=== mcu_el2_lsu_trigger_cnt ===
==> mcu_el2_lsu_trigger_cnt/port_nets.png <==
Drawn at 1.5 px/um.
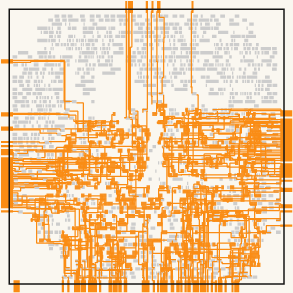
==> mcu_el2_lsu_trigger_cnt/metal_stack.png <==
Drawn at 1.5 px/um. Only two layers are drawn.
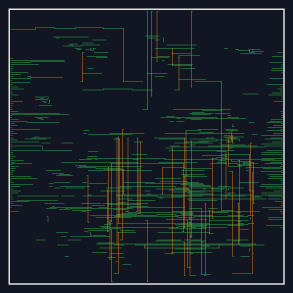
==> mcu_el2_lsu_trigger_cnt/met2.png <==
Drawn at 2 px/um.
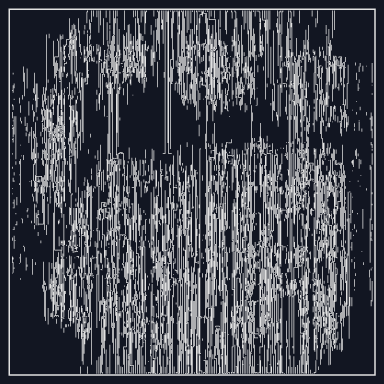
File: src/rtl/mcu_el2_lsu_trigger_cnt_pkg.sv
// Shared types and helpers for the LSU debug-trigger unit.
// Holds the per-channel trigger configuration packet, the LSU M-stage
// packet and the exact / NAPOT mask-and-match compare helper.
package mcu_el2_lsu_trigger_cnt_pkg;

    // Compare width carried by the configuration packet (tdata2).
    localparam int LSU_TRIG_DW = 32;

    // LSU M-stage access descriptor.
    typedef struct packed {
        logic valid;
        logic load;
        logic store;
        logic dma;
        logic by;
        logic half;
        logic word;
    } mcu_el2_lsu_pkt_t;

    // Per-channel trigger configuration as written by dec.
    typedef struct packed {
        logic                   m;
        logic                   select;
        logic                   load;
        logic                   store;
        logic                   match;
        logic                   chain;
        logic [LSU_TRIG_DW-1:0] tdata2;
    } mcu_el2_lsu_trig_cfg_t;

    // NAPOT don't-care mask: bit i is set while tdata2[i:0] is all ones,
    // so only the trailing run of ones is excluded from the compare.
    function automatic logic [LSU_TRIG_DW-1:0] trig_napot_dc_mask(
        input logic [LSU_TRIG_DW-1:0] tdata2
    );
        logic [LSU_TRIG_DW-1:0] dc_v;
        logic                   run_v;
        dc_v  = {LSU_TRIG_DW{1'b0}};
        run_v = 1'b1;
        for (int i = 0; i < LSU_TRIG_DW; i++) begin
            run_v   = run_v & tdata2[i];
            dc_v[i] = run_v;
        end
        return dc_v;
    endfunction

    // Mask-and-match compare: exact when napot=0, trailing ones ignored when napot=1.
    function automatic logic trig_maskandmatch(
        input logic [LSU_TRIG_DW-1:0] tdata2,
        input logic [LSU_TRIG_DW-1:0] operand,
        input logic                   napot
    );
        logic [LSU_TRIG_DW-1:0] dc_v;
        dc_v = napot ? trig_napot_dc_mask(tdata2) : {LSU_TRIG_DW{1'b0}};
        return &((tdata2 ~^ operand) | dc_v);
    endfunction

endpackage

File: src/rtl/mcu_el2_lsu_trigger_cnt_chan.sv
// One trigger channel: hit counter with auto-reload, registered fire pulse
// and sticky hit status. A counter value of 0 or 1 fires on the next match.
module mcu_el2_lsu_trigger_cnt_chan
    import mcu_el2_lsu_trigger_cnt_pkg::*;
#(
    parameter int CW = 14
) (
    input  logic          clk,
    input  logic          rst,
    input  logic          eff_i,
    input  logic          cnt_ld_i,
    input  logic [CW-1:0] cnt_val_i,
    input  logic          hit_clr_i,
    output logic          match_r_o,
    output logic          hit_o,
    output logic [CW-1:0] cnt_o
);

    logic [CW-1:0] cnt_q;
    logic [CW-1:0] cnt_d;
    logic          fire_s;
    logic          match_q;
    logic          hit_q;
    logic          hit_d;

    // Counter next state and fire decision; a dec reload beats a match.
    always_comb begin
        cnt_d  = cnt_q;
        fire_s = 1'b0;
        if (cnt_ld_i) begin
            cnt_d  = cnt_val_i;
            fire_s = 1'b0;
        end else if (eff_i) begin
            if (cnt_q <= CW'(1)) begin
                fire_s = 1'b1;
                cnt_d  = cnt_val_i;
            end else begin
                fire_s = 1'b0;
                cnt_d  = cnt_q - CW'(1);
            end
        end else begin
            cnt_d  = cnt_q;
            fire_s = 1'b0;
        end
    end

    // Sticky hit: a new fire takes priority over a clear in the same cycle.
    always_comb begin
        hit_d = fire_s | (hit_q & ~hit_clr_i);
    end

    // State registers; reset discards any pending fire and zeroes the counter.
    always_ff @(posedge clk) begin
        if (rst) begin
            cnt_q   <= {CW{1'b0}};
            match_q <= 1'b0;
            hit_q   <= 1'b0;
        end else begin
            cnt_q   <= cnt_d;
            match_q <= fire_s;
            hit_q   <= hit_d;
        end
    end

    assign match_r_o = match_q;
    assign hit_o     = hit_q;
    assign cnt_o     = cnt_q;

endmodule

File: src/rtl/mcu_el2_lsu_trigger_cnt.sv
// LSU debug-trigger unit: NUM_TRIG channels compare the M-stage address or
// size-gated store data against tdata2 (exact or NAPOT), optionally chain
// even/odd pairs, count hits and present registered fire pulses in R stage.
// Optional feature macro: MCU_EL2_LSU_TRIG_CHAIN_EN (pair chaining honoured).
// DW must equal LSU_TRIG_DW, the tdata2 width of the configuration packet.
module mcu_el2_lsu_trigger_cnt
    import mcu_el2_lsu_trigger_cnt_pkg::*;
#(
    parameter int NUM_TRIG = 4,
    parameter int DW       = LSU_TRIG_DW,
    parameter int CW       = 14
) (
    input  logic                              clk,
    input  logic                              rst,
    input  mcu_el2_lsu_trig_cfg_t [NUM_TRIG-1:0] trig_cfg,
    input  logic [NUM_TRIG-1:0]               cnt_ld,
    input  logic [NUM_TRIG-1:0][CW-1:0]       cnt_val,
    input  mcu_el2_lsu_pkt_t                  lsu_pkt_m,
    input  logic                              lsu_flush_m,
    input  logic [DW-1:0]                     lsu_addr_m,
    input  logic [DW-1:0]                     store_data_m,
    input  logic [NUM_TRIG-1:0]               hit_clr,
    output logic [NUM_TRIG-1:0]               lsu_trigger_match_r,
    output logic [NUM_TRIG-1:0]               lsu_trigger_hit,
    output logic [NUM_TRIG-1:0][CW-1:0]       trig_cnt
);

    logic [NUM_TRIG-1:0]         m_vec_s;
    logic                        enable_s;
    logic [DW-1:0]               addr_op_s;
    logic [DW-1:0]               data_op_s;
    logic                        acc_ok_s;
    logic [NUM_TRIG-1:0][DW-1:0] op_s;
    logic [NUM_TRIG-1:0]         raw_s;
    logic [NUM_TRIG-1:0]         eff_s;
    logic                        by_unused_s;

    // Byte accesses need no extra gating: the low byte always takes part.
    assign by_unused_s = lsu_pkt_m.by;

    // Global enable and operand gating: operands held at zero while no channel is armed.
    always_comb begin
        m_vec_s = {NUM_TRIG{1'b0}};
        for (int i = 0; i < NUM_TRIG; i++) begin
            m_vec_s[i] = trig_cfg[i].m;
        end
        enable_s  = |m_vec_s;
        addr_op_s = {DW{1'b0}};
        data_op_s = {DW{1'b0}};
        if (enable_s) begin
            addr_op_s       = lsu_addr_m;
            data_op_s[7:0]  = store_data_m[7:0];
            if (lsu_pkt_m.half | lsu_pkt_m.word) begin
                data_op_s[15:8] = store_data_m[15:8];
            end else begin
                data_op_s[15:8] = 8'h00;
            end
            if (lsu_pkt_m.word) begin
                data_op_s[DW-1:16] = store_data_m[DW-1:16];
            end else begin
                data_op_s[DW-1:16] = {(DW-16){1'b0}};
            end
        end else begin
            addr_op_s = {DW{1'b0}};
            data_op_s = {DW{1'b0}};
        end
    end

    // Per-channel raw match: access qualification, type filter and compare.
    always_comb begin
        acc_ok_s = lsu_pkt_m.valid & ~lsu_pkt_m.dma & ~lsu_flush_m & enable_s;
        op_s     = {(NUM_TRIG*DW){1'b0}};
        raw_s    = {NUM_TRIG{1'b0}};
        for (int i = 0; i < NUM_TRIG; i++) begin
            if (trig_cfg[i].select) begin
                op_s[i] = data_op_s;
            end else begin
                op_s[i] = addr_op_s;
            end
            raw_s[i] = acc_ok_s
                     & ((trig_cfg[i].store & lsu_pkt_m.store)
                        | (trig_cfg[i].load & lsu_pkt_m.load & ~trig_cfg[i].select))
                     & trig_maskandmatch(trig_cfg[i].tdata2, op_s[i], trig_cfg[i].match);
        end
    end

`ifdef MCU_EL2_LSU_TRIG_CHAIN_EN
    // Pair chaining: a chained even channel and its odd partner fire only together.
    always_comb begin
        eff_s = raw_s;
        for (int i = 0; i < NUM_TRIG; i += 2) begin
            if (trig_cfg[i].chain) begin
                eff_s[i]   = raw_s[i] & raw_s[i+1];
                eff_s[i+1] = raw_s[i] & raw_s[i+1];
            end else begin
                eff_s[i]   = raw_s[i];
                eff_s[i+1] = raw_s[i+1];
            end
        end
    end
`else
    logic [NUM_TRIG-1:0] chain_unused_s;

    // No chaining built: every channel stands alone and the chain bit is ignored.
    always_comb begin
        eff_s          = raw_s;
        chain_unused_s = {NUM_TRIG{1'b0}};
        for (int i = 0; i < NUM_TRIG; i++) begin
            chain_unused_s[i] = trig_cfg[i].chain;
        end
    end
`endif

    for (genvar g = 0; g < NUM_TRIG; g++) begin : g_chan
        mcu_el2_lsu_trigger_cnt_chan #(
            .CW (CW)
        ) u_chan (
            .clk       (clk),
            .rst       (rst),
            .eff_i     (eff_s[g]),
            .cnt_ld_i  (cnt_ld[g]),
            .cnt_val_i (cnt_val[g]),
            .hit_clr_i (hit_clr[g]),
            .match_r_o (lsu_trigger_match_r[g]),
            .hit_o     (lsu_trigger_hit[g]),
            .cnt_o     (trig_cnt[g])
        );
    end

endmodule

File: config.mk
export PLATFORM = sky130hd
export DESIGN_NAME = mcu_el2_lsu_trigger_cnt
export DESIGN_NICKNAME = d
export VERILOG_FILES = /design/src/rtl/mcu_el2_lsu_trigger_cnt_pkg.sv /design/src/rtl/mcu_el2_lsu_trigger_cnt_chan.sv /design/src/rtl/mcu_el2_lsu_trigger_cnt.sv
export SDC_FILE = /design/constraint.sdc
export NUM_CORES = 1
export LEC_CHECK = 0
export CAP_MARGIN = 25
export CORE_UTILIZATION = 31
export DETAILED_ROUTE_END_ITERATION = 12
export PLACE_DENSITY_LB_ADDON = 0.25
export SETUP_SLACK_MARGIN = 0.02
export SLEW_MARGIN = 0
export SYNTH_ARGS = -nofsm -noshare
export SYNTH_HDL_FRONTEND = slang
export SYNTH_SLANG_ARGS = --single-unit
File: constraint.sdc
create_clock -name clk -period 5.24 [get_ports clk]
set_clock_uncertainty 0.05 [all_clocks]
set_input_delay 1.572 -clock clk [delete_from_list [all_inputs] [get_ports clk]]
set_output_delay 1.572 -clock clk [all_outputs]
set_load 0.02 [all_outputs]
==> run summary <==
flow finished, numbers: status=finished clean, Top cells excl fill/tap=clkdlybuf4s50_1 (342), a21oi_1 (132), o21ai_0 (116), Synth async-reset ratio=0%, synthesized cell area=10,100 um^2, WL met3=5710 um, ANT nets after route=0, GR Overflow Total=0, total negative slack=0 ps, Pleak=5.51 nW, GR Util met3=7.32%, worst-case clock buffer depth=2, delay-heaviest family, CP=simple AND/OR/NAND/NOR gates, Core Area=31,700 um^2, Flop pwr share=23.4%, crit path kind=input pin to register, Detail Route met2 WL=23,700 um, WP depth=11, Post-Layout Cell Count=approximately 2,300, Placement Setup Slack=-37.8 ps, vias per inst=6.22, number of global-route vias before repair=roughly 13,000, Seq. cell area=1280 um^2, routability cong.=between 1 and 1.5, grt peak-use layer=met2, sequential element share of the synthesized area=12.7%, worst path cell trace=clkdlybuf4s50_1 -> nor4_4 -> buf_4 -> nor2_1 -> a2111oi_0 -> o311ai_0 -> nor4bb_1 -> and4_1 -> nand4_1 -> o31a_1 -> o22ai_1, Fmax=198 MHz, fin nets=2,171, max_cap viols=0, seq pwr=564 uW, Tightest Pin Transition=893 ps, Max Used Layer=met5, AND-OR/OR-AND share of the synthesized area=37.8%, Top-area cell share=approximately 13%, Worst Setup Start Kind=input pin, worst-skew pair later-pin latency=between 300 and 400 ps, Top cell excl fill/tap=clkdlybuf4s50_1, Sw Pwr=997 uW, Critical Path AT=5250 ps, Post-CTS Hold Fix Bufs=0, Crit Reg-Reg Startpoint=g_chan[3].u_chan.cnt_o[4], ant diodes=5, Post-CTS Resized=0, Critical Path Fanout Max=36, dpl cell area=14,200 um^2, largest net degree at the start of global routing=51, max FFs per register=56, Post-CTS Setup Bufs=0, Synth Flop Type=dfxtp_1, post-detail-place hpwl=43,600 um, Max-area cell class=combinational gates, Final Hold Slack=420 ps
About mcu_el2_lsu_trigger_cnt/port_nets.png:
orange -> `trig_cfg`  # direction input, edge 68 bottom, 38 right, 37 left, 9 top, end cells 594, wire 11,300 um
I/O Buffers: 348
Top Ports: 354

About mcu_el2_lsu_trigger_cnt/metal_stack.png:
orange -> met4  # wire length 2,010 um
green -> met3  # wire length 5,710 um
routed len/inst: 23.9 um
Post-Route WL: 54,700 um
Tot GR Track Use: 31.9%
via count: 14,200

About mcu_el2_lsu_trigger_cnt/met2.png:
longest straight run = 71.5 um
share of all routed wire = 43%
main direction = vertical
nets with wire on the layer = 1,832
wire length on this layer = 23.7 mm
GR Util met2: 49.4%


=== uart_buffers_param_flat ===
<file path="src/rtl/uart_buffers_param_if.sv">
// Bus between the UART buffering stage and its neighbours: the APB register
// file on one side and the TX/RX shift registers on the other. The slave
// modport is the buffer stage; the master modport is whatever drives it.
interface uart_buffers_param_if #(
  parameter int DATA_W    = 8,
  parameter int DEPTH_LOG = 4
);
  logic                fifoen;
  logic                txclr;
  logic                rxclr;
  logic [1:0]          rxfiftl;
  logic                thr_wr_en;
  logic [DATA_W-1:0]   pwdata;
  logic                tsr_load;
  logic [DATA_W-1:0]   tx_data;
  logic                tx_empty;
  logic                tx_full;
  logic [DEPTH_LOG:0]  tx_count;
  logic                receive_done;
  logic [DATA_W-1:0]   rsr_data;
  logic                break_int;
  logic                frame_error;
  logic                parity_error;
  logic                rbr_rd_en;
  logic [DATA_W+2:0]   rbr;
  logic                rx_empty;
  logic                rx_full;
  logic [DEPTH_LOG:0]  rx_count;
  logic                rx_trigger;
  logic                rx_fifo_err;
  logic                overrun;
  logic                ovr_clr;
  logic                char_tick;
  logic                rx_timeout;

  modport master (
    output fifoen, txclr, rxclr, rxfiftl, thr_wr_en, pwdata, tsr_load,
           receive_done, rsr_data, break_int, frame_error, parity_error,
           rbr_rd_en, ovr_clr, char_tick,
    input  tx_data, tx_empty, tx_full, tx_count, rbr, rx_empty, rx_full,
           rx_count, rx_trigger, rx_fifo_err, overrun, rx_timeout
  );

  modport slave (
    input  fifoen, txclr, rxclr, rxfiftl, thr_wr_en, pwdata, tsr_load,
           receive_done, rsr_data, break_int, frame_error, parity_error,
           rbr_rd_en, ovr_clr, char_tick,
    output tx_data, tx_empty, tx_full, tx_count, rbr, rx_empty, rx_full,
           rx_count, rx_trigger, rx_fifo_err, overrun, rx_timeout
  );
endinterface

</file>
<file path="src/rtl/uart_buffers_param.sv">
// TX/RX buffering between the APB register file and the UART shift registers.
// FIFO mode holds DEPTH entries; holding mode behaves as a single THR/RBR.
// RX entries carry {break, frame, parity, data}. A running count of errored
// entries drives rx_fifo_err; overrun is sticky until ovr_clr.
// Optional feature macro: UART_BUF_TIMEOUT_EN (RX character timeout on
// char_tick). Without it rx_timeout is tied low and char_tick is ignored.
module uart_buffers_param #(
  parameter int DATA_W    = 8,
  parameter int DEPTH     = 16,
  parameter int DEPTH_LOG = 4,
  parameter int TO_CHARS  = 4
) (
  input  logic                  pclk,
  input  logic                  presetn,
  uart_buffers_param_if.slave   bus
);

  localparam int CW = DEPTH_LOG + 1;
  localparam logic [DEPTH_LOG-1:0] PTR_ONE = 1;
  localparam logic [CW-1:0]        CNT_ONE = 1;
  localparam logic [CW-1:0]        LVL_1   = 1;
  localparam logic [CW-1:0]        LVL_Q   = CW'(DEPTH / 4);
  localparam logic [CW-1:0]        LVL_H   = CW'(DEPTH / 2);
  localparam logic [CW-1:0]        LVL_F   = CW'(DEPTH - 2);

  // ---------------- mode tracking ----------------
  logic          r_fifoen;
  logic          w_mode_chg;
  logic [CW-1:0] w_cap;

  assign w_mode_chg = bus.fifoen ^ r_fifoen;
  assign w_cap      = bus.fifoen ? CW'(DEPTH) : CNT_ONE;

  // Remember the last mode so a change can flush both buffers
  always_ff @(posedge pclk or negedge presetn) begin
    if (!presetn) r_fifoen <= 1'b0;
    else          r_fifoen <= bus.fifoen;
  end

  // ---------------- TX buffer ----------------
  logic [DATA_W-1:0]    r_tx_mem [DEPTH];
  logic [DEPTH_LOG-1:0] r_tx_wr_ptr;
  logic [DEPTH_LOG-1:0] r_tx_rd_ptr;
  logic [CW-1:0]        r_tx_count;
  logic                 w_tx_empty;
  logic                 w_tx_full;
  logic                 w_tx_clr;
  logic                 w_tx_pop;
  logic                 w_tx_push;

  assign w_tx_empty = (r_tx_count == '0);
  assign w_tx_full  = (r_tx_count == w_cap);
  assign w_tx_clr   = bus.txclr | w_mode_chg;
  assign w_tx_pop   = bus.tsr_load & ~w_tx_empty;
  // A pop on a full buffer frees the slot for a same-cycle push
  assign w_tx_push  = bus.thr_wr_en & (~w_tx_full | w_tx_pop);

  // TX pointers and occupancy; clear wins over push/pop
  always_ff @(posedge pclk or negedge presetn) begin
    if (!presetn) begin
      r_tx_wr_ptr <= '0;
      r_tx_rd_ptr <= '0;
      r_tx_count  <= '0;
    end else if (w_tx_clr) begin
      r_tx_wr_ptr <= '0;
      r_tx_rd_ptr <= '0;
      r_tx_count  <= '0;
    end else begin
      if (w_tx_push) r_tx_wr_ptr <= r_tx_wr_ptr + PTR_ONE;
      if (w_tx_pop)  r_tx_rd_ptr <= r_tx_rd_ptr + PTR_ONE;
      if (w_tx_push && !w_tx_pop)      r_tx_count <= r_tx_count + CNT_ONE;
      else if (!w_tx_push && w_tx_pop) r_tx_count <= r_tx_count - CNT_ONE;
    end
  end

  // TX storage write (data only, no reset needed: reads are gated by empty)
  always_ff @(posedge pclk) begin
    if (w_tx_push && !w_tx_clr) r_tx_mem[r_tx_wr_ptr] <= bus.pwdata;
  end

  assign bus.tx_data  = w_tx_empty ? '0 : r_tx_mem[r_tx_rd_ptr];
  assign bus.tx_empty = w_tx_empty;
  assign bus.tx_full  = w_tx_full;
  assign bus.tx_count = r_tx_count;

  // ---------------- RX buffer ----------------
  logic [DATA_W+2:0]    r_rx_mem [DEPTH];
  logic [DEPTH_LOG-1:0] r_rx_wr_ptr;
  logic [DEPTH_LOG-1:0] r_rx_rd_ptr;
  logic [CW-1:0]        r_rx_count;
  logic [CW-1:0]        r_err_cnt;
  logic                 r_overrun;
  logic                 w_rx_empty;
  logic                 w_rx_full;
  logic                 w_rx_clr;
  logic                 w_rx_pop;
  logic                 w_rx_push;
  logic                 w_rx_ovr_evt;
  logic                 w_rx_ovw;
  logic [DEPTH_LOG-1:0] w_rx_wr_idx;
  logic [DATA_W+2:0]    w_rx_entry;
  logic                 w_new_err;
  logic                 w_head_err;
  logic                 w_err_inc;
  logic                 w_err_dec;

  assign w_rx_empty   = (r_rx_count == '0);
  assign w_rx_full    = (r_rx_count == w_cap);
  assign w_rx_clr     = bus.rxclr | w_mode_chg;
  assign w_rx_pop     = bus.rbr_rd_en & ~w_rx_empty;
  assign w_rx_push    = bus.receive_done & (~w_rx_full | w_rx_pop);
  // Character arriving with no room: flags overrun unless a clear swallows it
  assign w_rx_ovr_evt = bus.receive_done & w_rx_full & ~w_rx_pop & ~w_rx_clr;
  // Holding mode replaces the single RBR entry instead of dropping
  assign w_rx_ovw     = w_rx_ovr_evt & ~bus.fifoen;
  assign w_rx_wr_idx  = w_rx_ovw ? r_rx_rd_ptr : r_rx_wr_ptr;
  assign w_rx_entry   = {bus.break_int, bus.frame_error, bus.parity_error, bus.rsr_data};
  assign w_new_err    = bus.break_int | bus.frame_error | bus.parity_error;
  assign w_head_err   = |r_rx_mem[r_rx_rd_ptr][DATA_W+2:DATA_W];
  assign w_err_inc    = (w_rx_push | w_rx_ovw) & w_new_err;
  assign w_err_dec    = (w_rx_pop | w_rx_ovw) & w_head_err;

  // RX pointers, occupancy and errored-entry count; clear wins
  always_ff @(posedge pclk or negedge presetn) begin
    if (!presetn) begin
      r_rx_wr_ptr <= '0;
      r_rx_rd_ptr <= '0;
      r_rx_count  <= '0;
      r_err_cnt   <= '0;
    end else if (w_rx_clr) begin
      r_rx_wr_ptr <= '0;
      r_rx_rd_ptr <= '0;
      r_rx_count  <= '0;
      r_err_cnt   <= '0;
    end else begin
      if (w_rx_push) r_rx_wr_ptr <= r_rx_wr_ptr + PTR_ONE;
      if (w_rx_pop)  r_rx_rd_ptr <= r_rx_rd_ptr + PTR_ONE;
      if (w_rx_push && !w_rx_pop)      r_rx_count <= r_rx_count + CNT_ONE;
      else if (!w_rx_push && w_rx_pop) r_rx_count <= r_rx_count - CNT_ONE;
      r_err_cnt <= r_err_cnt + CW'(w_err_inc) - CW'(w_err_dec);
    end
  end

  // RX storage write, including the holding-mode overwrite of the head
  always_ff @(posedge pclk) begin
    if ((w_rx_push || w_rx_ovw) && !w_rx_clr) r_rx_mem[w_rx_wr_idx] <= w_rx_entry;
  end

  // Sticky overrun; a new event beats a same-cycle ovr_clr
  always_ff @(posedge pclk or negedge presetn) begin
    if (!presetn)         r_overrun <= 1'b0;
    else if (w_rx_ovr_evt) r_overrun <= 1'b1;
    else if (bus.ovr_clr)  r_overrun <= 1'b0;
  end

  // Map the trigger select onto a depth-scaled level
  logic [CW-1:0] w_level;
  always_comb begin
    w_level = LVL_1;
    case (bus.rxfiftl)
      2'b00:   w_level = LVL_1;
      2'b01:   w_level = LVL_Q;
      2'b10:   w_level = LVL_H;
      default: w_level = LVL_F;
    endcase
  end

  assign bus.rbr         = w_rx_empty ? '0 : r_rx_mem[r_rx_rd_ptr];
  assign bus.rx_empty    = w_rx_empty;
  assign bus.rx_full     = w_rx_full;
  assign bus.rx_count    = r_rx_count;
  assign bus.rx_trigger  = bus.fifoen ? (r_rx_count >= w_level) : ~w_rx_empty;
  assign bus.rx_fifo_err = (r_err_cnt != '0);
  assign bus.overrun     = r_overrun;

  // ---------------- RX character timeout ----------------
`ifdef UART_BUF_TIMEOUT_EN
  localparam int TW = $clog2(TO_CHARS + 1);
  localparam logic [TW-1:0] TO_LIM = TW'(TO_CHARS);

  logic [TW-1:0] r_to_cnt;

  function automatic logic [TW-1:0] sat_inc(input logic [TW-1:0] v);
    return (v >= TO_LIM) ? v : v + TW'(1);
  endfunction

  // Count idle character times while RX holds data in FIFO mode
  always_ff @(posedge pclk or negedge presetn) begin
    if (!presetn) begin
      r_to_cnt <= '0;
    end else if (w_rx_clr || bus.receive_done || bus.rbr_rd_en || w_rx_empty) begin
      r_to_cnt <= '0;
    end else if (bus.char_tick && bus.fifoen) begin
      r_to_cnt <= sat_inc(r_to_cnt);
    end
  end

  assign bus.rx_timeout = (r_to_cnt >= TO_LIM);
`else
  logic w_unused;
  assign w_unused       = bus.char_tick ^ (TO_CHARS == 0);
  assign bus.rx_timeout = 1'b0;
`endif

endmodule

</file>
<file path="src/flat_wrapper.sv">
// flat-port wrapper written by rule: the top's interface ports become plain ports
module uart_buffers_param_flat 
#(
  parameter int DATA_W    = 8,
  parameter int DEPTH     = 16,
  parameter int DEPTH_LOG = 4,
  parameter int TO_CHARS  = 4
)
  (pclk, presetn, bus_fifoen, bus_txclr, bus_rxclr, bus_rxfiftl, bus_thr_wr_en, bus_pwdata, bus_tsr_load, bus_receive_done, bus_rsr_data, bus_break_int, bus_frame_error, bus_parity_error, bus_rbr_rd_en, bus_ovr_clr, bus_char_tick, bus_tx_data, bus_tx_empty, bus_tx_full, bus_tx_count, bus_rbr, bus_rx_empty, bus_rx_full, bus_rx_count, bus_rx_trigger, bus_rx_fifo_err, bus_overrun, bus_rx_timeout);
  uart_buffers_param_if #(.DATA_W(DATA_W), .DEPTH_LOG(DEPTH_LOG)) bus_i ();
  input  logic pclk;
  input  logic presetn;
  input wire logic [$bits(bus_i.fifoen)-1:0] bus_fifoen;
  input wire logic [$bits(bus_i.txclr)-1:0] bus_txclr;
  input wire logic [$bits(bus_i.rxclr)-1:0] bus_rxclr;
  input wire logic [$bits(bus_i.rxfiftl)-1:0] bus_rxfiftl;
  input wire logic [$bits(bus_i.thr_wr_en)-1:0] bus_thr_wr_en;
  input wire logic [$bits(bus_i.pwdata)-1:0] bus_pwdata;
  input wire logic [$bits(bus_i.tsr_load)-1:0] bus_tsr_load;
  input wire logic [$bits(bus_i.receive_done)-1:0] bus_receive_done;
  input wire logic [$bits(bus_i.rsr_data)-1:0] bus_rsr_data;
  input wire logic [$bits(bus_i.break_int)-1:0] bus_break_int;
  input wire logic [$bits(bus_i.frame_error)-1:0] bus_frame_error;
  input wire logic [$bits(bus_i.parity_error)-1:0] bus_parity_error;
  input wire logic [$bits(bus_i.rbr_rd_en)-1:0] bus_rbr_rd_en;
  input wire logic [$bits(bus_i.ovr_clr)-1:0] bus_ovr_clr;
  input wire logic [$bits(bus_i.char_tick)-1:0] bus_char_tick;
  output wire logic [$bits(bus_i.tx_data)-1:0] bus_tx_data;
  output wire logic [$bits(bus_i.tx_empty)-1:0] bus_tx_empty;
  output wire logic [$bits(bus_i.tx_full)-1:0] bus_tx_full;
  output wire logic [$bits(bus_i.tx_count)-1:0] bus_tx_count;
  output wire logic [$bits(bus_i.rbr)-1:0] bus_rbr;
  output wire logic [$bits(bus_i.rx_empty)-1:0] bus_rx_empty;
  output wire logic [$bits(bus_i.rx_full)-1:0] bus_rx_full;
  output wire logic [$bits(bus_i.rx_count)-1:0] bus_rx_count;
  output wire logic [$bits(bus_i.rx_trigger)-1:0] bus_rx_trigger;
  output wire logic [$bits(bus_i.rx_fifo_err)-1:0] bus_rx_fifo_err;
  output wire logic [$bits(bus_i.overrun)-1:0] bus_overrun;
  output wire logic [$bits(bus_i.rx_timeout)-1:0] bus_rx_timeout;
  assign bus_i.fifoen = bus_fifoen;
  assign bus_i.txclr = bus_txclr;
  assign bus_i.rxclr = bus_rxclr;
  assign bus_i.rxfiftl = bus_rxfiftl;
  assign bus_i.thr_wr_en = bus_thr_wr_en;
  assign bus_i.pwdata = bus_pwdata;
  assign bus_i.tsr_load = bus_tsr_load;
  assign bus_i.receive_done = bus_receive_done;
  assign bus_i.rsr_data = bus_rsr_data;
  assign bus_i.break_int = bus_break_int;
  assign bus_i.frame_error = bus_frame_error;
  assign bus_i.parity_error = bus_parity_error;
  assign bus_i.rbr_rd_en = bus_rbr_rd_en;
  assign bus_i.ovr_clr = bus_ovr_clr;
  assign bus_i.char_tick = bus_char_tick;
  assign bus_tx_data = bus_i.tx_data;
  assign bus_tx_empty = bus_i.tx_empty;
  assign bus_tx_full = bus_i.tx_full;
  assign bus_tx_count = bus_i.tx_count;
  assign bus_rbr = bus_i.rbr;
  assign bus_rx_empty = bus_i.rx_empty;
  assign bus_rx_full = bus_i.rx_full;
  assign bus_rx_count = bus_i.rx_count;
  assign bus_rx_trigger = bus_i.rx_trigger;
  assign bus_rx_fifo_err = bus_i.rx_fifo_err;
  assign bus_overrun = bus_i.overrun;
  assign bus_rx_timeout = bus_i.rx_timeout;
  uart_buffers_param #(.DATA_W(DATA_W), .DEPTH(DEPTH), .DEPTH_LOG(DEPTH_LOG), .TO_CHARS(TO_CHARS)) u_core (.pclk(pclk), .presetn(presetn), .bus(bus_i));
endmodule
</file>
<file path="config.mk">
export PLATFORM = sky130hd
export DESIGN_NAME = uart_buffers_param_flat
export DESIGN_NICKNAME = d
export VERILOG_FILES = /design/src/rtl/uart_buffers_param_if.sv /design/src/rtl/uart_buffers_param.sv /design/src/flat_wrapper.sv
export SDC_FILE = /design/constraint.sdc
export NUM_CORES = 1
export LEC_CHECK = 0
export CELL_PAD_IN_SITES_DETAIL_PLACEMENT = 1
export CELL_PAD_IN_SITES_GLOBAL_PLACEMENT = 1
export CORE_ASPECT_RATIO = 1.1
export CORE_UTILIZATION = 46
export DETAILED_ROUTE_END_ITERATION = 16
export PLACE_DENSITY = 0.85
export SLEW_MARGIN = 20
export SYNTH_ARGS = -nofsm -noshare
export SYNTH_HDL_FRONTEND = slang
export SYNTH_SLANG_ARGS = --single-unit
export TNS_END_PERCENT = 5
</file>
<file path="constraint.sdc">
create_clock -name pclk -period 3.3 [get_ports pclk]
set_clock_uncertainty 0.2 [all_clocks]
set_input_delay 0.495 -clock pclk [delete_from_list [all_inputs] [get_ports pclk]]
set_output_delay 0.495 -clock pclk [all_outputs]
set_load 0.03 [all_outputs]
</file>
==> uart_buffers_param_flat/metal_stack.png <==
Drawn at 1.5 px/um. Only two layers are drawn.
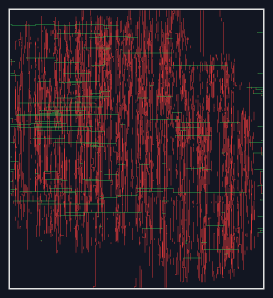
red -> met2  # wire length 17,900 um
green -> met3  # wire length 1,650 um
routed len/inst: 24.3 um
Tot GR Track Use: 22.1%

==> run summary <==
flow finished, numbers: met1 WL=12,600 um, area fraction in mux cells=15.6%, DRT Pass-1 Iters=4, setup violators final=17, global-route wire length before repair=~50,000 um, Post-CTS Setup Bufs=4, Root Buffer=clkbuf_16, Residual DRC=0, Syn Nets=801, GR Overflow Total=0, layout cell share with drive strength beyond 1=33.2%, Worst Setup EP=u_core.r_err_cnt[4], Top cells excl fill/tap=edfxtp_1 (304), buf_4 (107), mux4_2 (92), yosys cell count=742, number of fill cells=2,644, flop count=337, crit path kind=register to register, Worst Setup SP=u_core.r_rx_rd_ptr[0], status=complete, but fails checks, worst-case clock buffer depth=3, number of global-route vias before repair=about 8,500, Top cell excl fill/tap=edfxtp_1, failing checks=setup timing, post-detail-place hpwl=between 20,000 and 25,000 um, worst setup margin=-240 ps

=== inst_encoder_issue ===
==> inst_encoder_issue/metal_stack.png <==
Drawn at 2 px/um. Only two layers are drawn.
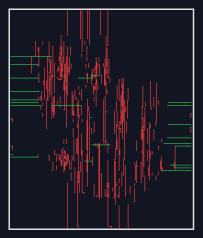
===== config.mk =====
export PLATFORM = sky130hd
export DESIGN_NAME = inst_encoder_issue
export DESIGN_NICKNAME = d
export VERILOG_FILES = /design/src/rtl/inst_encoder_issue.sv
export SDC_FILE = /design/constraint.sdc
export NUM_CORES = 1
export LEC_CHECK = 0
export CORE_ASPECT_RATIO = 1.25
export CORE_MARGIN = 10
export CORE_UTILIZATION = 35
export CTS_BUF_LIST = sky130_fd_sc_hd__clkbuf_8
export CTS_CLUSTER_DIAMETER = 80
export DETAILED_ROUTE_END_ITERATION = 10
export PLACE_DENSITY = 0.66
export SYNTH_ARGS = -nofsm -noshare
export SYNTH_HDL_FRONTEND = slang
export SYNTH_SLANG_ARGS = --single-unit

===== constraint.sdc =====
create_clock -name clk -period 3 [get_ports clk]
set_clock_uncertainty 0.05 [all_clocks]
set_input_delay 0.45 -clock clk [delete_from_list [all_inputs] [get_ports clk]]
set_output_delay 0.45 -clock clk [all_outputs]
set_load 0.01 [all_outputs]

===== src/rtl/inst_encoder_issue.sv =====
// Instruction encoder/issuer: encodes one-hot decoded requests into 8-bit words and buffers them in a FWFT FIFO.
// Optional INST_PARITY_EN adds a per-entry even-parity bit on out_parity.
module inst_encoder_issue #(
  parameter int DEPTH = 4,
  parameter int CNT_W = 8
) (
  input  logic             clk,
  input  logic             rst,
  input  logic             in_valid,
  output logic             in_ready,
  input  logic [4:0]       instr_flag,
  input  logic [2:0]       operand_a,
  input  logic [2:0]       operand_b,
  output logic             out_valid,
  input  logic             out_ready,
  output logic [7:0]       out_inst,
  output logic             err,
`ifdef INST_PARITY_EN
  output logic             out_parity,
`endif
  output logic [CNT_W-1:0] err_count
);

  localparam int AW = $clog2(DEPTH);

  logic [7:0]    mem [DEPTH];
  logic [AW-1:0] wr_ptr;
  logic [AW-1:0] rd_ptr;
  logic [AW:0]   count;
  logic          full;
  logic          empty;
  logic          flag_ok;
  logic          accept;
  logic          push;
  logic          pop;
  logic [7:0]    word;

  assign full  = (count == (AW+1)'(DEPTH));
  assign empty = (count == '0);

  // Exactly one bit set: non-zero and clearing the lowest set bit leaves nothing.
  assign flag_ok = (instr_flag != 5'd0) && ((instr_flag & (instr_flag - 5'd1)) == 5'd0);

  always_comb begin
    word = 8'h00;
    case (instr_flag)
      5'b00001: word = {2'b00, operand_a, operand_b};
      5'b00010: word = {2'b01, operand_a, operand_b};
      5'b00100: word = {2'b10, operand_a, operand_b};
      5'b01000: word = {2'b11, operand_a, operand_b};
      default:  word = 8'h00;
    endcase
  end

  assign in_ready = !full;
  assign accept   = in_valid && in_ready;
  assign push     = accept && flag_ok;
  assign pop      = !empty && out_ready;

  always_ff @(posedge clk or posedge rst) begin
    if (rst) begin
      wr_ptr <= '0;
      rd_ptr <= '0;
      count  <= '0;
    end else begin
      if (push) wr_ptr <= wr_ptr + 1'b1;
      if (pop)  rd_ptr <= rd_ptr + 1'b1;
      case ({push, pop})
        2'b10:   count <= count + 1'b1;
        2'b01:   count <= count - 1'b1;
        default: count <= count;
      endcase
    end
  end

  // Storage holds no reset: emptiness is governed solely by count.
  always_ff @(posedge clk) begin
    if (push) mem[wr_ptr] <= word;
  end

  assign out_valid = !empty;
  assign out_inst  = empty ? 8'h00 : mem[rd_ptr];

`ifdef INST_PARITY_EN
  logic par_mem [DEPTH];

  always_ff @(posedge clk) begin
    if (push) par_mem[wr_ptr] <= ^word;
  end

  assign out_parity = empty ? 1'b0 : par_mem[rd_ptr];
`endif

  always_ff @(posedge clk or posedge rst) begin
    if (rst) begin
      err       <= 1'b0;
      err_count <= '0;
    end else begin
      err <= accept && !flag_ok;
      if (accept && !flag_ok && (err_count != '1))
        err_count <= err_count + 1'b1;
    end
  end

endmodule

==> run summary <==
flow finished, numbers: Adder Share, Synth=4.27%, I/O Buffers=33, Post-Layout Cell Count=277, worst-skew pair later-pin latency=about 300 ps, delay-heaviest family, CP=buffers and inverters, Flop pwr share=41.9%, Worst EP required=2500 ps, sequential share of cell area=48.8%, worst hold endpoint=err_count[5], worst setup margin=around 280 ps, Fmax=368 MHz, Max Used Layer=met4, GRT met1 Usage=8.98%, Crit Reg-Reg Startpoint=count[0], AND-OR/OR-AND share of the synthesized area=1.97%, most numerous cell in the Yosys netlist=edfxtp_1, Max-area cell class=flip-flops and latches, WL met3=260 um, post-synthesis cell count=approximately 150, global-route wire length before repair=6600 um, status=finished clean, Biggest register=mem, Worst Setup SP=rd_ptr[0], vias per inst=between 4 and 5, routability cong.=0.747, fin area=2790 um^2, #FFs+latches synth=48, initial antenna violation count=0, setup violators final=0, unrepaired setup endpoints after global routing=no, Post-CTS Resized=0, bufs w/o clock=36, yosys cell count=between 150 and 200, Top Ports=34, fin nets=213, Non-clock buffer share=12.6%, WP depth=4, Critical Path Fanout Max=6, Synth Flop Type=edfxtp_1, met1 WL=between 1500 and 2000 um, comb area leader=simple AND/OR/NAND/NOR gates, clk pwr=between 400 and 500 uW, Hold Path Origin=err_count[5], H-tree depth=2, placed cell count=269, Die Ht=109 um, number of enable flip-flop cells=32, CLK BUF=5, Critical Path AT=around 2200 ps, Mapped Avg Cell Area=14.8 um^2, Final Hold Slack=454 ps, total clock sinks=48, Core Rows=32, yosys simple share=15.1%, Worst Setup EP=out_inst[3], Top cells excl fill/tap=clkdlybuf4s50_1 (33), edfxtp_1 (32), and2_1 (19), largest net degree at the start of global routing=17, HP Class=register to register, sequential element share of the synthesized area=61.1%, fin crit share=90.5%, Worst Path Buf+Inv=2, yosys xor share=5.11%, synth top area cells=edfxtp_1 (43%), dfrtp_1 (18%), mux4_2 (8.1%), and2_1 (5.3%), xor2_1 (3.5%), Syn Nets=173
Notes on inst_encoder_issue/metal_stack.png above:
red -> met2  # wire length 2,000 um
green -> met3  # wire length 261 um
Post-Route WL: 3990 um
via count: 1,281
Tot GR Track Use: 8.34%
routed len/inst: 14.4 um


=== registro_desplazamiento_32 ===
==> registro_desplazamiento_32/port_nets.png <==
Drawn at 3 px/um.
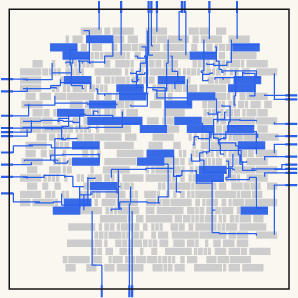
[src/rtl/registro_desplazamiento_32.sv]
// registro_desplazamiento_32: 32-bit shift register split into 4-bit slices with a
// per-slice serial output and an automatic burst engine (N shifts + DONE pulse).
// Optional feature macro: PARIDAD_EN adds the PAR output (XOR reduction of Q).
module registro_desplazamiento_32 #(
   parameter int unsigned WIDTH = 32,
   parameter int unsigned SLICE = 4,
   parameter int unsigned LEN_W = 6,
   localparam int unsigned NS = WIDTH / SLICE
) (
   input  logic             CLK,
   input  logic             RESET_L,
   input  logic             ENB,
   input  logic [1:0]       MODO,
   input  logic             DIR,
   input  logic             S_IN,
   input  logic [WIDTH-1:0] D,
   input  logic             START,
   input  logic [LEN_W-1:0] LEN,
   output logic [WIDTH-1:0] Q,
   output logic [NS-1:0]    S_OUT,
   output logic             BUSY,
   output logic             DONE
`ifdef PARIDAD_EN
   ,
   output logic             PAR
`endif
);

   localparam logic [1:0] ST_IDLE  = 2'd0;
   localparam logic [1:0] ST_BURST = 2'd1;
   localparam logic [1:0] ST_FIN   = 2'd2;

   localparam logic [1:0] MODO_SHIFT  = 2'b00;
   localparam logic [1:0] MODO_ROTATE = 2'b01;
   localparam logic [1:0] MODO_LOAD   = 2'b10;

   logic [1:0]       state_q, state_d;
   logic [LEN_W-1:0] cnt_q, cnt_d;
   logic             dir_q, dir_d;
   logic             rot_q, rot_d;
   logic [WIDTH-1:0] q_q, q_d;
   logic [NS-1:0]    s_out_q, s_out_d;

   // Operation selected for this cycle, from either the manual inputs or the burst latch
   logic do_shift, do_load, op_dir, op_rot;
   logic shift_in;

   // Burst FSM and manual-operation decode
   always_comb begin
      state_d  = state_q;
      cnt_d    = cnt_q;
      dir_d    = dir_q;
      rot_d    = rot_q;
      do_shift = 1'b0;
      do_load  = 1'b0;
      op_dir   = DIR;
      op_rot   = (MODO == MODO_ROTATE);
      case (state_q)
         ST_IDLE: begin
            // START wins over a manual op requested in the same cycle
            if (START) begin
               dir_d   = DIR;
               rot_d   = (MODO == MODO_ROTATE);
               cnt_d   = LEN;
               state_d = (LEN != '0) ? ST_BURST : ST_FIN;
            end else if (ENB) begin
               do_shift = (MODO == MODO_SHIFT) || (MODO == MODO_ROTATE);
               do_load  = (MODO == MODO_LOAD);
            end
         end
         ST_BURST: begin
            do_shift = 1'b1;
            op_dir   = dir_q;
            op_rot   = rot_q;
            cnt_d    = cnt_q - 1'b1;
            if (cnt_q == LEN_W'(1)) begin
               state_d = ST_FIN;
            end
         end
         ST_FIN: begin
            state_d = ST_IDLE;
         end
         default: begin
            state_d = ST_IDLE;
         end
      endcase
   end

   // Datapath: load, or one-bit shift/rotate capturing each slice's outgoing bit
   always_comb begin
      q_d      = q_q;
      s_out_d  = s_out_q;
      shift_in = 1'b0;
      if (do_load) begin
         q_d = D;
      end else if (do_shift) begin
         if (!op_dir) begin
            shift_in = op_rot ? q_q[WIDTH-1] : S_IN;
            q_d      = {q_q[WIDTH-2:0], shift_in};
            for (int i = 0; i < int'(NS); i++) begin
               s_out_d[i] = q_q[SLICE*i + SLICE - 1];
            end
         end else begin
            shift_in = op_rot ? q_q[0] : S_IN;
            q_d      = {shift_in, q_q[WIDTH-1:1]};
            for (int i = 0; i < int'(NS); i++) begin
               s_out_d[i] = q_q[SLICE*i];
            end
         end
      end
   end

   // State and data registers; reset aborts any burst without a DONE pulse
   always_ff @(posedge CLK or negedge RESET_L) begin
      if (!RESET_L) begin
         state_q <= ST_IDLE;
         cnt_q   <= '0;
         dir_q   <= 1'b0;
         rot_q   <= 1'b0;
         q_q     <= '0;
         s_out_q <= '0;
      end else begin
         state_q <= state_d;
         cnt_q   <= cnt_d;
         dir_q   <= dir_d;
         rot_q   <= rot_d;
         q_q     <= q_d;
         s_out_q <= s_out_d;
      end
   end

   assign Q     = q_q;
   assign S_OUT = s_out_q;
   assign BUSY  = (state_q != ST_IDLE);
   assign DONE  = (state_q == ST_FIN);

`ifdef PARIDAD_EN
   assign PAR = ^q_q;
`endif

endmodule
[config.mk]
export PLATFORM = sky130hd
export DESIGN_NAME = registro_desplazamiento_32
export DESIGN_NICKNAME = d
export VERILOG_FILES = /design/src/rtl/registro_desplazamiento_32.sv
export SDC_FILE = /design/constraint.sdc
export NUM_CORES = 1
export LEC_CHECK = 0
export ABC_AREA = 1
export CORE_MARGIN = 3
export CORE_UTILIZATION = 40
export DETAILED_ROUTE_END_ITERATION = 8
export PLACE_DENSITY = 0.78
export REMOVE_ABC_BUFFERS = 1
export SLEW_MARGIN = 10
export SYNTH_ARGS = -nofsm -noshare
export SYNTH_HDL_FRONTEND = slang
export SYNTH_SLANG_ARGS = --single-unit
[constraint.sdc]
create_clock -name CLK -period 1.38 [get_ports CLK]
set_input_delay 0.138 -clock CLK [delete_from_list [all_inputs] [get_ports CLK]]
set_output_delay 0.138 -clock CLK [all_outputs]
set_load 0.05 [all_outputs]
==> run summary <==
flow finished, numbers: Non-clock buffer share=34.1%, placed cell count=606, R2R Setup Slk=-210 ps, Synth async-reset ratio=100%, WL met3=869 um, GR Util met3=4.79%, status=complete, but fails checks, max_cap viols=0, Flop pwr share=22.4%, Synth Flop Type=dfrtp_1, Top cell excl fill/tap=nand2_1, Yosys Chip Area=3010 um^2, max FFs per register=32, Root Buffer=clkbuf_8, worst path cell trace=inv_2 -> nand2_4 -> buf_6 -> nand2_8 -> nand2_8 -> clkbuf_16 -> o211ai_1 -> nand3_1, slowest stage cell on the critical path=dfrtp_1, cell count of the worst reg-to-reg path=8, Top Consumer=combinational cells, slowest stage delay, CP=410 ps, Final Hold Slack=342 ps, clock group share of total power=7.6%, Clock-cell share=2.15%, Crit Reg-Reg Startpoint=state_q[1], Worst Setup Start Kind=register, dpl cell area=4400 um^2, Fmax=628 MHz, via count=3,404, CTS clk-pin slew, worst paths=100 ps, Top-area cell share=41.6%, Cell Type Count=25, seq pwr=3.12 mW, routability cong.=0.883, Post-Route WL=10,400 um, #FFs+latches synth=50, comb area leader=simple AND/OR/NAND/NOR gates, Post-CTS Hold Fix Bufs=1, Gate Area=approximately 1700 um^2, delay-heaviest family, CP=buffers and inverters, fin area=5130 um^2, Combinational Power Share=a little over two thirds, sequential element share of the synthesized area=about two fifths, failing checks=setup timing, bufs w/o clock=123, worst setup margin=-213 ps, setup violators final=44, Comb power=9.76 mW, worst-skew pair later-pin latency=320 ps
Notes on registro_desplazamiento_32/port_nets.png above:
blue -> `Q`  # direction output, edge 10 right, 10 left, 9 top, 3 bottom, end cells 32, wire 1,500 um
Top Ports: 88
I/O Buffers: 87


=== alu_cmd_driver ===
==> alu_cmd_driver/pins.png <==
Drawn at 2 px/um. Pins as bars across the die edge, other pins in grey.
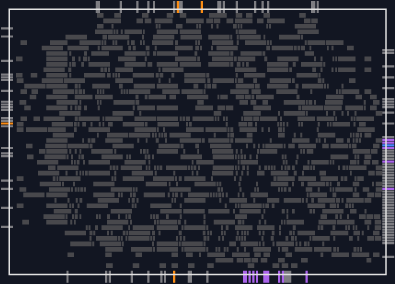
==> alu_cmd_driver/metal_stack.png <==
Drawn at 1.5 px/um. Only two layers are drawn.
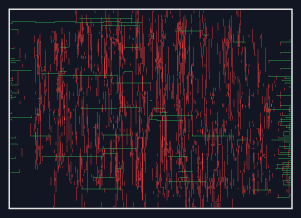
`src/rtl/alu_pkg.sv`:
```
// Shared types for the ALU command driver: opcodes, command record and FSM states.
package alu_pkg;

    localparam int ALU_W     = 16;
    localparam int ALU_TAG_W = 4;

    typedef enum logic [2:0] {
        ADD = 3'b000,
        SUB = 3'b001,
        AND = 3'b010,
        OR  = 3'b011,
        XOR = 3'b100
    } alu_op_e;

    // op is a raw 3-bit field so that undefined opcodes pass through untouched
    typedef struct packed {
        logic [2:0]           op;
        logic [ALU_W-1:0]     a;
        logic [ALU_W-1:0]     b;
        logic                 use_acc;
        logic [ALU_TAG_W-1:0] tag;
    } alu_cmd_t;

    typedef enum logic [1:0] {
        IDLE  = 2'd0,
        ISSUE = 2'd1,
        RESP  = 2'd2
    } alu_state_e;

endpackage

```
`src/rtl/alu_cmd_fifo.sv`:
```
// Circular command FIFO with wrap-bit pointers and a registered not-full flag.
module alu_cmd_fifo
    import alu_pkg::*;
#(
    parameter int DEPTH = 4
) (
    input  logic     clk,
    input  logic     rst_n,
    input  logic     i_push,
    input  alu_cmd_t i_wdata,
    input  logic     i_pop,
    output alu_cmd_t o_rdata,
    output logic     o_full,
    output logic     o_empty,
    output logic     o_ready
);
    localparam int AW = $clog2(DEPTH);

    alu_cmd_t       r_mem [DEPTH];
    logic [AW:0]    r_wr_ptr;
    logic [AW:0]    r_rd_ptr;
    logic           r_ready;
    logic [AW:0]    w_wr_next;
    logic [AW:0]    w_rd_next;
    logic           w_push;
    logic           w_pop;
    logic           w_full_next;

    assign o_empty = (r_wr_ptr == r_rd_ptr);
    assign o_full  = (r_wr_ptr[AW] != r_rd_ptr[AW]) &&
                     (r_wr_ptr[AW-1:0] == r_rd_ptr[AW-1:0]);
    assign w_push  = i_push && !o_full;
    assign w_pop   = i_pop && !o_empty;

    assign w_wr_next   = r_wr_ptr + (AW+1)'(w_push);
    assign w_rd_next   = r_rd_ptr + (AW+1)'(w_pop);
    assign w_full_next = (w_wr_next[AW] != w_rd_next[AW]) &&
                         (w_wr_next[AW-1:0] == w_rd_next[AW-1:0]);

    assign o_rdata = r_mem[r_rd_ptr[AW-1:0]];
    assign o_ready = r_ready;

    always_ff @(posedge clk or negedge rst_n) begin
        if (!rst_n) begin
            r_wr_ptr <= '0;
            r_rd_ptr <= '0;
            r_ready  <= 1'b0;
        end else begin
            r_wr_ptr <= w_wr_next;
            r_rd_ptr <= w_rd_next;
            // ready is the not-full flag of the pointers that take effect this edge
            r_ready  <= !w_full_next;
        end
    end

    always_ff @(posedge clk) begin
        if (w_push) begin
            r_mem[r_wr_ptr[AW-1:0]] <= i_wdata;
        end
    end

endmodule

```
`src/rtl/alu_cmd_driver.sv`:
```
// Issues queued commands to the combinational ALU and returns tagged results.
//   state | meaning
//   IDLE  | nothing in flight; pop the FIFO head when one is present
//   ISSUE | ALU operands stable; result captured at the end of the cycle
//   RESP  | response held until rsp_ready; then chain the next pop or go idle
module alu_cmd_driver
    import alu_pkg::*;
#(
    parameter int WIDTH      = ALU_W,
    parameter int FIFO_DEPTH = 4,
    parameter int TAG_W      = ALU_TAG_W
) (
    input  logic             clk,
    input  logic             rst_n,
    input  logic             cmd_valid,
    output logic             cmd_ready,
    input  logic [2:0]       cmd_op,
    input  logic [WIDTH-1:0] cmd_a,
    input  logic [WIDTH-1:0] cmd_b,
    input  logic             cmd_use_acc,
    input  logic [TAG_W-1:0] cmd_tag,
    output logic [WIDTH-1:0] alu_num1,
    output logic [WIDTH-1:0] alu_num2,
    output logic [2:0]       alu_sel,
    input  logic [WIDTH:0]   alu_result,
    output logic             rsp_valid,
    input  logic             rsp_ready,
    output logic [WIDTH:0]   rsp_result,
    output logic [TAG_W-1:0] rsp_tag,
    output logic             rsp_zero,
    output logic             busy
);
    alu_state_e       r_state;
    alu_state_e       w_state_next;
    logic [WIDTH-1:0] r_acc;
    logic [WIDTH-1:0] r_num1;
    logic [WIDTH-1:0] r_num2;
    logic [2:0]       r_sel;
    logic [TAG_W-1:0] r_tag;
    logic             r_rsp_valid;
    logic [WIDTH:0]   r_rsp_result;
    logic [TAG_W-1:0] r_rsp_tag;
    logic             r_rsp_zero;

    alu_cmd_t         w_wdata;
    alu_cmd_t         w_head;
    logic             w_full;
    logic             w_empty;
    logic             w_ready;
    logic             w_push;
    logic             w_load;
    logic             w_capture;
    logic             w_rsp_clr;

    assign w_wdata = '{op: cmd_op, a: cmd_a, b: cmd_b, use_acc: cmd_use_acc, tag: cmd_tag};
    assign w_push  = cmd_valid && w_ready && !w_full;

    alu_cmd_fifo #(.DEPTH(FIFO_DEPTH)) u_fifo (
        .clk     (clk),
        .rst_n   (rst_n),
        .i_push  (w_push),
        .i_wdata (w_wdata),
        .i_pop   (w_load),
        .o_rdata (w_head),
        .o_full  (w_full),
        .o_empty (w_empty),
        .o_ready (w_ready)
    );

    always_ff @(posedge clk or negedge rst_n) begin
        if (!rst_n) begin
            r_state <= IDLE;
        end else begin
            r_state <= w_state_next;
        end
    end

    always_comb begin
        w_state_next = r_state;
        w_load       = 1'b0;
        w_capture    = 1'b0;
        w_rsp_clr    = 1'b0;
        case (r_state)
            IDLE: begin
                if (!w_empty) begin
                    w_load       = 1'b1;
                    w_state_next = ISSUE;
                end
            end
            ISSUE: begin
                w_capture    = 1'b1;
                w_state_next = RESP;
            end
            RESP: begin
                if (rsp_ready) begin
                    w_rsp_clr = 1'b1;
                    if (!w_empty) begin
                        w_load       = 1'b1;
                        w_state_next = ISSUE;
                    end else begin
                        w_state_next = IDLE;
                    end
                end
            end
            default: w_state_next = IDLE;
        endcase
    end

    always_ff @(posedge clk or negedge rst_n) begin
        if (!rst_n) begin
            r_acc        <= '0;
            r_num1       <= '0;
            r_num2       <= '0;
            r_sel        <= '0;
            r_tag        <= '0;
            r_rsp_valid  <= 1'b0;
            r_rsp_result <= '0;
            r_rsp_tag    <= '0;
            r_rsp_zero   <= 1'b0;
        end else begin
            if (w_load) begin
                // acc already holds the previous result: capture precedes the next pop
                r_num1 <= w_head.use_acc ? r_acc : w_head.a;
                r_num2 <= w_head.b;
                r_sel  <= w_head.op;
                r_tag  <= w_head.tag;
            end
            if (w_capture) begin
                r_rsp_valid  <= 1'b1;
                r_rsp_result <= alu_result;
                r_rsp_tag    <= r_tag;
                r_rsp_zero   <= (alu_result[WIDTH-1:0] == '0);
                r_acc        <= alu_result[WIDTH-1:0];
            end else if (w_rsp_clr) begin
                r_rsp_valid <= 1'b0;
            end
        end
    end

    assign cmd_ready  = w_ready;
    assign alu_num1   = r_num1;
    assign alu_num2   = r_num2;
    assign alu_sel    = r_sel;
    assign rsp_valid  = r_rsp_valid;
    assign rsp_result = r_rsp_result;
    assign rsp_tag    = r_rsp_tag;
    assign rsp_zero   = r_rsp_zero;
    assign busy       = (r_state != IDLE) || !w_empty;

endmodule
```
`config.mk`:
```
export PLATFORM = sky130hd
export DESIGN_NAME = alu_cmd_driver
export DESIGN_NICKNAME = d
export VERILOG_FILES = /design/src/rtl/alu_pkg.sv /design/src/rtl/alu_cmd_fifo.sv /design/src/rtl/alu_cmd_driver.sv
export SDC_FILE = /design/constraint.sdc
export NUM_CORES = 1
export LEC_CHECK = 0
export ABC_AREA = 1
export CAP_MARGIN = 0
export CORE_ASPECT_RATIO = 0.7
export CORE_UTILIZATION = 39
export DETAILED_ROUTE_END_ITERATION = 8
export PLACE_DENSITY_LB_ADDON = 0.1
export SYNTH_ARGS = -nofsm -noshare
export SYNTH_HDL_FRONTEND = slang
export SYNTH_SLANG_ARGS = --single-unit
export TNS_END_PERCENT = 1
```
`constraint.sdc`:
```
create_clock -name clk -period 5.9 [get_ports clk]
set_clock_uncertainty 0.15 [all_clocks]
set_input_delay 1.475 -clock clk [delete_from_list [all_inputs] [get_ports clk]]
set_output_delay 1.475 -clock clk [all_outputs]
set_load 0.01 [all_outputs]
```
==> run summary <==
flow finished, numbers: max_cap viols=0, Tightest Pin Transition=about 1100 ps, met1 WL=11,800 um, Crit Reg-Reg Startpoint=u_fifo.r_rd_ptr[0], Critical Path Fanout Max=slightly above 80, RR Endpoint=u_fifo.o_ready, Power, Total=approximately 6.4 mW, Worst EP required=approximately 4300 ps, worst-case clock buffer depth=3, Seq. cell area=6580 um^2, Residual DRC=0, Worst Setup Start Kind=register, Comb power=2.41 mW, yosys simple share=17.4%, Root Buffer=clkbuf_16, synthesized cell area=between 9000 and 10,000 um^2, total clock sinks=231, Post-CTS Hold Fix Bufs=0, Comb/total area=19.2%, clock group share of total power=between 20% and 30%, area fraction in mux cells=0%, fin crit share=72.4%, worst hold endpoint=rsp_tag[3], Post-Layout Cell Count=1,307, Fmax=234 MHz, WP depth=6, endpoints failing hold=0, OpenROAD warning count=26, Top Ports=121, slowest stage delay, CP=620 ps, grt peak-use layer=met1, Post-CTS Setup Bufs=0, dpl cell area=10,800 um^2, Slew Limit Fails=0, Tap Cells=between 300 and 400, clk pwr=1.55 mW, fin area=11,600 um^2, crit path kind=register to output port, status=finished clean, worst setup margin=1630 ps, DRT Pass-1 Iters=5, setup violators final=0, yosys xor share=0.559%, synth cell count leaders=nand2_1 (285), edfxtp_1 (160), inv_1 (88), cell count of the worst reg-to-reg path=11, Internal=just over 4 mW, CTS tree=yes, Flop pwr share=38.4%, Worst Setup EP=busy, GR Overflow Total=0, Synth Flop Type=edfxtp_1, Pleak=4.89 nW, Top cell excl fill/tap=nand2_1, Top Consumer=sequential cells, Adder Share, Synth=less than 1%, Detail Route met2 WL=8420 um, delay-heaviest family, CP=buffers and inverters, Post-CTS Resized=0
Notes on alu_cmd_driver/pins.png above:
purple -> `alu_num1`  # pins 16, direction output, edge 11 bottom, 5 right
orange -> `cmd_tag`  # pins 4, direction input, edge 2 top, 1 bottom, 1 left
blue -> `rsp_valid`  # pins 1, direction output, edge right
I/O Buffers: 120
Die X-Extent: 188 um

Notes on alu_cmd_driver/metal_stack.png above:
green -> met3  # wire length 993 um
red -> met2  # wire length 8,420 um
routed len/inst: 16.4 um
Tot GR Track Use: 17.7%


=== mef_vedacao_flat ===
==> config.mk <==
export PLATFORM = sky130hd
export DESIGN_NAME = mef_vedacao_flat
export DESIGN_NICKNAME = d
export VERILOG_FILES = /design/src/rtl/mef_vedacao_pkg.sv /design/src/rtl/mef_vedacao_if.sv /design/src/rtl/mef_vedacao_temporizador.sv /design/src/rtl/mef_vedacao.sv /design/src/flat_wrapper.sv
export SDC_FILE = /design/constraint.sdc
export NUM_CORES = 1
export LEC_CHECK = 0
export ABC_AREA = 1
export CAP_MARGIN = 20
export CORE_MARGIN = 1
export CORE_UTILIZATION = 42
export DETAILED_ROUTE_END_ITERATION = 10
export GPL_ROUTABILITY_DRIVEN = 1
export GPL_TIMING_DRIVEN = 0
export PLACE_DENSITY = 0.73
export SLEW_MARGIN = 25
export SYNTH_ARGS = -nofsm -noshare
export SYNTH_HDL_FRONTEND = slang
export SYNTH_HIERARCHICAL = 1
export SYNTH_SLANG_ARGS = --single-unit
==> constraint.sdc <==
create_clock -name CK -period 1.3 [get_ports CK]
set_input_delay 0.39 -clock CK [delete_from_list [all_inputs] [get_ports CK]]
set_output_delay 0.39 -clock CK [all_outputs]
set_load 0.05 [all_outputs]
==> src/rtl/mef_vedacao_pkg.sv <==
// Shared types and width helpers for the capping stage that follows the filling FSM.
package mef_vedacao_pkg;

   typedef enum logic [1:0] {
      OCIOSO     = 2'd0,
      TRANSPORTE = 2'd1,
      VEDANDO    = 2'd2,
      LIBERA     = 2'd3
   } estado_veda_t;

   function automatic int larguraContagem(input int lote);
      return $clog2(lote);
   endfunction

   function automatic int larguraEstoque(input int estoqueMax);
      return $clog2(estoqueMax + 1);
   endfunction

   // A one-cycle capping time still needs a 1-bit timer.
   function automatic int larguraTimer(input int tempoVeda);
      return ($clog2(tempoVeda) > 1) ? $clog2(tempoVeda) : 1;
   endfunction

endpackage

==> src/rtl/mef_vedacao_if.sv <==
// Line-side signal bundle of the capping stage: the controller drives the sensors, the stage drives the actuators.
interface mef_vedacao_if #(
   parameter int LOTE        = 6,
   parameter int ESTOQUE_MAX = 15
);
   import mef_vedacao_pkg::*;

   localparam int WC = larguraContagem(LOTE);
   localparam int WE = larguraEstoque(ESTOQUE_MAX);

   logic          Start;
   logic          Pronto;
   logic          GarrafaV;
   logic          Repor;
   logic          Motor;
   logic          Vedando;
   logic          Liberado;
   logic          Lote;
   logic [WC-1:0] Contagem;
   logic [WE-1:0] Estoque;
   logic          AlarmeTampa;

   modport master (
      output Start, Pronto, GarrafaV, Repor,
      input  Motor, Vedando, Liberado, Lote, Contagem, Estoque, AlarmeTampa
   );

   modport slave (
      input  Start, Pronto, GarrafaV, Repor,
      output Motor, Vedando, Liberado, Lote, Contagem, Estoque, AlarmeTampa
   );

endinterface

==> src/rtl/mef_vedacao_temporizador.sv <==
// Loadable down-counter timing the capping actuator; stops at zero and flags it.
module temporizador_veda #(
   parameter int LARGURA = 2
) (
   input  logic               CK,
   input  logic               nReset,
   input  logic               carregar,
   input  logic               decrementar,
   input  logic [LARGURA-1:0] valor,
   output logic               zero
);

   logic [LARGURA-1:0] contador;

   // Load has priority over counting down; the count saturates at zero.
   always_ff @(posedge CK) begin
      if (!nReset) begin
         contador <= '0;
      end else if (carregar) begin
         contador <= valor;
      end else if (decrementar && (contador != '0)) begin
         contador <= contador - LARGURA'(1);
      end else begin
         contador <= contador;
      end
   end

   assign zero = (contador == '0);

endmodule

==> src/rtl/mef_vedacao.sv <==
// Capping stage: moves a filled bottle to the capper, seals it for TEMPO_VEDA cycles,
// releases it, and keeps pack count and cap stock.
module mef_vedacao
   import mef_vedacao_pkg::*;
#(
   parameter int TEMPO_VEDA  = 4,
   parameter int LOTE        = 6,
   parameter int ESTOQUE_MAX = 15
) (
   input logic           CK,
   input logic           nReset,
   mef_vedacao_if.slave  bus
);

   localparam int WC = larguraContagem(LOTE);
   localparam int WE = larguraEstoque(ESTOQUE_MAX);
   localparam int WT = larguraTimer(TEMPO_VEDA);

   estado_veda_t  estado;
   logic [WC-1:0] contagem;
   logic [WE-1:0] estoque;
   logic          liberado;
   logic          lote;
   logic          timerZero;
   logic          carregaTimer;
   logic          fimVeda;

   assign carregaTimer = (estado == TRANSPORTE) && bus.Start && bus.GarrafaV;
   assign fimVeda      = (estado == VEDANDO) && timerZero;

   temporizador_veda #(
      .LARGURA (WT)
   ) uTimer (
      .CK          (CK),
      .nReset      (nReset),
      .carregar    (carregaTimer),
      .decrementar (estado == VEDANDO),
      .valor       (WT'(TEMPO_VEDA - 1)),
      .zero        (timerZero)
   );

   // Sequencing FSM plus the pack counter, the stock counter and the release pulses.
   always_ff @(posedge CK) begin
      if (!nReset) begin
         estado   <= OCIOSO;
         contagem <= '0;
         estoque  <= WE'(ESTOQUE_MAX);
         liberado <= 1'b0;
         lote     <= 1'b0;
      end else begin
         liberado <= 1'b0;
         lote     <= 1'b0;
         case (estado)
            OCIOSO: begin
               if (bus.Start && bus.Pronto && (estoque != '0)) begin
                  estado <= TRANSPORTE;
               end
            end
            TRANSPORTE: begin
               if (bus.Start && bus.GarrafaV) begin
                  estado <= VEDANDO;
               end
            end
            VEDANDO: begin
               if (timerZero) begin
                  estado   <= LIBERA;
                  liberado <= 1'b1;
                  if (contagem == WC'(LOTE - 1)) begin
                     contagem <= '0;
                     lote     <= 1'b1;
                  end else begin
                     contagem <= contagem + WC'(1);
                  end
               end
            end
            LIBERA: begin
               if (bus.Start && !bus.GarrafaV) begin
                  estado <= OCIOSO;
               end
            end
            default: begin
               estado <= OCIOSO;
            end
         endcase

         // A reload in the same cycle as a consumption leaves the stock full.
         if (bus.Repor) begin
            estoque <= WE'(ESTOQUE_MAX);
         end else if (fimVeda && (estoque != '0)) begin
            estoque <= estoque - WE'(1);
         end else begin
            estoque <= estoque;
         end
      end
   end

   assign bus.Motor       = ((estado == TRANSPORTE) || (estado == LIBERA)) && bus.Start;
   assign bus.Vedando     = (estado == VEDANDO);
   assign bus.Liberado    = liberado;
   assign bus.Lote        = lote;
   assign bus.Contagem    = contagem;
   assign bus.Estoque     = estoque;
   assign bus.AlarmeTampa = (estoque == '0);

endmodule

==> src/flat_wrapper.sv <==
// flat-port wrapper written by rule: the top's interface ports become plain ports
module mef_vedacao_flat import mef_vedacao_pkg::*;
#(
   parameter int TEMPO_VEDA  = 4,
   parameter int LOTE        = 6,
   parameter int ESTOQUE_MAX = 15
)
  (CK, nReset, bus_Start, bus_Pronto, bus_GarrafaV, bus_Repor, bus_Motor, bus_Vedando, bus_Liberado, bus_Lote, bus_Contagem, bus_Estoque, bus_AlarmeTampa);
  mef_vedacao_if #(.LOTE(LOTE), .ESTOQUE_MAX(ESTOQUE_MAX)) bus_i ();
  input logic CK;
  input logic nReset;
  input wire logic [$bits(bus_i.Start)-1:0] bus_Start;
  input wire logic [$bits(bus_i.Pronto)-1:0] bus_Pronto;
  input wire logic [$bits(bus_i.GarrafaV)-1:0] bus_GarrafaV;
  input wire logic [$bits(bus_i.Repor)-1:0] bus_Repor;
  output wire logic [$bits(bus_i.Motor)-1:0] bus_Motor;
  output wire logic [$bits(bus_i.Vedando)-1:0] bus_Vedando;
  output wire logic [$bits(bus_i.Liberado)-1:0] bus_Liberado;
  output wire logic [$bits(bus_i.Lote)-1:0] bus_Lote;
  output wire logic [$bits(bus_i.Contagem)-1:0] bus_Contagem;
  output wire logic [$bits(bus_i.Estoque)-1:0] bus_Estoque;
  output wire logic [$bits(bus_i.AlarmeTampa)-1:0] bus_AlarmeTampa;
  assign bus_i.Start = bus_Start;
  assign bus_i.Pronto = bus_Pronto;
  assign bus_i.GarrafaV = bus_GarrafaV;
  assign bus_i.Repor = bus_Repor;
  assign bus_Motor = bus_i.Motor;
  assign bus_Vedando = bus_i.Vedando;
  assign bus_Liberado = bus_i.Liberado;
  assign bus_Lote = bus_i.Lote;
  assign bus_Contagem = bus_i.Contagem;
  assign bus_Estoque = bus_i.Estoque;
  assign bus_AlarmeTampa = bus_i.AlarmeTampa;
  mef_vedacao #(.TEMPO_VEDA(TEMPO_VEDA), .LOTE(LOTE), .ESTOQUE_MAX(ESTOQUE_MAX)) u_core (.CK(CK), .nReset(nReset), .bus(bus_i));
endmodule
==> mef_vedacao_flat/pins.png <==
Drawn at 12 px/um. Pins as bars across the die edge, other pins in grey.
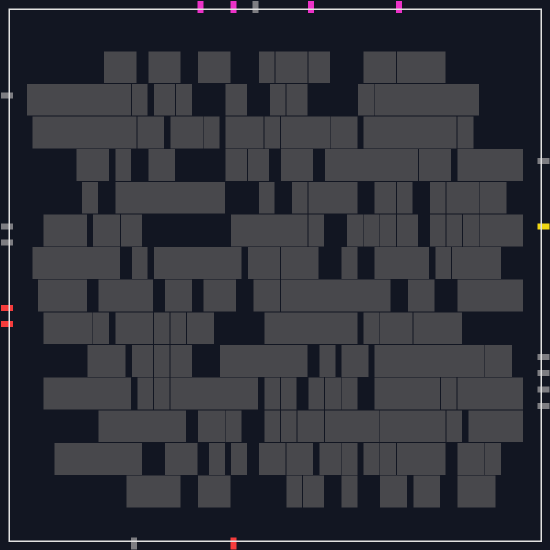
magenta -> `bus_Estoque`  # pins 4, direction output, edge top
yellow -> `bus_Pronto`  # pins 1, direction input, edge right
red -> `bus_Contagem`  # pins 3, direction output, edge 2 left, 1 bottom
Die Ht: 44.2 um
I/O Buffers: 17
Die X-Extent: 44.2 um

==> run summary <==
flow finished, numbers: setup violators final=8, R2R Setup Slk=-50 ps, Pleak=0.583 nW, Tot GR Track Use=19.8%, Yosys Chip Area=748 um^2, OpenROAD warning count=32, worst setup margin=-291 ps, status=complete, but fails checks, Top cells excl fill/tap=nand2_1 (22), inv_1 (10), nand2_2 (9), Gate Area=500 um^2, failing checks=setup timing, CTS tree=yes, max_cap viols=0, Worst Setup Start Kind=register, initial antenna violation count=0, slowest stage delay, CP=between 300 and 400 ps, Comb power=1.18 mW
==> mef_vedacao_flat/met2.png <==
Drawn at 12 px/um.
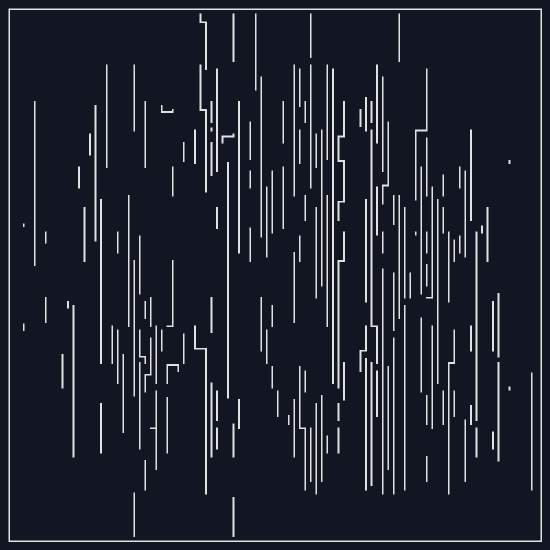
longest straight run = 26.2 um
wire length on this layer = 896 um
share of all routed wire = 52%
nets with wire on the layer = 123
GR Util met2: 33.2%
via count: 757


=== axi_line_master ===
### config.mk
export PLATFORM = sky130hd
export DESIGN_NAME = axi_line_master
export DESIGN_NICKNAME = d
export VERILOG_FILES = /design/src/rtl/axi_line_master.sv
export SDC_FILE = /design/constraint.sdc
export NUM_CORES = 1
export LEC_CHECK = 0
export ABC_AREA = 1
export CAP_MARGIN = 15
export CORE_AREA = 5 5 271 273
export DETAILED_ROUTE_END_ITERATION = 7
export DIE_AREA = 0 0 276 278
export PLACE_DENSITY = 0.5
export SLEW_MARGIN = 10
export SYNTH_ARGS = -nofsm -noshare
export SYNTH_HDL_FRONTEND = slang
export SYNTH_SLANG_ARGS = --single-unit
### constraint.sdc
create_clock -name clk -period 1.4 [get_ports clk]
set_input_delay 0.21 -clock clk [delete_from_list [all_inputs] [get_ports clk]]
set_output_delay 0.21 -clock clk [all_outputs]
set_load 0.02 [all_outputs]
### src/rtl/axi_line_master.sv
// axi_line_master: single-outstanding AXI4 master for data-cache line
// writebacks and refills. One request is accepted at a time. The request
// performs an optional writeback (AW+W+B), then an optional refill (AR+R),
// and ends with a one-cycle resp_valid pulse. One line is one beat.
//
// Ports:
//   clk, rst              clock, asynchronous active-low reset
//   req_*                 miss request (valid/ready handshake, wb/rf flags,
//                         write/read line addresses, evicted line data)
//   resp_valid            one-cycle completion pulse
//   resp_rdata            last refilled line, held until the next refill
//   err                   sticky AXI error flag
//   M_AXI_AW/W/B/AR/R*    AXI4 master channels (single-beat INCR bursts)
//
// Build option: define AXI_ERR_STICKY_EN to make err track non-OKAY
// BRESP/RRESP; otherwise err is tied to 0.
module axi_line_master #(
  parameter int unsigned ADDR_W = 27,
  parameter int unsigned DATA_W = 128
) (
  input  logic                  clk,
  input  logic                  rst,

  input  logic                  req_valid,
  output logic                  req_ready,
  input  logic                  req_wb,
  input  logic                  req_rf,
  input  logic [ADDR_W-1:0]     req_waddr,
  input  logic [ADDR_W-1:0]     req_raddr,
  input  logic [DATA_W-1:0]     req_wdata,
  output logic                  resp_valid,
  output logic [DATA_W-1:0]     resp_rdata,
  output logic                  err,

  output logic [ADDR_W-1:0]     M_AXI_AWADDR,
  output logic [7:0]            M_AXI_AWLEN,
  output logic [2:0]            M_AXI_AWSIZE,
  output logic [1:0]            M_AXI_AWBURST,
  output logic                  M_AXI_AWLOCK,
  output logic [3:0]            M_AXI_AWCACHE,
  output logic [2:0]            M_AXI_AWPROT,
  output logic [3:0]            M_AXI_AWQOS,
  output logic                  M_AXI_AWVALID,
  input  logic                  M_AXI_AWREADY,

  output logic [DATA_W-1:0]     M_AXI_WDATA,
  output logic [DATA_W/8-1:0]   M_AXI_WSTRB,
  output logic                  M_AXI_WLAST,
  output logic                  M_AXI_WVALID,
  input  logic                  M_AXI_WREADY,

  input  logic [1:0]            M_AXI_BRESP,
  input  logic                  M_AXI_BVALID,
  output logic                  M_AXI_BREADY,

  output logic [ADDR_W-1:0]     M_AXI_ARADDR,
  output logic [7:0]            M_AXI_ARLEN,
  output logic [2:0]            M_AXI_ARSIZE,
  output logic [1:0]            M_AXI_ARBURST,
  output logic [1:0]            M_AXI_ARLOCK,
  output logic [3:0]            M_AXI_ARCACHE,
  output logic [2:0]            M_AXI_ARPROT,
  output logic [3:0]            M_AXI_ARQOS,
  output logic                  M_AXI_ARVALID,
  input  logic                  M_AXI_ARREADY,

  input  logic [DATA_W-1:0]     M_AXI_RDATA,
  input  logic [1:0]            M_AXI_RRESP,
  input  logic                  M_AXI_RLAST,
  input  logic                  M_AXI_RVALID,
  output logic                  M_AXI_RREADY
);

  localparam int unsigned STRB_W = DATA_W / 8;
  localparam int unsigned OFS_W  = $clog2(STRB_W);
  localparam int unsigned LINE_W = ADDR_W - OFS_W;

  typedef enum logic [2:0] {
    S_IDLE,
    S_WADDR,
    S_WRESP,
    S_RADDR,
    S_RDATA,
    S_DONE
  } state_e;

  state_e              state_q, state_d;
  logic                req_ready_q, req_ready_d;
  logic                resp_valid_q, resp_valid_d;
  logic                awvalid_q, awvalid_d;
  logic                wvalid_q, wvalid_d;
  logic                bready_q, bready_d;
  logic                arvalid_q, arvalid_d;
  logic                rready_q, rready_d;
  logic                rf_q, rf_d;
  logic [LINE_W-1:0]   waddr_q, waddr_d;
  logic [LINE_W-1:0]   raddr_q, raddr_d;
  logic [DATA_W-1:0]   wdata_q, wdata_d;
  logic [DATA_W-1:0]   rdata_q, rdata_d;

  // State and output registers
  always_ff @(posedge clk or negedge rst) begin
    if (!rst) begin
      state_q      <= S_IDLE;
      req_ready_q  <= 1'b1;
      resp_valid_q <= 1'b0;
      awvalid_q    <= 1'b0;
      wvalid_q     <= 1'b0;
      bready_q     <= 1'b0;
      arvalid_q    <= 1'b0;
      rready_q     <= 1'b0;
      rf_q         <= 1'b0;
      waddr_q      <= '0;
      raddr_q      <= '0;
      wdata_q      <= '0;
      rdata_q      <= '0;
    end else begin
      state_q      <= state_d;
      req_ready_q  <= req_ready_d;
      resp_valid_q <= resp_valid_d;
      awvalid_q    <= awvalid_d;
      wvalid_q     <= wvalid_d;
      bready_q     <= bready_d;
      arvalid_q    <= arvalid_d;
      rready_q     <= rready_d;
      rf_q         <= rf_d;
      waddr_q      <= waddr_d;
      raddr_q      <= raddr_d;
      wdata_q      <= wdata_d;
      rdata_q      <= rdata_d;
    end
  end

  // Next state; every output flop is loaded with its value for the next
  // state so that handshake signals appear in the cycle the state is entered.
  always_comb begin
    state_d      = state_q;
    req_ready_d  = 1'b0;
    resp_valid_d = 1'b0;
    awvalid_d    = awvalid_q;
    wvalid_d     = wvalid_q;
    bready_d     = 1'b0;
    arvalid_d    = 1'b0;
    rready_d     = 1'b0;
    rf_d         = rf_q;
    waddr_d      = waddr_q;
    raddr_d      = raddr_q;
    wdata_d      = wdata_q;
    rdata_d      = rdata_q;

    case (state_q)
      S_IDLE: begin
        req_ready_d = 1'b1;
        if (req_valid && req_ready_q) begin
          req_ready_d = 1'b0;
          rf_d        = req_rf;
          waddr_d     = req_waddr[ADDR_W-1:OFS_W];
          raddr_d     = req_raddr[ADDR_W-1:OFS_W];
          wdata_d     = req_wdata;
          if (req_wb) begin
            state_d   = S_WADDR;
            awvalid_d = 1'b1;
            wvalid_d  = 1'b1;
          end else if (req_rf) begin
            state_d   = S_RADDR;
            arvalid_d = 1'b1;
          end else begin
            state_d      = S_DONE;
            resp_valid_d = 1'b1;
          end
        end
      end

      // AW and W retire independently; leave once both have handshaken.
      S_WADDR: begin
        if (awvalid_q && M_AXI_AWREADY) awvalid_d = 1'b0;
        if (wvalid_q && M_AXI_WREADY)   wvalid_d  = 1'b0;
        if (!awvalid_d && !wvalid_d) begin
          state_d  = S_WRESP;
          bready_d = 1'b1;
        end
      end

      // AR is only issued after B so a refill of the evicted line sees it.
      S_WRESP: begin
        bready_d = 1'b1;
        if (M_AXI_BVALID) begin
          bready_d = 1'b0;
          if (rf_q) begin
            state_d   = S_RADDR;
            arvalid_d = 1'b1;
          end else begin
            state_d      = S_DONE;
            resp_valid_d = 1'b1;
          end
        end
      end

      S_RADDR: begin
        arvalid_d = 1'b1;
        if (M_AXI_ARREADY) begin
          arvalid_d = 1'b0;
          state_d   = S_RDATA;
          rready_d  = 1'b1;
        end
      end

      S_RDATA: begin
        rready_d = 1'b1;
        if (M_AXI_RVALID) begin
          rready_d     = 1'b0;
          rdata_d      = M_AXI_RDATA;
          state_d      = S_DONE;
          resp_valid_d = 1'b1;
        end
      end

      S_DONE: begin
        state_d     = S_IDLE;
        req_ready_d = 1'b1;
      end

      default: begin
        state_d     = S_IDLE;
        req_ready_d = 1'b1;
        awvalid_d   = 1'b0;
        wvalid_d    = 1'b0;
      end
    endcase
  end

`ifdef AXI_ERR_STICKY_EN
  logic err_q, err_d;

  // Sticky error: any non-OKAY B or R response seen during a handshake
  always_comb begin
    err_d = err_q;
    if ((state_q == S_WRESP) && M_AXI_BVALID && (M_AXI_BRESP != 2'b00)) err_d = 1'b1;
    if ((state_q == S_RDATA) && M_AXI_RVALID && (M_AXI_RRESP != 2'b00)) err_d = 1'b1;
  end

  always_ff @(posedge clk or negedge rst) begin
    if (!rst) err_q <= 1'b0;
    else      err_q <= err_d;
  end

  assign err = err_q;

  logic unused_ok;
  assign unused_ok = &{1'b0, M_AXI_RLAST, req_waddr[OFS_W-1:0], req_raddr[OFS_W-1:0]};
`else
  assign err = 1'b0;

  logic unused_ok;
  assign unused_ok = &{1'b0, M_AXI_RLAST, M_AXI_BRESP, M_AXI_RRESP,
                       req_waddr[OFS_W-1:0], req_raddr[OFS_W-1:0]};
`endif

  // Request-side outputs
  assign req_ready  = req_ready_q;
  assign resp_valid = resp_valid_q;
  assign resp_rdata = rdata_q;

  // Write channels: line-aligned single-beat INCR, full strobes
  assign M_AXI_AWADDR  = {waddr_q, {OFS_W{1'b0}}};
  assign M_AXI_AWLEN   = 8'd0;
  assign M_AXI_AWSIZE  = 3'b100;
  assign M_AXI_AWBURST = 2'b01;
  assign M_AXI_AWLOCK  = 1'b0;
  assign M_AXI_AWCACHE = 4'd0;
  assign M_AXI_AWPROT  = 3'd0;
  assign M_AXI_AWQOS   = 4'd0;
  assign M_AXI_AWVALID = awvalid_q;
  assign M_AXI_WDATA   = wdata_q;
  assign M_AXI_WSTRB   = {STRB_W{1'b1}};
  assign M_AXI_WLAST   = 1'b1;
  assign M_AXI_WVALID  = wvalid_q;
  assign M_AXI_BREADY  = bready_q;

  // Read channels
  assign M_AXI_ARADDR  = {raddr_q, {OFS_W{1'b0}}};
  assign M_AXI_ARLEN   = 8'd0;
  assign M_AXI_ARSIZE  = 3'b100;
  assign M_AXI_ARBURST = 2'b01;
  assign M_AXI_ARLOCK  = 2'b00;
  assign M_AXI_ARCACHE = 4'd0;
  assign M_AXI_ARPROT  = 3'd0;
  assign M_AXI_ARQOS   = 4'd0;
  assign M_AXI_ARVALID = arvalid_q;
  assign M_AXI_RREADY  = rready_q;

endmodule

==> axi_line_master/pins.png <==
Drawn at 1.5 px/um. Pins as bars across the die edge, other pins in grey.
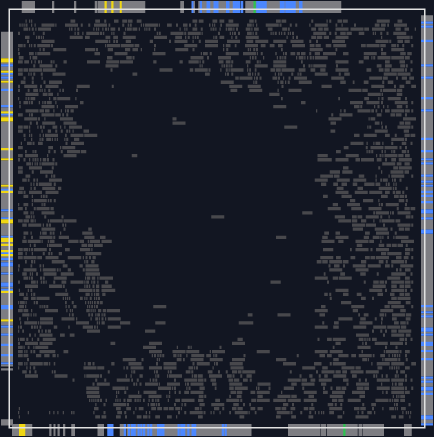
blue -> `M_AXI_WDATA`  # pins 128, direction output, edge 40 right, 34 top, 29 bottom, 25 left
yellow -> `req_raddr`  # pins 27, direction input, edge 20 left, 4 bottom, 3 top
green -> `M_AXI_ARBURST`  # pins 2, direction output, edge 1 top, 1 bottom
all pins by edge = 201 right, 192 bottom, 168 left, 150 top
Die X-Extent: 276 um
I/O Buffers: 620
Die Ht: 278 um

==> axi_line_master/final_placement.png <==
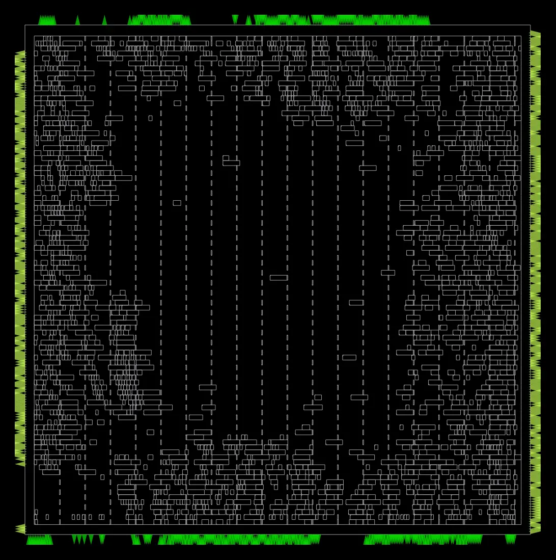
final core utilization: 29.0%
Post-Layout Cell Count: 2,834
sequential share of cell area: 38.1%

==> run summary <==
flow finished, numbers: yosys cell count=1,192, die area=76,700 um^2, OpenROAD warning count=45, number of fill cells=7,528, cell count of the worst reg-to-reg path=4, vias per inst=about 3.9, GR Util met2=between 20% and 30%, worst setup margin=-148 ps, Gate Area=4280 um^2, status=complete, but fails checks, CLK BUF=58, placed cell count=2,752, CTS tree=yes, failing checks=setup timing, WL met3=4230 um, #FFs+latches synth=313, worst-skew pair later-pin latency=540 ps, clock group share of total power=21.2%, seq pwr=approximately 16 mW, initial antenna violation count=2, Critical Path Fanout Max=101, Worst EP required=between 1500 and 2000 ps, worst-case clock buffer depth=3, flop count=between 300 and 400, bufs w/o clock=700, setup violators final=between 200 and 300, H-tree depth=2, most numerous cell in the Yosys netlist=nand2_1, RR Endpoint=M_AXI_WDATA[80]
==> axi_line_master/port_nets.png <==
Drawn at 1 px/um.
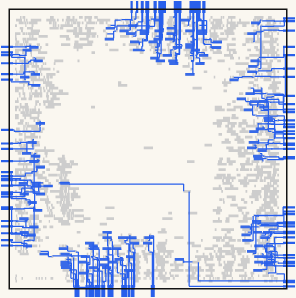
blue -> `M_AXI_WDATA`  # direction output, edge 40 right, 34 top, 29 bottom, 25 left, end cells 128, wire 5,730 um
Top Ports: 711


=== multicycle_ctrl_fsm_flat ===
File: config.mk
export PLATFORM = sky130hd
export DESIGN_NAME = multicycle_ctrl_fsm_flat
export DESIGN_NICKNAME = d
export VERILOG_FILES = /design/src/rtl/multicycle_ctrl_fsm_if.sv /design/src/rtl/multicycle_ctrl_fsm.sv /design/src/flat_wrapper.sv
export SDC_FILE = /design/constraint.sdc
export NUM_CORES = 1
export LEC_CHECK = 0
export ABC_AREA = 1
export CORE_UTILIZATION = 45
export DETAILED_ROUTE_END_ITERATION = 8
export PLACE_DENSITY = 0.76
export SYNTH_ARGS = -nofsm -noshare
export SYNTH_HDL_FRONTEND = slang
export SYNTH_SLANG_ARGS = --single-unit
File: constraint.sdc
create_clock -name clk -period 2.2 [get_ports clk]
set_clock_uncertainty 0.15 [all_clocks]
set_input_delay 0.55 -clock clk [delete_from_list [all_inputs] [get_ports clk]]
set_output_delay 0.55 -clock clk [all_outputs]
set_load 0.03 [all_outputs]
File: src/rtl/multicycle_ctrl_fsm_if.sv
// Interface between the instruction register / memory side and the
// multi-cycle control FSM.
//   inst       : current instruction register contents
//   mem_ready  : memory acknowledges the current access this cycle
//   state      : current FSM state encoding
//   mem_req    : memory access requested (IF, LD_MEM, ST_MEM)
//   mem_we     : write access (ST_MEM only)
//   ir_load    : IR capture strobe (IF with mem_ready)
//   inst_done  : one-cycle pulse in the last cycle of an instruction
//   illegal_op : one-cycle pulse in ID on an undefined opcode
//   halted     : high while in HALT
//   num_inst   : retired-instruction count
// master = environment driving inst/mem_ready; slave = the FSM.
interface multicycle_ctrl_fsm_if #(
  parameter int WORD_SIZE = 16,
  parameter int CNT_W     = 16
);
  logic [WORD_SIZE-1:0] inst;
  logic                 mem_ready;
  logic [3:0]           state;
  logic                 mem_req;
  logic                 mem_we;
  logic                 ir_load;
  logic                 inst_done;
  logic                 illegal_op;
  logic                 halted;
  logic [CNT_W-1:0]     num_inst;

  modport master (
    output inst, mem_ready,
    input  state, mem_req, mem_we, ir_load, inst_done, illegal_op, halted, num_inst
  );

  modport slave (
    input  inst, mem_ready,
    output state, mem_req, mem_we, ir_load, inst_done, illegal_op, halted, num_inst
  );
endinterface

File: src/rtl/multicycle_ctrl_fsm.sv
// Control state machine for the multi-cycle CPU: sequences fetch, decode,
// execute, memory and write-back phases with variable-latency memory
// handshakes, a terminal HALT state, illegal-opcode detection and a
// retired-instruction counter.
// Ports:
//   clk   : system clock, rising edge
//   reset : synchronous, active-high reset
//   bus   : multicycle_ctrl_fsm_if.slave (inst, mem_ready in; state,
//           mem_req, mem_we, ir_load, inst_done, illegal_op, halted,
//           num_inst out)
module multicycle_ctrl_fsm #(
  parameter int WORD_SIZE = 16,
  parameter int OPCODE_W  = 4,
  parameter int FUNC_W    = 6,
  parameter int CNT_W     = 16
) (
  input  logic                 clk,
  input  logic                 reset,
  multicycle_ctrl_fsm_if.slave bus
);

  typedef enum logic [3:0] {
    S_RST    = 4'd0,
    S_IF     = 4'd1,
    S_ID     = 4'd2,
    S_R_EX   = 4'd3,
    S_I_EX   = 4'd4,
    S_LD_EX  = 4'd5,
    S_ST_EX  = 4'd6,
    S_BR_EX  = 4'd7,
    S_LD_MEM = 4'd8,
    S_ST_MEM = 4'd9,
    S_R_WB   = 4'd10,
    S_I_WB   = 4'd11,
    S_LD_WB  = 4'd12,
    S_HALT   = 4'd13
  } state_e;

  localparam logic [OPCODE_W-1:0] OP_BNE = OPCODE_W'(0);
  localparam logic [OPCODE_W-1:0] OP_BEQ = OPCODE_W'(1);
  localparam logic [OPCODE_W-1:0] OP_BGZ = OPCODE_W'(2);
  localparam logic [OPCODE_W-1:0] OP_BLZ = OPCODE_W'(3);
  localparam logic [OPCODE_W-1:0] OP_ADI = OPCODE_W'(4);
  localparam logic [OPCODE_W-1:0] OP_ORI = OPCODE_W'(5);
  localparam logic [OPCODE_W-1:0] OP_LHI = OPCODE_W'(6);
  localparam logic [OPCODE_W-1:0] OP_LWD = OPCODE_W'(7);
  localparam logic [OPCODE_W-1:0] OP_SWD = OPCODE_W'(8);
  localparam logic [OPCODE_W-1:0] OP_JMP = OPCODE_W'(9);
  localparam logic [OPCODE_W-1:0] OP_JAL = OPCODE_W'(10);
  localparam logic [OPCODE_W-1:0] OP_R   = OPCODE_W'(15);

  localparam logic [FUNC_W-1:0] FN_JPR = FUNC_W'(25);
  localparam logic [FUNC_W-1:0] FN_JRL = FUNC_W'(26);
  localparam logic [FUNC_W-1:0] FN_WWD = FUNC_W'(28);
  localparam logic [FUNC_W-1:0] FN_HLT = FUNC_W'(29);

  state_e             state_q, state_d;
  logic [CNT_W-1:0]   num_q, num_d;
  logic [OPCODE_W-1:0] opcode;
  logic [FUNC_W-1:0]  func;
  logic               illegal_dec;

  logic mem_req, mem_we, ir_load, inst_done, illegal_op, halted;

  // Only the opcode and function fields are decoded; the remaining
  // instruction bits are operands consumed by the datapath.
  logic unused_inst_bits;
  assign unused_inst_bits = ^bus.inst;

  assign opcode = bus.inst[WORD_SIZE-1 -: OPCODE_W];
  assign func   = bus.inst[FUNC_W-1:0];

  // State register and retired-instruction counter
  always_ff @(posedge clk) begin
    if (reset) begin
      state_q <= S_RST;
      num_q   <= '0;
    end else begin
      state_q <= state_d;
      num_q   <= num_d;
    end
  end

  // Next-state logic
  always_comb begin
    state_d     = state_q;
    illegal_dec = 1'b0;
    case (state_q)
      S_RST:    state_d = S_IF;
      S_IF:     if (bus.mem_ready) state_d = S_ID;
      S_ID: begin
        case (opcode)
          OP_R: begin
            if (func == FN_HLT)
              state_d = S_HALT;
            else if (func == FN_WWD || func == FN_JPR || func == FN_JRL)
              state_d = S_IF;
            else
              state_d = S_R_EX;
          end
          OP_ADI, OP_ORI, OP_LHI:         state_d = S_I_EX;
          OP_LWD:                         state_d = S_LD_EX;
          OP_SWD:                         state_d = S_ST_EX;
          OP_BNE, OP_BEQ, OP_BGZ, OP_BLZ: state_d = S_BR_EX;
          OP_JMP, OP_JAL:                 state_d = S_IF;
          default: begin
            state_d     = S_IF;
            illegal_dec = 1'b1;
          end
        endcase
      end
      S_R_EX:   state_d = S_R_WB;
      S_I_EX:   state_d = S_I_WB;
      S_LD_EX:  state_d = S_LD_MEM;
      S_ST_EX:  state_d = S_ST_MEM;
      S_BR_EX:  state_d = S_IF;
      S_LD_MEM: if (bus.mem_ready) state_d = S_LD_WB;
      S_ST_MEM: if (bus.mem_ready) state_d = S_IF;
      S_R_WB, S_I_WB, S_LD_WB: state_d = S_IF;
      S_HALT:   state_d = S_HALT;
      default:  state_d = S_IF;  // unreachable codes recover via fetch
    endcase
  end

  // Output logic
  always_comb begin
    mem_req    = 1'b0;
    mem_we     = 1'b0;
    ir_load    = 1'b0;
    illegal_op = 1'b0;
    halted     = 1'b0;
    case (state_q)
      S_IF: begin
        mem_req = 1'b1;
        ir_load = bus.mem_ready;
      end
      S_ID:     illegal_op = illegal_dec;
      S_LD_MEM: mem_req = 1'b1;
      S_ST_MEM: begin
        mem_req = 1'b1;
        mem_we  = 1'b1;
      end
      S_HALT:   halted = 1'b1;
      default: ;
    endcase
    // Retirement is the last cycle before returning to fetch; HLT goes to
    // HALT instead, so it never retires.
    inst_done = (state_q == S_ID || state_q == S_BR_EX || state_q == S_ST_MEM ||
                 state_q == S_R_WB || state_q == S_I_WB || state_q == S_LD_WB) &&
                (state_d == S_IF);
    num_d = inst_done ? num_q + CNT_W'(1) : num_q;
  end

  assign bus.state      = state_q;
  assign bus.mem_req    = mem_req;
  assign bus.mem_we     = mem_we;
  assign bus.ir_load    = ir_load;
  assign bus.inst_done  = inst_done;
  assign bus.illegal_op = illegal_op;
  assign bus.halted     = halted;
  assign bus.num_inst   = num_q;

endmodule

File: src/flat_wrapper.sv
// flat-port wrapper written by rule: the top's interface ports become plain ports
module multicycle_ctrl_fsm_flat 
#(
  parameter int WORD_SIZE = 16,
  parameter int OPCODE_W  = 4,
  parameter int FUNC_W    = 6,
  parameter int CNT_W     = 16
)
  (clk, reset, bus_inst, bus_mem_ready, bus_state, bus_mem_req, bus_mem_we, bus_ir_load, bus_inst_done, bus_illegal_op, bus_halted, bus_num_inst);
  multicycle_ctrl_fsm_if #(.WORD_SIZE(WORD_SIZE), .CNT_W(CNT_W)) bus_i ();
  input  logic clk;
  input  logic reset;
  input wire logic [$bits(bus_i.inst)-1:0] bus_inst;
  input wire logic [$bits(bus_i.mem_ready)-1:0] bus_mem_ready;
  output wire logic [$bits(bus_i.state)-1:0] bus_state;
  output wire logic [$bits(bus_i.mem_req)-1:0] bus_mem_req;
  output wire logic [$bits(bus_i.mem_we)-1:0] bus_mem_we;
  output wire logic [$bits(bus_i.ir_load)-1:0] bus_ir_load;
  output wire logic [$bits(bus_i.inst_done)-1:0] bus_inst_done;
  output wire logic [$bits(bus_i.illegal_op)-1:0] bus_illegal_op;
  output wire logic [$bits(bus_i.halted)-1:0] bus_halted;
  output wire logic [$bits(bus_i.num_inst)-1:0] bus_num_inst;
  assign bus_i.inst = bus_inst;
  assign bus_i.mem_ready = bus_mem_ready;
  assign bus_state = bus_i.state;
  assign bus_mem_req = bus_i.mem_req;
  assign bus_mem_we = bus_i.mem_we;
  assign bus_ir_load = bus_i.ir_load;
  assign bus_inst_done = bus_i.inst_done;
  assign bus_illegal_op = bus_i.illegal_op;
  assign bus_halted = bus_i.halted;
  assign bus_num_inst = bus_i.num_inst;
  multicycle_ctrl_fsm #(.WORD_SIZE(WORD_SIZE), .OPCODE_W(OPCODE_W), .FUNC_W(FUNC_W), .CNT_W(CNT_W)) u_core (.clk(clk), .reset(reset), .bus(bus_i));
endmodule
==> multicycle_ctrl_fsm_flat/met2.png <==
Drawn at 8 px/um.
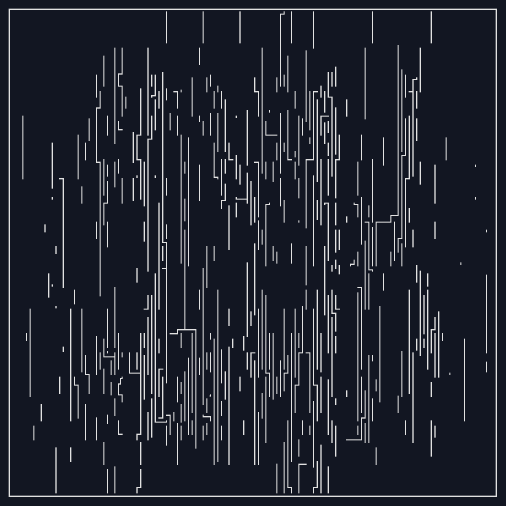
wire length on this layer = 1,750 um
main direction = vertical
share of all routed wire = 44%
nets with wire on the layer = 258
Post-Route WL: 4010 um
GR Util met2: 34.1%
via count: 1,767

==> multicycle_ctrl_fsm_flat/pins.png <==
Drawn at 8 px/um. Pins as bars across the die edge, other pins in grey.
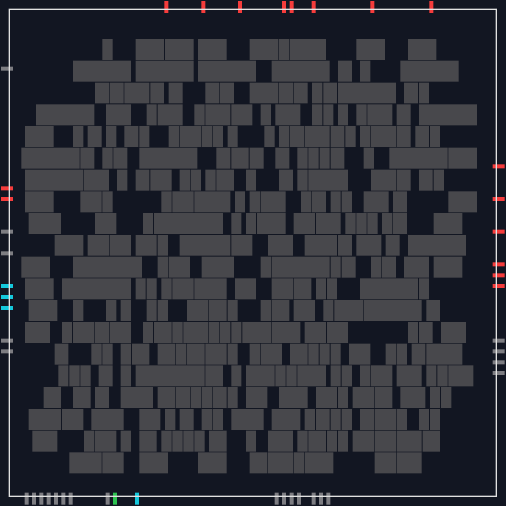
green -> `bus_ir_load`  # pins 1, direction output, edge bottom
red -> `bus_num_inst`  # pins 16, direction output, edge 8 top, 6 right, 2 left
cyan -> `bus_state`  # pins 4, direction output, edge 3 left, 1 bottom
all pins by edge = 17 bottom, 10 right, 10 left, 8 top
Die X-Extent: 60.7 um
Die Ht: 60.7 um
I/O Buffers: 38

==> run summary <==
flow finished, numbers: status=complete, but fails checks, failing checks=setup timing, Max-area cell class=combinational gates, Yosys top cell by area=dfxtp_1, Synth Flop Type=dfxtp_1, ant diodes=0, worst path cell trace=clkdlybuf4s15_1 -> nand2_1 -> inv_1 -> nand2_1 -> nor2_1 -> nand2_1 -> nand3_2 -> nor2_4 -> nand3_4 -> clkinvlp_4 -> buf_6, number of global-route vias before repair=between 1,000 and 1,500, final core utilization=a little under three quarters, Worst Path Buf+Inv=4, grt peak-use layer=met2, Tightest Pin Transition=352 ps, setup violators final=2, R2R Setup Slk=310 ps, flop count=20, Comb power=987 uW, worst setup margin=-252 ps, max FFs per register=16, ANT nets after route=0, hold path depth=2, number of enable flip-flop cells=0, Sw Pwr=between 700 and 800 uW, Tmin final=2450 ps, peak supply drop=668 uV, Crit Reg-Reg Startpoint=u_core.bus.state[2], Worst setup EP type=output port, Post-CTS Hold Fix Bufs=0, endpoints failing hold=0, sequential share of cell area=a little under a fifth, Syn-to-layout area delta=45.6%, met1 WL=~2000 um, Seq. cell area=415 um^2, GR Overflow Total=0, Yosys Chip Area=1550 um^2, layout cell share with drive strength beyond 1=26.2%, Core Area=between 3000 and 4000 um^2, number of fill cells=301, Worst EP required=1500 ps

=== fdiv_iter ===
==> fdiv_iter/port_nets.png <==
Drawn at 1.5 px/um.
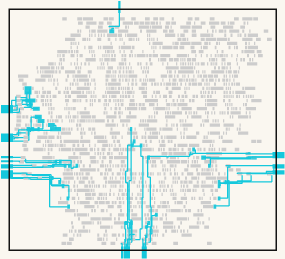
File: config.mk
export PLATFORM = sky130hd
export DESIGN_NAME = fdiv_iter
export DESIGN_NICKNAME = d
export VERILOG_FILES = /design/src/rtl/fdiv_pkg.sv /design/src/rtl/fdiv_rne.sv /design/src/rtl/fdiv_iter.sv
export SDC_FILE = /design/constraint.sdc
export NUM_CORES = 1
export LEC_CHECK = 0
export ABC_AREA = 1
export CAP_MARGIN = 20
export CORE_ASPECT_RATIO = 0.9
export CORE_MARGIN = 2
export CORE_UTILIZATION = 35
export CTS_BUF_LIST = sky130_fd_sc_hd__clkbuf_16
export CTS_CLUSTER_DIAMETER = 80
export DETAILED_ROUTE_END_ITERATION = 6
export GPL_ROUTABILITY_DRIVEN = 0
export PLACE_DENSITY = 0.59
export SETUP_SLACK_MARGIN = 0.3
export SYNTH_ARGS = -nofsm -noshare
export SYNTH_HDL_FRONTEND = slang
export SYNTH_SLANG_ARGS = --single-unit
File: constraint.sdc
create_clock -name clk -period 7.2 [get_ports clk]
set_clock_uncertainty 0.15 [all_clocks]
set_input_delay 0.72 -clock clk [delete_from_list [all_inputs] [get_ports clk]]
set_output_delay 0.72 -clock clk [all_outputs]
set_load 0.005 [all_outputs]
File: src/rtl/fdiv_pkg.sv
// Shared definitions for the iterative floating-point divider: FSM states,
// iteration count, exponent bias and canonical special-value encodings.
package fdiv_pkg;

  localparam int MAX_W = 128;

  typedef enum logic [1:0] {
    S_IDLE = 2'd0,
    S_DIV  = 2'd1,
    S_RND  = 2'd2,
    S_DONE = 2'd3
  } fdiv_state_e;

  // Exponent bias 2^(EXP_W-1)-1.
  function automatic int fdiv_bias(input int exp_w);
    return (32'sd1 <<< (exp_w - 1)) - 32'sd1;
  endfunction

  // Quotient bits produced: hidden bit, FRAC_W fraction bits, guard and one extra.
  function automatic int fdiv_q(input int frac_w);
    return frac_w + 3;
  endfunction

  // Signed infinity: exponent all ones, fraction zero.
  function automatic logic [MAX_W-1:0] fdiv_inf(input int exp_w, input int frac_w,
                                                 input logic sign);
    logic [MAX_W-1:0] v;
    v = ((MAX_W'(1'b1) << exp_w) - MAX_W'(1'b1)) << frac_w;
    v = v | (MAX_W'(sign) << (exp_w + frac_w));
    return v;
  endfunction

  // Canonical quiet NaN: positive, exponent all ones, fraction MSB set.
  function automatic logic [MAX_W-1:0] fdiv_qnan(input int exp_w, input int frac_w);
    logic [MAX_W-1:0] v;
    v = fdiv_inf(exp_w, frac_w, 1'b0);
    v = v | (MAX_W'(1'b1) << (frac_w - 1));
    return v;
  endfunction

  // Signed zero.
  function automatic logic [MAX_W-1:0] fdiv_zero(input int exp_w, input int frac_w,
                                                  input logic sign);
    return MAX_W'(sign) << (exp_w + frac_w);
  endfunction

endpackage

File: src/rtl/fdiv_rne.sv
// Round-to-nearest-even, overflow/underflow detection and result packing for
// the normal (non-special) division path. Purely combinational.
module fdiv_rne
  import fdiv_pkg::*;
#(
  parameter int EXP_W  = 8,
  parameter int FRAC_W = 23
) (
  input  logic               sign,
  input  logic [EXP_W+1:0]   exp_in,
  input  logic [FRAC_W-1:0]  frac_in,
  input  logic               guard,
  input  logic               sticky,
  output logic [EXP_W+FRAC_W:0] result,
  output logic [4:0]         flags
);

  localparam int W = 1 + EXP_W + FRAC_W;
  localparam logic [EXP_W+1:0] EXP_MAX_C = {2'b00, {EXP_W{1'b1}}};

  logic              round_up_s;
  logic [FRAC_W:0]   frac_sum_s;
  logic [EXP_W+1:0]  exp_r_s;
  logic              ovf_s;
  logic              udf_s;

  // Round the fraction, propagate carry into the exponent, then pack or saturate.
  always_comb begin
    round_up_s = guard & (sticky | frac_in[0]);
    frac_sum_s = {1'b0, frac_in} + {{FRAC_W{1'b0}}, round_up_s};
    // A carry out leaves the fraction all zero, i.e. mantissa 1.0 one binade up.
    exp_r_s    = exp_in + {{(EXP_W+1){1'b0}}, frac_sum_s[FRAC_W]};
    ovf_s      = ~exp_r_s[EXP_W+1] & (exp_r_s >= EXP_MAX_C);
    udf_s      = exp_r_s[EXP_W+1] | (exp_r_s == {(EXP_W+2){1'b0}});
    if (ovf_s) begin
      result = W'(fdiv_inf(EXP_W, FRAC_W, sign));
      flags  = 5'b00101;
    end else if (udf_s) begin
      result = W'(fdiv_zero(EXP_W, FRAC_W, sign));
      flags  = 5'b00011;
    end else begin
      result = {sign, exp_r_s[EXP_W-1:0], frac_sum_s[FRAC_W-1:0]};
      flags  = {4'b0000, guard | sticky};
    end
  end

endmodule

File: src/rtl/fdiv_iter.sv
// Iterative radix-2 restoring floating-point divider with valid/ready handshake.
// Special operands resolve in one cycle; normal operands take one quotient bit
// per cycle, then a rounding cycle.
module fdiv_iter
  import fdiv_pkg::*;
#(
  parameter int EXP_W  = 8,
  parameter int FRAC_W = 23
) (
  input  logic                  clk,
  input  logic                  rst,
  input  logic                  in_valid,
  output logic                  in_ready,
  input  logic [EXP_W+FRAC_W:0] dividend,
  input  logic [EXP_W+FRAC_W:0] divisor,
  output logic                  out_valid,
  input  logic                  out_ready,
  output logic [EXP_W+FRAC_W:0] result,
  output logic [4:0]            flags
);

  localparam int W     = 1 + EXP_W + FRAC_W;
  localparam int Q     = fdiv_q(FRAC_W);
  localparam int CNT_W = $clog2(Q);
  localparam logic [CNT_W-1:0] CNT_LAST_C = CNT_W'(Q - 1);
  localparam logic [EXP_W+1:0] BIAS_C     = (EXP_W+2)'(fdiv_bias(EXP_W));
  localparam logic [W-1:0]     QNAN_C     = W'(fdiv_qnan(EXP_W, FRAC_W));

  fdiv_state_e        state_q, state_d;
  logic               sign_q, sign_d;
  logic [EXP_W+1:0]   exp_q, exp_d;
  logic [FRAC_W:0]    mb_q, mb_d;
  logic [FRAC_W+1:0]  rem_q, rem_d;
  logic [Q-1:0]       quo_q, quo_d;
  logic [CNT_W-1:0]   cnt_q, cnt_d;
  logic [W-1:0]       result_q, result_d;
  logic [4:0]         flags_q, flags_d;
  logic               in_ready_q, in_ready_d;
  logic               out_valid_q, out_valid_d;

  logic [EXP_W-1:0]   ea_s, eb_s;
  logic [FRAC_W-1:0]  fa_s, fb_s;
  logic               a_zero_s, b_zero_s, a_inf_s, b_inf_s, a_nan_s, b_nan_s;
  logic               sign_s;
  logic               spec_hit_s;
  logic [W-1:0]       spec_res_s;
  logic [4:0]         spec_flg_s;
  logic [FRAC_W+1:0]  rem_diff_s;
  logic [EXP_W+1:0]   rn_exp_s;
  logic [FRAC_W-1:0]  rn_frac_s;
  logic               rn_guard_s, rn_sticky_s;
  logic [W-1:0]       rne_result_s;
  logic [4:0]         rne_flags_s;

  assign ea_s   = dividend[W-2:FRAC_W];
  assign eb_s   = divisor[W-2:FRAC_W];
  assign fa_s   = dividend[FRAC_W-1:0];
  assign fb_s   = divisor[FRAC_W-1:0];
  assign sign_s = dividend[W-1] ^ divisor[W-1];

  // Classify incoming operands; exponent 0 counts as zero regardless of fraction.
  always_comb begin
    a_zero_s = (ea_s == {EXP_W{1'b0}});
    b_zero_s = (eb_s == {EXP_W{1'b0}});
    a_inf_s  = (ea_s == {EXP_W{1'b1}}) && (fa_s == {FRAC_W{1'b0}});
    b_inf_s  = (eb_s == {EXP_W{1'b1}}) && (fb_s == {FRAC_W{1'b0}});
    a_nan_s  = (ea_s == {EXP_W{1'b1}}) && (fa_s != {FRAC_W{1'b0}});
    b_nan_s  = (eb_s == {EXP_W{1'b1}}) && (fb_s != {FRAC_W{1'b0}});
  end

  // Resolve special operand combinations in priority order.
  always_comb begin
    spec_hit_s = 1'b1;
    spec_res_s = {W{1'b0}};
    spec_flg_s = 5'b00000;
    if (a_nan_s || b_nan_s || (a_zero_s && b_zero_s) || (a_inf_s && b_inf_s)) begin
      spec_res_s = QNAN_C;
      spec_flg_s = 5'b10000;
    end else if (b_zero_s && !a_inf_s) begin
      spec_res_s = W'(fdiv_inf(EXP_W, FRAC_W, sign_s));
      spec_flg_s = 5'b01000;
    end else if (a_inf_s) begin
      spec_res_s = W'(fdiv_inf(EXP_W, FRAC_W, sign_s));
    end else if (a_zero_s || b_inf_s) begin
      spec_res_s = W'(fdiv_zero(EXP_W, FRAC_W, sign_s));
    end else begin
      spec_hit_s = 1'b0;
    end
  end

  // Normalise the raw quotient into fraction, guard, sticky and exponent.
  always_comb begin
    if (quo_q[Q-1]) begin
      rn_frac_s   = quo_q[Q-2:2];
      rn_guard_s  = quo_q[1];
      rn_sticky_s = quo_q[0] | (|rem_q);
      rn_exp_s    = exp_q;
    end else begin
      rn_frac_s   = quo_q[Q-3:1];
      rn_guard_s  = quo_q[0];
      rn_sticky_s = |rem_q;
      rn_exp_s    = exp_q - {{(EXP_W+1){1'b0}}, 1'b1};
    end
  end

  fdiv_rne #(
    .EXP_W  (EXP_W),
    .FRAC_W (FRAC_W)
  ) u_rne (
    .sign    (sign_q),
    .exp_in  (rn_exp_s),
    .frac_in (rn_frac_s),
    .guard   (rn_guard_s),
    .sticky  (rn_sticky_s),
    .result  (rne_result_s),
    .flags   (rne_flags_s)
  );

  // Next-state logic: handshake, one restoring step per DIV cycle, rounding.
  always_comb begin
    state_d    = state_q;
    sign_d     = sign_q;
    exp_d      = exp_q;
    mb_d       = mb_q;
    rem_d      = rem_q;
    quo_d      = quo_q;
    cnt_d      = cnt_q;
    result_d   = result_q;
    flags_d    = flags_q;
    rem_diff_s = rem_q - {1'b0, mb_q};
    case (state_q)
      S_IDLE: begin
        if (in_valid) begin
          sign_d = sign_s;
          // Signed EXP_W+2 bits cannot wrap for any pair of finite exponents.
          exp_d  = {2'b00, ea_s} - {2'b00, eb_s} + BIAS_C;
          mb_d   = {1'b1, fb_s};
          rem_d  = {1'b0, 1'b1, fa_s};
          quo_d  = {Q{1'b0}};
          cnt_d  = {CNT_W{1'b0}};
          if (spec_hit_s) begin
            result_d = spec_res_s;
            flags_d  = spec_flg_s;
            state_d  = S_DONE;
          end else begin
            state_d  = S_DIV;
          end
        end else begin
          state_d = S_IDLE;
        end
      end
      S_DIV: begin
        // Remainder stays below twice the divisor, so dropping the top bit on shift is safe.
        if (rem_q >= {1'b0, mb_q}) begin
          quo_d = {quo_q[Q-2:0], 1'b1};
          rem_d = rem_diff_s << 1;
        end else begin
          quo_d = {quo_q[Q-2:0], 1'b0};
          rem_d = rem_q << 1;
        end
        if (cnt_q == CNT_LAST_C) begin
          cnt_d   = {CNT_W{1'b0}};
          state_d = S_RND;
        end else begin
          cnt_d   = cnt_q + {{(CNT_W-1){1'b0}}, 1'b1};
          state_d = S_DIV;
        end
      end
      S_RND: begin
        result_d = rne_result_s;
        flags_d  = rne_flags_s;
        state_d  = S_DONE;
      end
      S_DONE: begin
        if (out_ready) begin
          state_d = S_IDLE;
        end else begin
          state_d = S_DONE;
        end
      end
      default: begin
        state_d = S_IDLE;
      end
    endcase
    in_ready_d  = (state_d == S_IDLE);
    out_valid_d = (state_d == S_DONE);
  end

  // State and datapath registers with synchronous reset discarding any operation.
  always_ff @(posedge clk) begin
    if (rst) begin
      state_q     <= S_IDLE;
      sign_q      <= 1'b0;
      exp_q       <= {(EXP_W+2){1'b0}};
      mb_q        <= {(FRAC_W+1){1'b0}};
      rem_q       <= {(FRAC_W+2){1'b0}};
      quo_q       <= {Q{1'b0}};
      cnt_q       <= {CNT_W{1'b0}};
      result_q    <= {W{1'b0}};
      flags_q     <= 5'b00000;
      in_ready_q  <= 1'b1;
      out_valid_q <= 1'b0;
    end else begin
      state_q     <= state_d;
      sign_q      <= sign_d;
      exp_q       <= exp_d;
      mb_q        <= mb_d;
      rem_q       <= rem_d;
      quo_q       <= quo_d;
      cnt_q       <= cnt_d;
      result_q    <= result_d;
      flags_q     <= flags_d;
      in_ready_q  <= in_ready_d;
      out_valid_q <= out_valid_d;
    end
  end

  assign in_ready  = in_ready_q;
  assign out_valid = out_valid_q;
  assign result    = result_q;
  assign flags     = flags_q;

endmodule

==> run summary <==
flow finished, numbers: Pleak=4.57 nW, Synth Warn #=0, Tap Cells=348, worst hold endpoint=result[12], hold path depth=2, Crit Reg-Reg Startpoint=quo_q[25], Comb/total area=between 50% and 60%, status=finished clean, placed cell count=1,856, synthesized cell area=9420 um^2, critical path's most frequent cell=nand2_1, vias per inst=~4.9, Tightest Pin Transition=approximately 920 ps, post-detail-place hpwl=19,700 um, Sw Pwr=973 uW, Adder Share, Synth=5.60%, FP Util=between 30% and 40%, crit path kind=register to register, #FFs+latches synth=132, initial antenna violation count=0, Max-area cell class=combinational gates, delay-heaviest family, CP=simple AND/OR/NAND/NOR gates, HP Class=register to register, clk pwr=944 uW, OpenROAD warning count=27, bufs w/o clock=113, Syn-to-layout area delta=20.1%, yosys simple share=32.0%, Flop pwr share=30.9%, Critical Path Fanout Max=31, number of global-route vias before repair=8,796, CTS clk-pin slew, worst paths=roughly 60 ps, comb area leader=simple AND/OR/NAND/NOR gates, Top Consumer=the clock network
Notes on fdiv_iter/port_nets.png above:
cyan -> `dividend`  # direction input, edge 16 left, 8 bottom, 7 right, 1 top, end cells 48, wire 1,410 um
Top Ports: 107
I/O Buffers: 106


=== pipeexe_md ===
<file path="src/rtl/pipeexe_md.sv">
`default_nettype none
// +------------------------------------------------------------------------+
// | pipeexe_md : EXE stage ALU with iterative multiply/divide (HI/LO)      |
// | Rev 1.0                                                                |
// +------------------------------------------------------------------------+
module pipeexe_md #(
  parameter int WIDTH = 32,
  parameter int RBITS = 5
) (
  input  logic             clock,
  input  logic             resetn,
  input  logic [3:0]       ealuc,
  input  logic             ealuimm,
  input  logic             eshift,
  input  logic             ejal,
  input  logic [WIDTH-1:0] ea,
  input  logic [WIDTH-1:0] eb,
  input  logic [WIDTH-1:0] eimm,
  input  logic [WIDTH-1:0] esa,
  input  logic [WIDTH-1:0] epc4,
  input  logic [RBITS-1:0] ern0,
  input  logic [2:0]       emd_op,
  output logic [WIDTH-1:0] ealu,
  output logic [RBITS-1:0] ern,
  output logic             estall,
  output logic             ebusy
);

  localparam int CW = $clog2(WIDTH);

  typedef enum logic [1:0] {S_IDLE = 2'd0, S_MUL = 2'd1, S_DIV = 2'd2} state_t;

  state_t             r_state, w_state_nx;
  logic [CW-1:0]      r_cnt;
  logic               r_busy;
  logic [WIDTH-1:0]   r_hi, r_lo, r_opnd;
  logic [2*WIDTH-1:0] r_acc;
  logic               r_neg_q, r_neg_r, r_dz;

  logic [WIDTH-1:0]   w_a, w_b, w_alu, w_ma, w_mb, w_quo, w_rem;
  logic [CW-1:0]      w_sh;
  logic               w_is_mul, w_is_div, w_signed, w_last;
  logic [WIDTH:0]     w_msum, w_dtrial, w_ddiff;
  logic [2*WIDTH-1:0] w_step, w_prod;

  always_comb begin
    w_a   = eshift ? esa : ea;
    w_b   = ealuimm ? eimm : eb;
    w_sh  = w_a[CW-1:0];
    w_alu = '0;
    casez (ealuc)
      4'b?000: w_alu = w_a + w_b;
      4'b?100: w_alu = w_a - w_b;
      4'b?001: w_alu = w_a & w_b;
      4'b?101: w_alu = w_a | w_b;
      4'b?010: w_alu = w_a ^ w_b;
      4'b?110: w_alu = w_b << (WIDTH / 2);
      4'b0011: w_alu = w_b << w_sh;
      4'b0111: w_alu = w_b >> w_sh;
      4'b1111: w_alu = $signed(w_b) >>> w_sh;
      default: w_alu = '0;
    endcase
  end

  assign w_is_mul = (emd_op == 3'd1) || (emd_op == 3'd2);
  assign w_is_div = (emd_op == 3'd3) || (emd_op == 3'd4);
  assign w_signed = (emd_op == 3'd1) || (emd_op == 3'd3);
  assign w_ma     = (w_signed && ea[WIDTH-1]) ? -ea : ea;
  assign w_mb     = (w_signed && eb[WIDTH-1]) ? -eb : eb;
  assign w_last   = (r_cnt == CW'(WIDTH - 1));

  always_comb begin
    w_state_nx = r_state;
    case (r_state)
      S_IDLE: begin
        if (w_is_mul)      w_state_nx = S_MUL;
        else if (w_is_div) w_state_nx = S_DIV;
      end
      S_MUL, S_DIV: if (w_last) w_state_nx = S_IDLE;
      default: w_state_nx = S_IDLE;
    endcase
  end

  // One iteration: shift-add for multiply, restoring step for divide.
  always_comb begin
    w_msum   = {1'b0, r_acc[2*WIDTH-1:WIDTH]} + (r_acc[0] ? {1'b0, r_opnd} : '0);
    w_dtrial = {r_acc[2*WIDTH-1:WIDTH], r_acc[WIDTH-1]};
    w_ddiff  = w_dtrial - {1'b0, r_opnd};
    if (r_state == S_MUL)
      w_step = {w_msum, r_acc[WIDTH-1:1]};
    else if (w_ddiff[WIDTH])
      w_step = {w_dtrial[WIDTH-1:0], r_acc[WIDTH-2:0], 1'b0};
    else
      w_step = {w_ddiff[WIDTH-1:0], r_acc[WIDTH-2:0], 1'b1};
  end

  // With a zero divisor the remainder path reproduces the dividend itself.
  assign w_prod = r_neg_q ? -w_step : w_step;
  assign w_quo  = r_dz ? '1 : (r_neg_q ? -w_step[WIDTH-1:0] : w_step[WIDTH-1:0]);
  assign w_rem  = r_neg_r ? -w_step[2*WIDTH-1:WIDTH] : w_step[2*WIDTH-1:WIDTH];

  always_ff @(posedge clock or negedge resetn) begin
    if (!resetn) begin
      r_state <= S_IDLE;
      r_cnt   <= '0;
      r_busy  <= 1'b0;
      r_hi    <= '0;
      r_lo    <= '0;
      r_acc   <= '0;
      r_opnd  <= '0;
      r_neg_q <= 1'b0;
      r_neg_r <= 1'b0;
      r_dz    <= 1'b0;
    end else begin
      r_state <= w_state_nx;
      case (r_state)
        S_IDLE: begin
          if (w_is_mul || w_is_div) begin
            r_busy  <= 1'b1;
            r_cnt   <= '0;
            r_acc   <= {{WIDTH{1'b0}}, (w_is_mul ? w_mb : w_ma)};
            r_opnd  <= w_is_mul ? w_ma : w_mb;
            r_neg_q <= w_signed && (ea[WIDTH-1] ^ eb[WIDTH-1]);
            r_neg_r <= w_signed && w_is_div && ea[WIDTH-1];
            r_dz    <= w_is_div && (eb == '0);
          end
        end
        default: begin
          r_acc <= w_step;
          r_cnt <= r_cnt + CW'(1);
          if (w_last) begin
            r_busy <= 1'b0;
            r_cnt  <= '0;
            if (r_state == S_MUL) begin
              {r_hi, r_lo} <= w_prod;
            end else begin
              r_hi <= w_rem;
              r_lo <= w_quo;
            end
          end
        end
      endcase
    end
  end

  always_comb begin
    if (ejal)                     ealu = epc4;
    else if (emd_op == 3'd5)      ealu = r_hi;
    else if (emd_op == 3'd6)      ealu = r_lo;
    else if (w_is_mul || w_is_div) ealu = '0;
    else                          ealu = w_alu;
  end

  assign ern    = ejal ? '1 : ern0;
  assign ebusy  = r_busy;
  assign estall = r_busy && (emd_op != 3'd0) && (emd_op != 3'd7);

endmodule
`default_nettype wire

</file>
<file path="config.mk">
export PLATFORM = sky130hd
export DESIGN_NAME = pipeexe_md
export DESIGN_NICKNAME = d
export VERILOG_FILES = /design/src/rtl/pipeexe_md.sv
export SDC_FILE = /design/constraint.sdc
export NUM_CORES = 1
export LEC_CHECK = 0
export CORE_ASPECT_RATIO = 0.7
export CORE_MARGIN = 3
export CORE_UTILIZATION = 45
export CTS_BUF_LIST = sky130_fd_sc_hd__clkbuf_4 sky130_fd_sc_hd__clkbuf_8
export CTS_CLUSTER_DIAMETER = 40
export DETAILED_ROUTE_END_ITERATION = 7
export PLACE_DENSITY = 0.72
export SYNTH_ARGS = -nofsm -noshare
export SYNTH_HDL_FRONTEND = slang
export SYNTH_SLANG_ARGS = --single-unit
</file>
<file path="constraint.sdc">
create_clock -name clock -period 7.97 [get_ports clock]
set_input_delay 1.594 -clock clock [delete_from_list [all_inputs] [get_ports clock]]
set_output_delay 1.594 -clock clock [all_outputs]
set_load 0.01 [all_outputs]
</file>
==> pipeexe_md/met2.png <==
Drawn at 1.5 px/um.
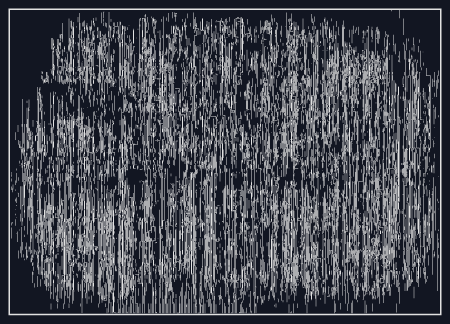
main direction = vertical
share of all routed wire = 35%
Post-Route WL: 126,000 um
GR Util met2: 50.8%
via count: 29,900

==> run summary <==
flow finished, numbers: worst path cell trace=clkdlybuf4s50_1 -> mux2i_4 -> buf_6 -> buf_6 -> a21boi_0 -> mux2i_1 -> nand2_1 -> o21ai_0 -> nor2_1 -> a21oi_1 -> o21ai_0 -> o21ai_0 -> buf_4 -> o211ai_1 -> a221oi_1 -> buf_4 -> o31ai_1 -> clkdlybuf4s50_1, ant diodes=0, FP Util=45.9%, Worst Skew=20.5 ps, worst-skew pair later-pin latency=530 ps, max_cap viols=0, Die X-Extent=287 um, Critical Path Fanout Max=28, Synth async-reset ratio=100%, Mapped Avg Cell Area=7.02 um^2, sequential element share of the synthesized area=17.2%, seq pwr=1.47 mW, met1 WL=55,500 um, flop count=171, AND-OR/OR-AND share of the synthesized area=30.9%, clk pwr=701 uW, Comb power=7.20 mW, number of enable flip-flop cells=0, critical path's most frequent cell=o21ai_0, most numerous cell in the Yosys netlist=nand2_1, Hold Path Origin=r_hi[5], Post-Layout Cell Count=~4,600, Internal=3.85 mW, synth cell count leaders=nand2_1 (423), nor2_1 (395), a21oi_1 (384), Critical Path AT=6330 ps, Power, Total=9.37 mW, Top cell excl fill/tap=nand2_1, HP Class=register to register, Max Used Layer=met5, worst hold endpoint=r_hi[5], status=finished clean, OpenROAD warning count=62, DRT Pass-1 Iters=6, Biggest register=r_acc, delay-heaviest family, CP=buffers and inverters, dpl cell area=29,300 um^2, GRT met1 Usage=63.2%, #FFs+latches synth=171, Yosys top cell by area=dfrtp_1, total clock sinks=171, Clock-cell share=roughly 1.4%, clock group share of total power=7.5%, Root Buffer=clkbuf_8, Placement Setup Slack=-581 ps, CTS clk-pin slew, worst paths=110 ps, Seq. cell area=around 4300 um^2, setup violators final=0, GR Overflow Total=0, Adder Share, Synth=8.71%, Pleak=between 10 and 15 nW, fin crit share=99.4%, R2R Setup Slk=1720 ps, WP depth=18, Sw Pwr=5.53 mW, Worst Setup Start Kind=input pin, placed cell count=4,556, Syn-to-layout area delta=21.0%, Worst setup EP type=output port, Net Sw Frac=approximately three fifths
==> pipeexe_md/metal_stack.png <==
Drawn at 1 px/um. Only two layers are drawn.
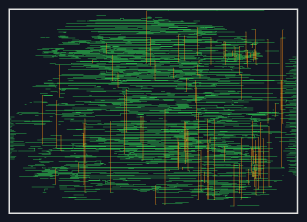
orange -> met4  # wire length 2,760 um
green -> met3  # wire length 23.4 mm
routed len/inst: 27.4 um
Tot GR Track Use: 41.8%


=== bcd_updown_counter ===
File: src/rtl/bcd_updown_counter.sv
// Multi-digit cascaded BCD up/down counter with parallel load, wrap/saturate
// modes, combinational terminal count and registered wrap/load-error pulses.
module bcd_updown_counter #(
    parameter int DIGITS = 2
) (
    input  logic                  clk,
    input  logic                  reset,
    input  logic                  enable,
    input  logic                  up_dn,
    input  logic                  sat_mode,
    input  logic                  load,
    input  logic [4*DIGITS-1:0]   load_val,
    output logic [4*DIGITS-1:0]   cnt,
    output logic                  tc,
    output logic                  wrap,
    output logic                  load_err
);

    logic [4*DIGITS-1:0] cnt_q, cnt_d;
    logic                wrap_q, wrap_d;
    logic                load_err_q, load_err_d;

    logic [4*DIGITS-1:0] step_val;
    logic                at_term;
    logic                load_ok;

    // Ripple carry/borrow across digits; a digit moves only while every lower
    // digit sits at its rollover value. The final carry marks the terminal state.
    always_comb begin
        logic       carry;
        logic [3:0] digit;
        // NOTE: every combinational output gets a default before any branch,
        // so no path leaves a variable unassigned and no latch is inferred.
        step_val = cnt_q;
        carry    = 1'b1;
        digit    = 4'd0;
        for (int k = 0; k < DIGITS; k++) begin
            digit = cnt_q[4*k +: 4];
            if (carry) begin
                if (up_dn) begin
                    step_val[4*k +: 4] = (digit == 4'd9) ? 4'd0 : digit + 4'd1;
                    carry              = (digit == 4'd9);
                end else begin
                    step_val[4*k +: 4] = (digit == 4'd0) ? 4'd9 : digit - 4'd1;
                    carry              = (digit == 4'd0);
                end
            end
        end
        at_term = carry;
    end

    always_comb begin
        load_ok = 1'b1;
        for (int k = 0; k < DIGITS; k++) begin
            if (load_val[4*k +: 4] > 4'd9) begin
                load_ok = 1'b0;
            end
        end
    end

    always_comb begin
        cnt_d      = cnt_q;
        wrap_d     = 1'b0;
        load_err_d = 1'b0;
        if (load) begin
            if (load_ok) begin
                cnt_d = load_val;
            end else begin
                load_err_d = 1'b1;
            end
        end else if (enable) begin
            if (at_term && sat_mode) begin
                cnt_d = cnt_q;
            end else begin
                // Stepping from the terminal state rolls every digit over,
                // which is exactly the wrap-around value.
                cnt_d  = step_val;
                wrap_d = at_term;
            end
        end
    end

    // NOTE: state registers use non-blocking assignments so all flops sample
    // their next-state values from the same pre-edge snapshot.
    always_ff @(posedge clk) begin
        if (!reset) begin
            cnt_q      <= '0;
            wrap_q     <= 1'b0;
            load_err_q <= 1'b0;
        end else begin
            cnt_q      <= cnt_d;
            wrap_q     <= wrap_d;
            load_err_q <= load_err_d;
        end
    end

    assign cnt      = cnt_q;
    assign wrap     = wrap_q;
    assign load_err = load_err_q;
    assign tc       = enable & ~load & at_term;

endmodule
File: config.mk
export PLATFORM = sky130hd
export DESIGN_NAME = bcd_updown_counter
export DESIGN_NICKNAME = d
export VERILOG_FILES = /design/src/rtl/bcd_updown_counter.sv
export SDC_FILE = /design/constraint.sdc
export NUM_CORES = 1
export LEC_CHECK = 0
export CORE_ASPECT_RATIO = 2
export CORE_MARGIN = 3
export CORE_UTILIZATION = 30
export DETAILED_ROUTE_END_ITERATION = 16
export GPL_ROUTABILITY_DRIVEN = 1
export MAX_ROUTING_LAYER = met4
export SYNTH_ARGS = -nofsm -noshare
export SYNTH_HDL_FRONTEND = slang
export SYNTH_SLANG_ARGS = --single-unit
File: constraint.sdc
create_clock -name clk -period 1.5 [get_ports clk]
set_input_delay 0.15 -clock clk [delete_from_list [all_inputs] [get_ports clk]]
set_output_delay 0.15 -clock clk [all_outputs]
set_load 0.005 [all_outputs]
==> bcd_updown_counter/met2.png <==
Drawn at 8 px/um.
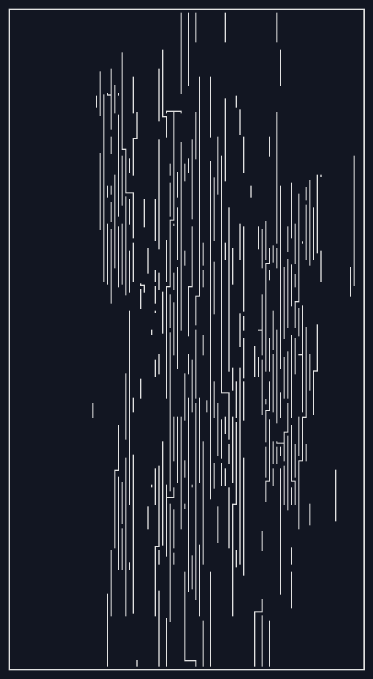
longest straight run = 42.2 um
wire length on this layer = 1,640 um
Post-Route WL: 2840 um
via count: 1,054
GR Util met2: 33.5%

==> run summary <==
flow finished, numbers: Root Buffer=clkbuf_8, Die Ht=82.4 um, number of enable flip-flop cells=0, status=finished clean, #FFs+latches synth=10, Post-CTS Hold Fix Bufs=0, Num CTS Buffers=3, Hold Path Origin=load_val[5], FP Util=31.6%, Synth Warn #=0, unrepaired setup endpoints after global routing=yes, Final Hold Slack=between 500 and 600 ps, CLK BUF=4, Worst Setup Start Kind=register, Power, Total=1.08 mW, worst-skew pair later-pin latency=230 ps, ant diodes=0, yosys xor share=under 10%, Worst setup EP type=register, worst hold endpoint=cnt[5], Tap Cells=29, slowest stage delay, CP=360 ps, I/O Buffers=24, synth cell count leaders=nand2_1 (12), dfxtp_1 (10), nand3_1 (9), o21ai_0 (9), nor2_1 (8), worst setup margin=9.50 ps, non-clock inverter count=5, grt peak-use layer=met2, Sw Pwr=about 330 uW, total negative slack=0 ps, clk pwr=341 uW, synthesized cell area=875 um^2, largest net degree at the start of global routing=16, hold path depth=3, Top Consumer=combinational cells, Clock-cell share=between 3 and 4%, cell count of the worst reg-to-reg path=7, Gate Area=642 um^2, HP Class=input pin to register, clock group share of total power=around a third, Worst Setup SP=cnt[4], worst-case clock buffer depth=2, Mapped Avg Cell Area=7.35 um^2, flop count=10, comb_multi_in=92, Max-area cell class=combinational gates, Synth async-reset ratio=0%, Placement Setup Slack=-398 ps, Worst Skew=2.55 ps, number of global-route vias before repair=1,087, post-synthesis cell count=between 100 and 150, crit path kind=register to register, Syn Nets=roughly 130, GR Util met3=0.217%, setup violators final=0, comb area leader=simple AND/OR/NAND/NOR gates, most numerous cell in the Yosys netlist=nand2_1


==> layout pictures side by side <==
Pin map.
shot_01.png
Drawn at 4 px/um. Pins as bars across the die edge, other pins in grey.
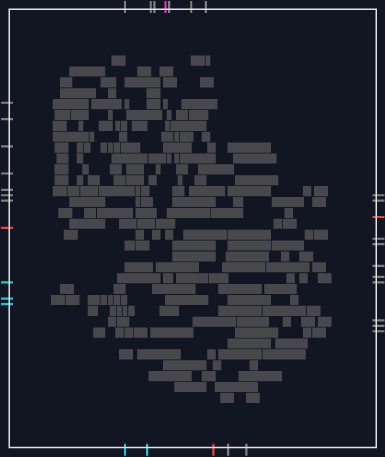
shot_02.png
Drawn at 2 px/um. Pins as bars across the die edge, other pins in grey.
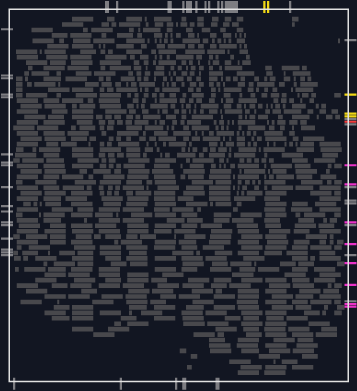
shot_03.png
Drawn at 3 px/um. Pins as bars across the die edge, other pins in grey.
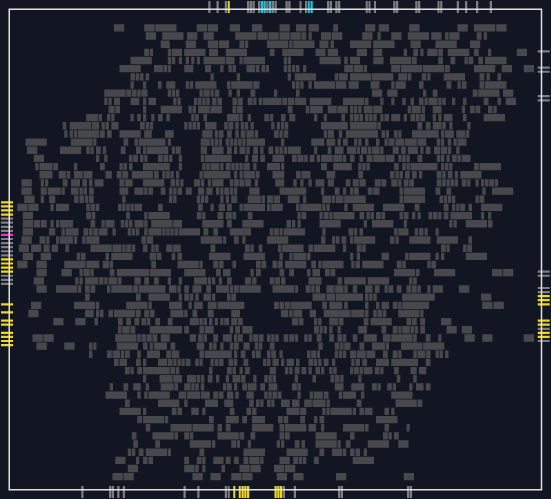
shot_04.png
Drawn at 1.5 px/um. Pins as bars across the die edge, other pins in grey.
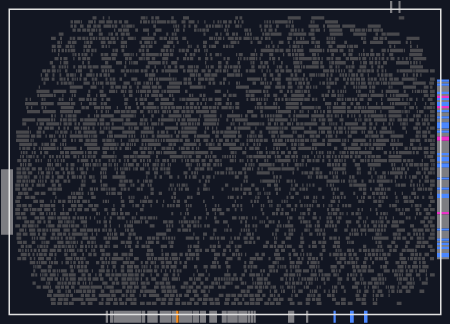
shot_05.png
Drawn at 2 px/um. Pins as bars across the die edge, other pins in grey.
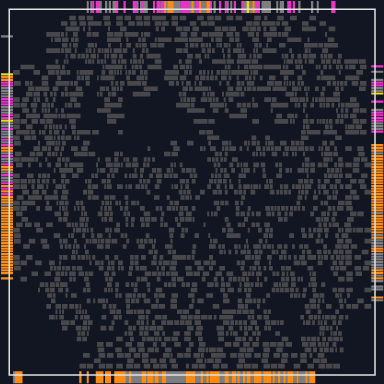
shot_06.png
Drawn at 4 px/um. Pins as bars across the die edge, other pins in grey.
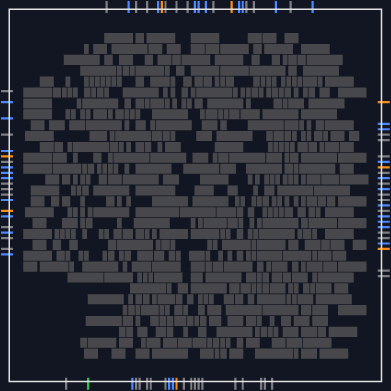
registro_desplazamiento_32: shot_06.png
uart_buffers_param_flat: shot_02.png
pipeexe_md: shot_04.png
mcu_el2_lsu_trigger_cnt: shot_05.png
inst_encoder_issue: shot_01.png
fdiv_iter: shot_03.png
The one with the most pins is shot_05.png.
The one with the largest die is shot_04.png.


==> gallery <==
Signal wires on met2.
Plate I
Drawn at 4 px/um.
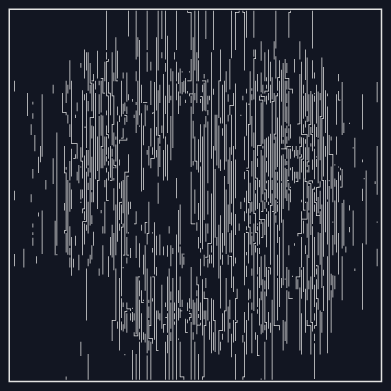
Plate II
Drawn at 2 px/um.
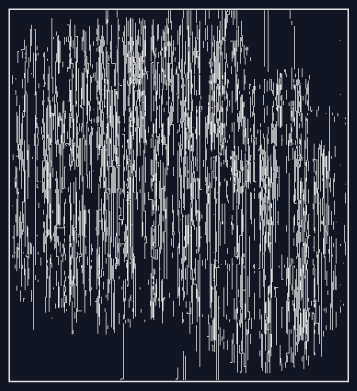
Plate III
Drawn at 1.5 px/um.
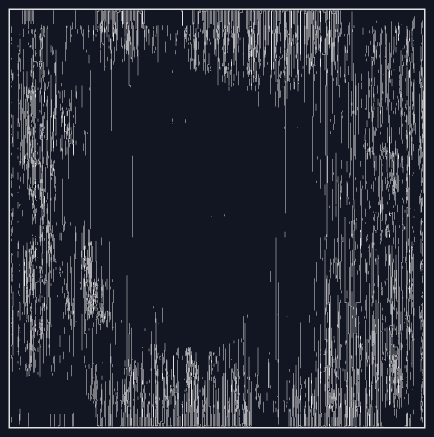
Plate IV
Drawn at 3 px/um.
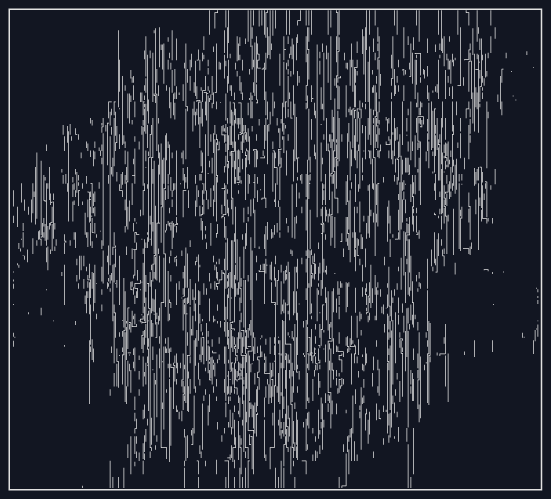
Plate V
Drawn at 2 px/um.
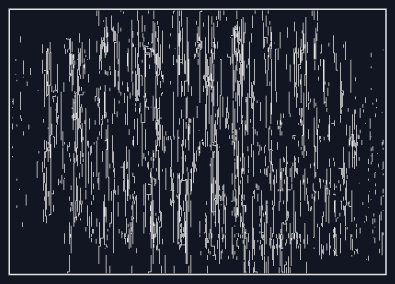
Plate VI
Drawn at 4 px/um.
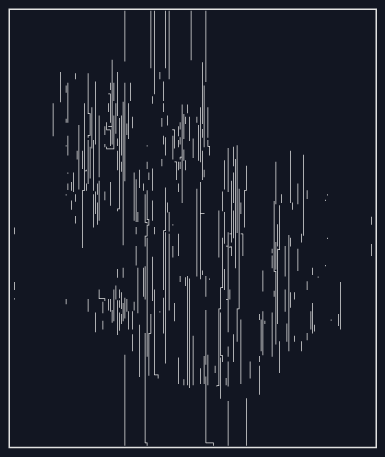
| picture | from |
|---|---|
| Plate II | uart_buffers_param_flat |
| Plate VI | inst_encoder_issue |
| Plate IV | fdiv_iter |
| Plate V | alu_cmd_driver |
| Plate I | registro_desplazamiento_32 |
| Plate III | axi_line_master |
The one with the smallest die is Plate I.

Power is estimated from default activity; no workload was simulated.
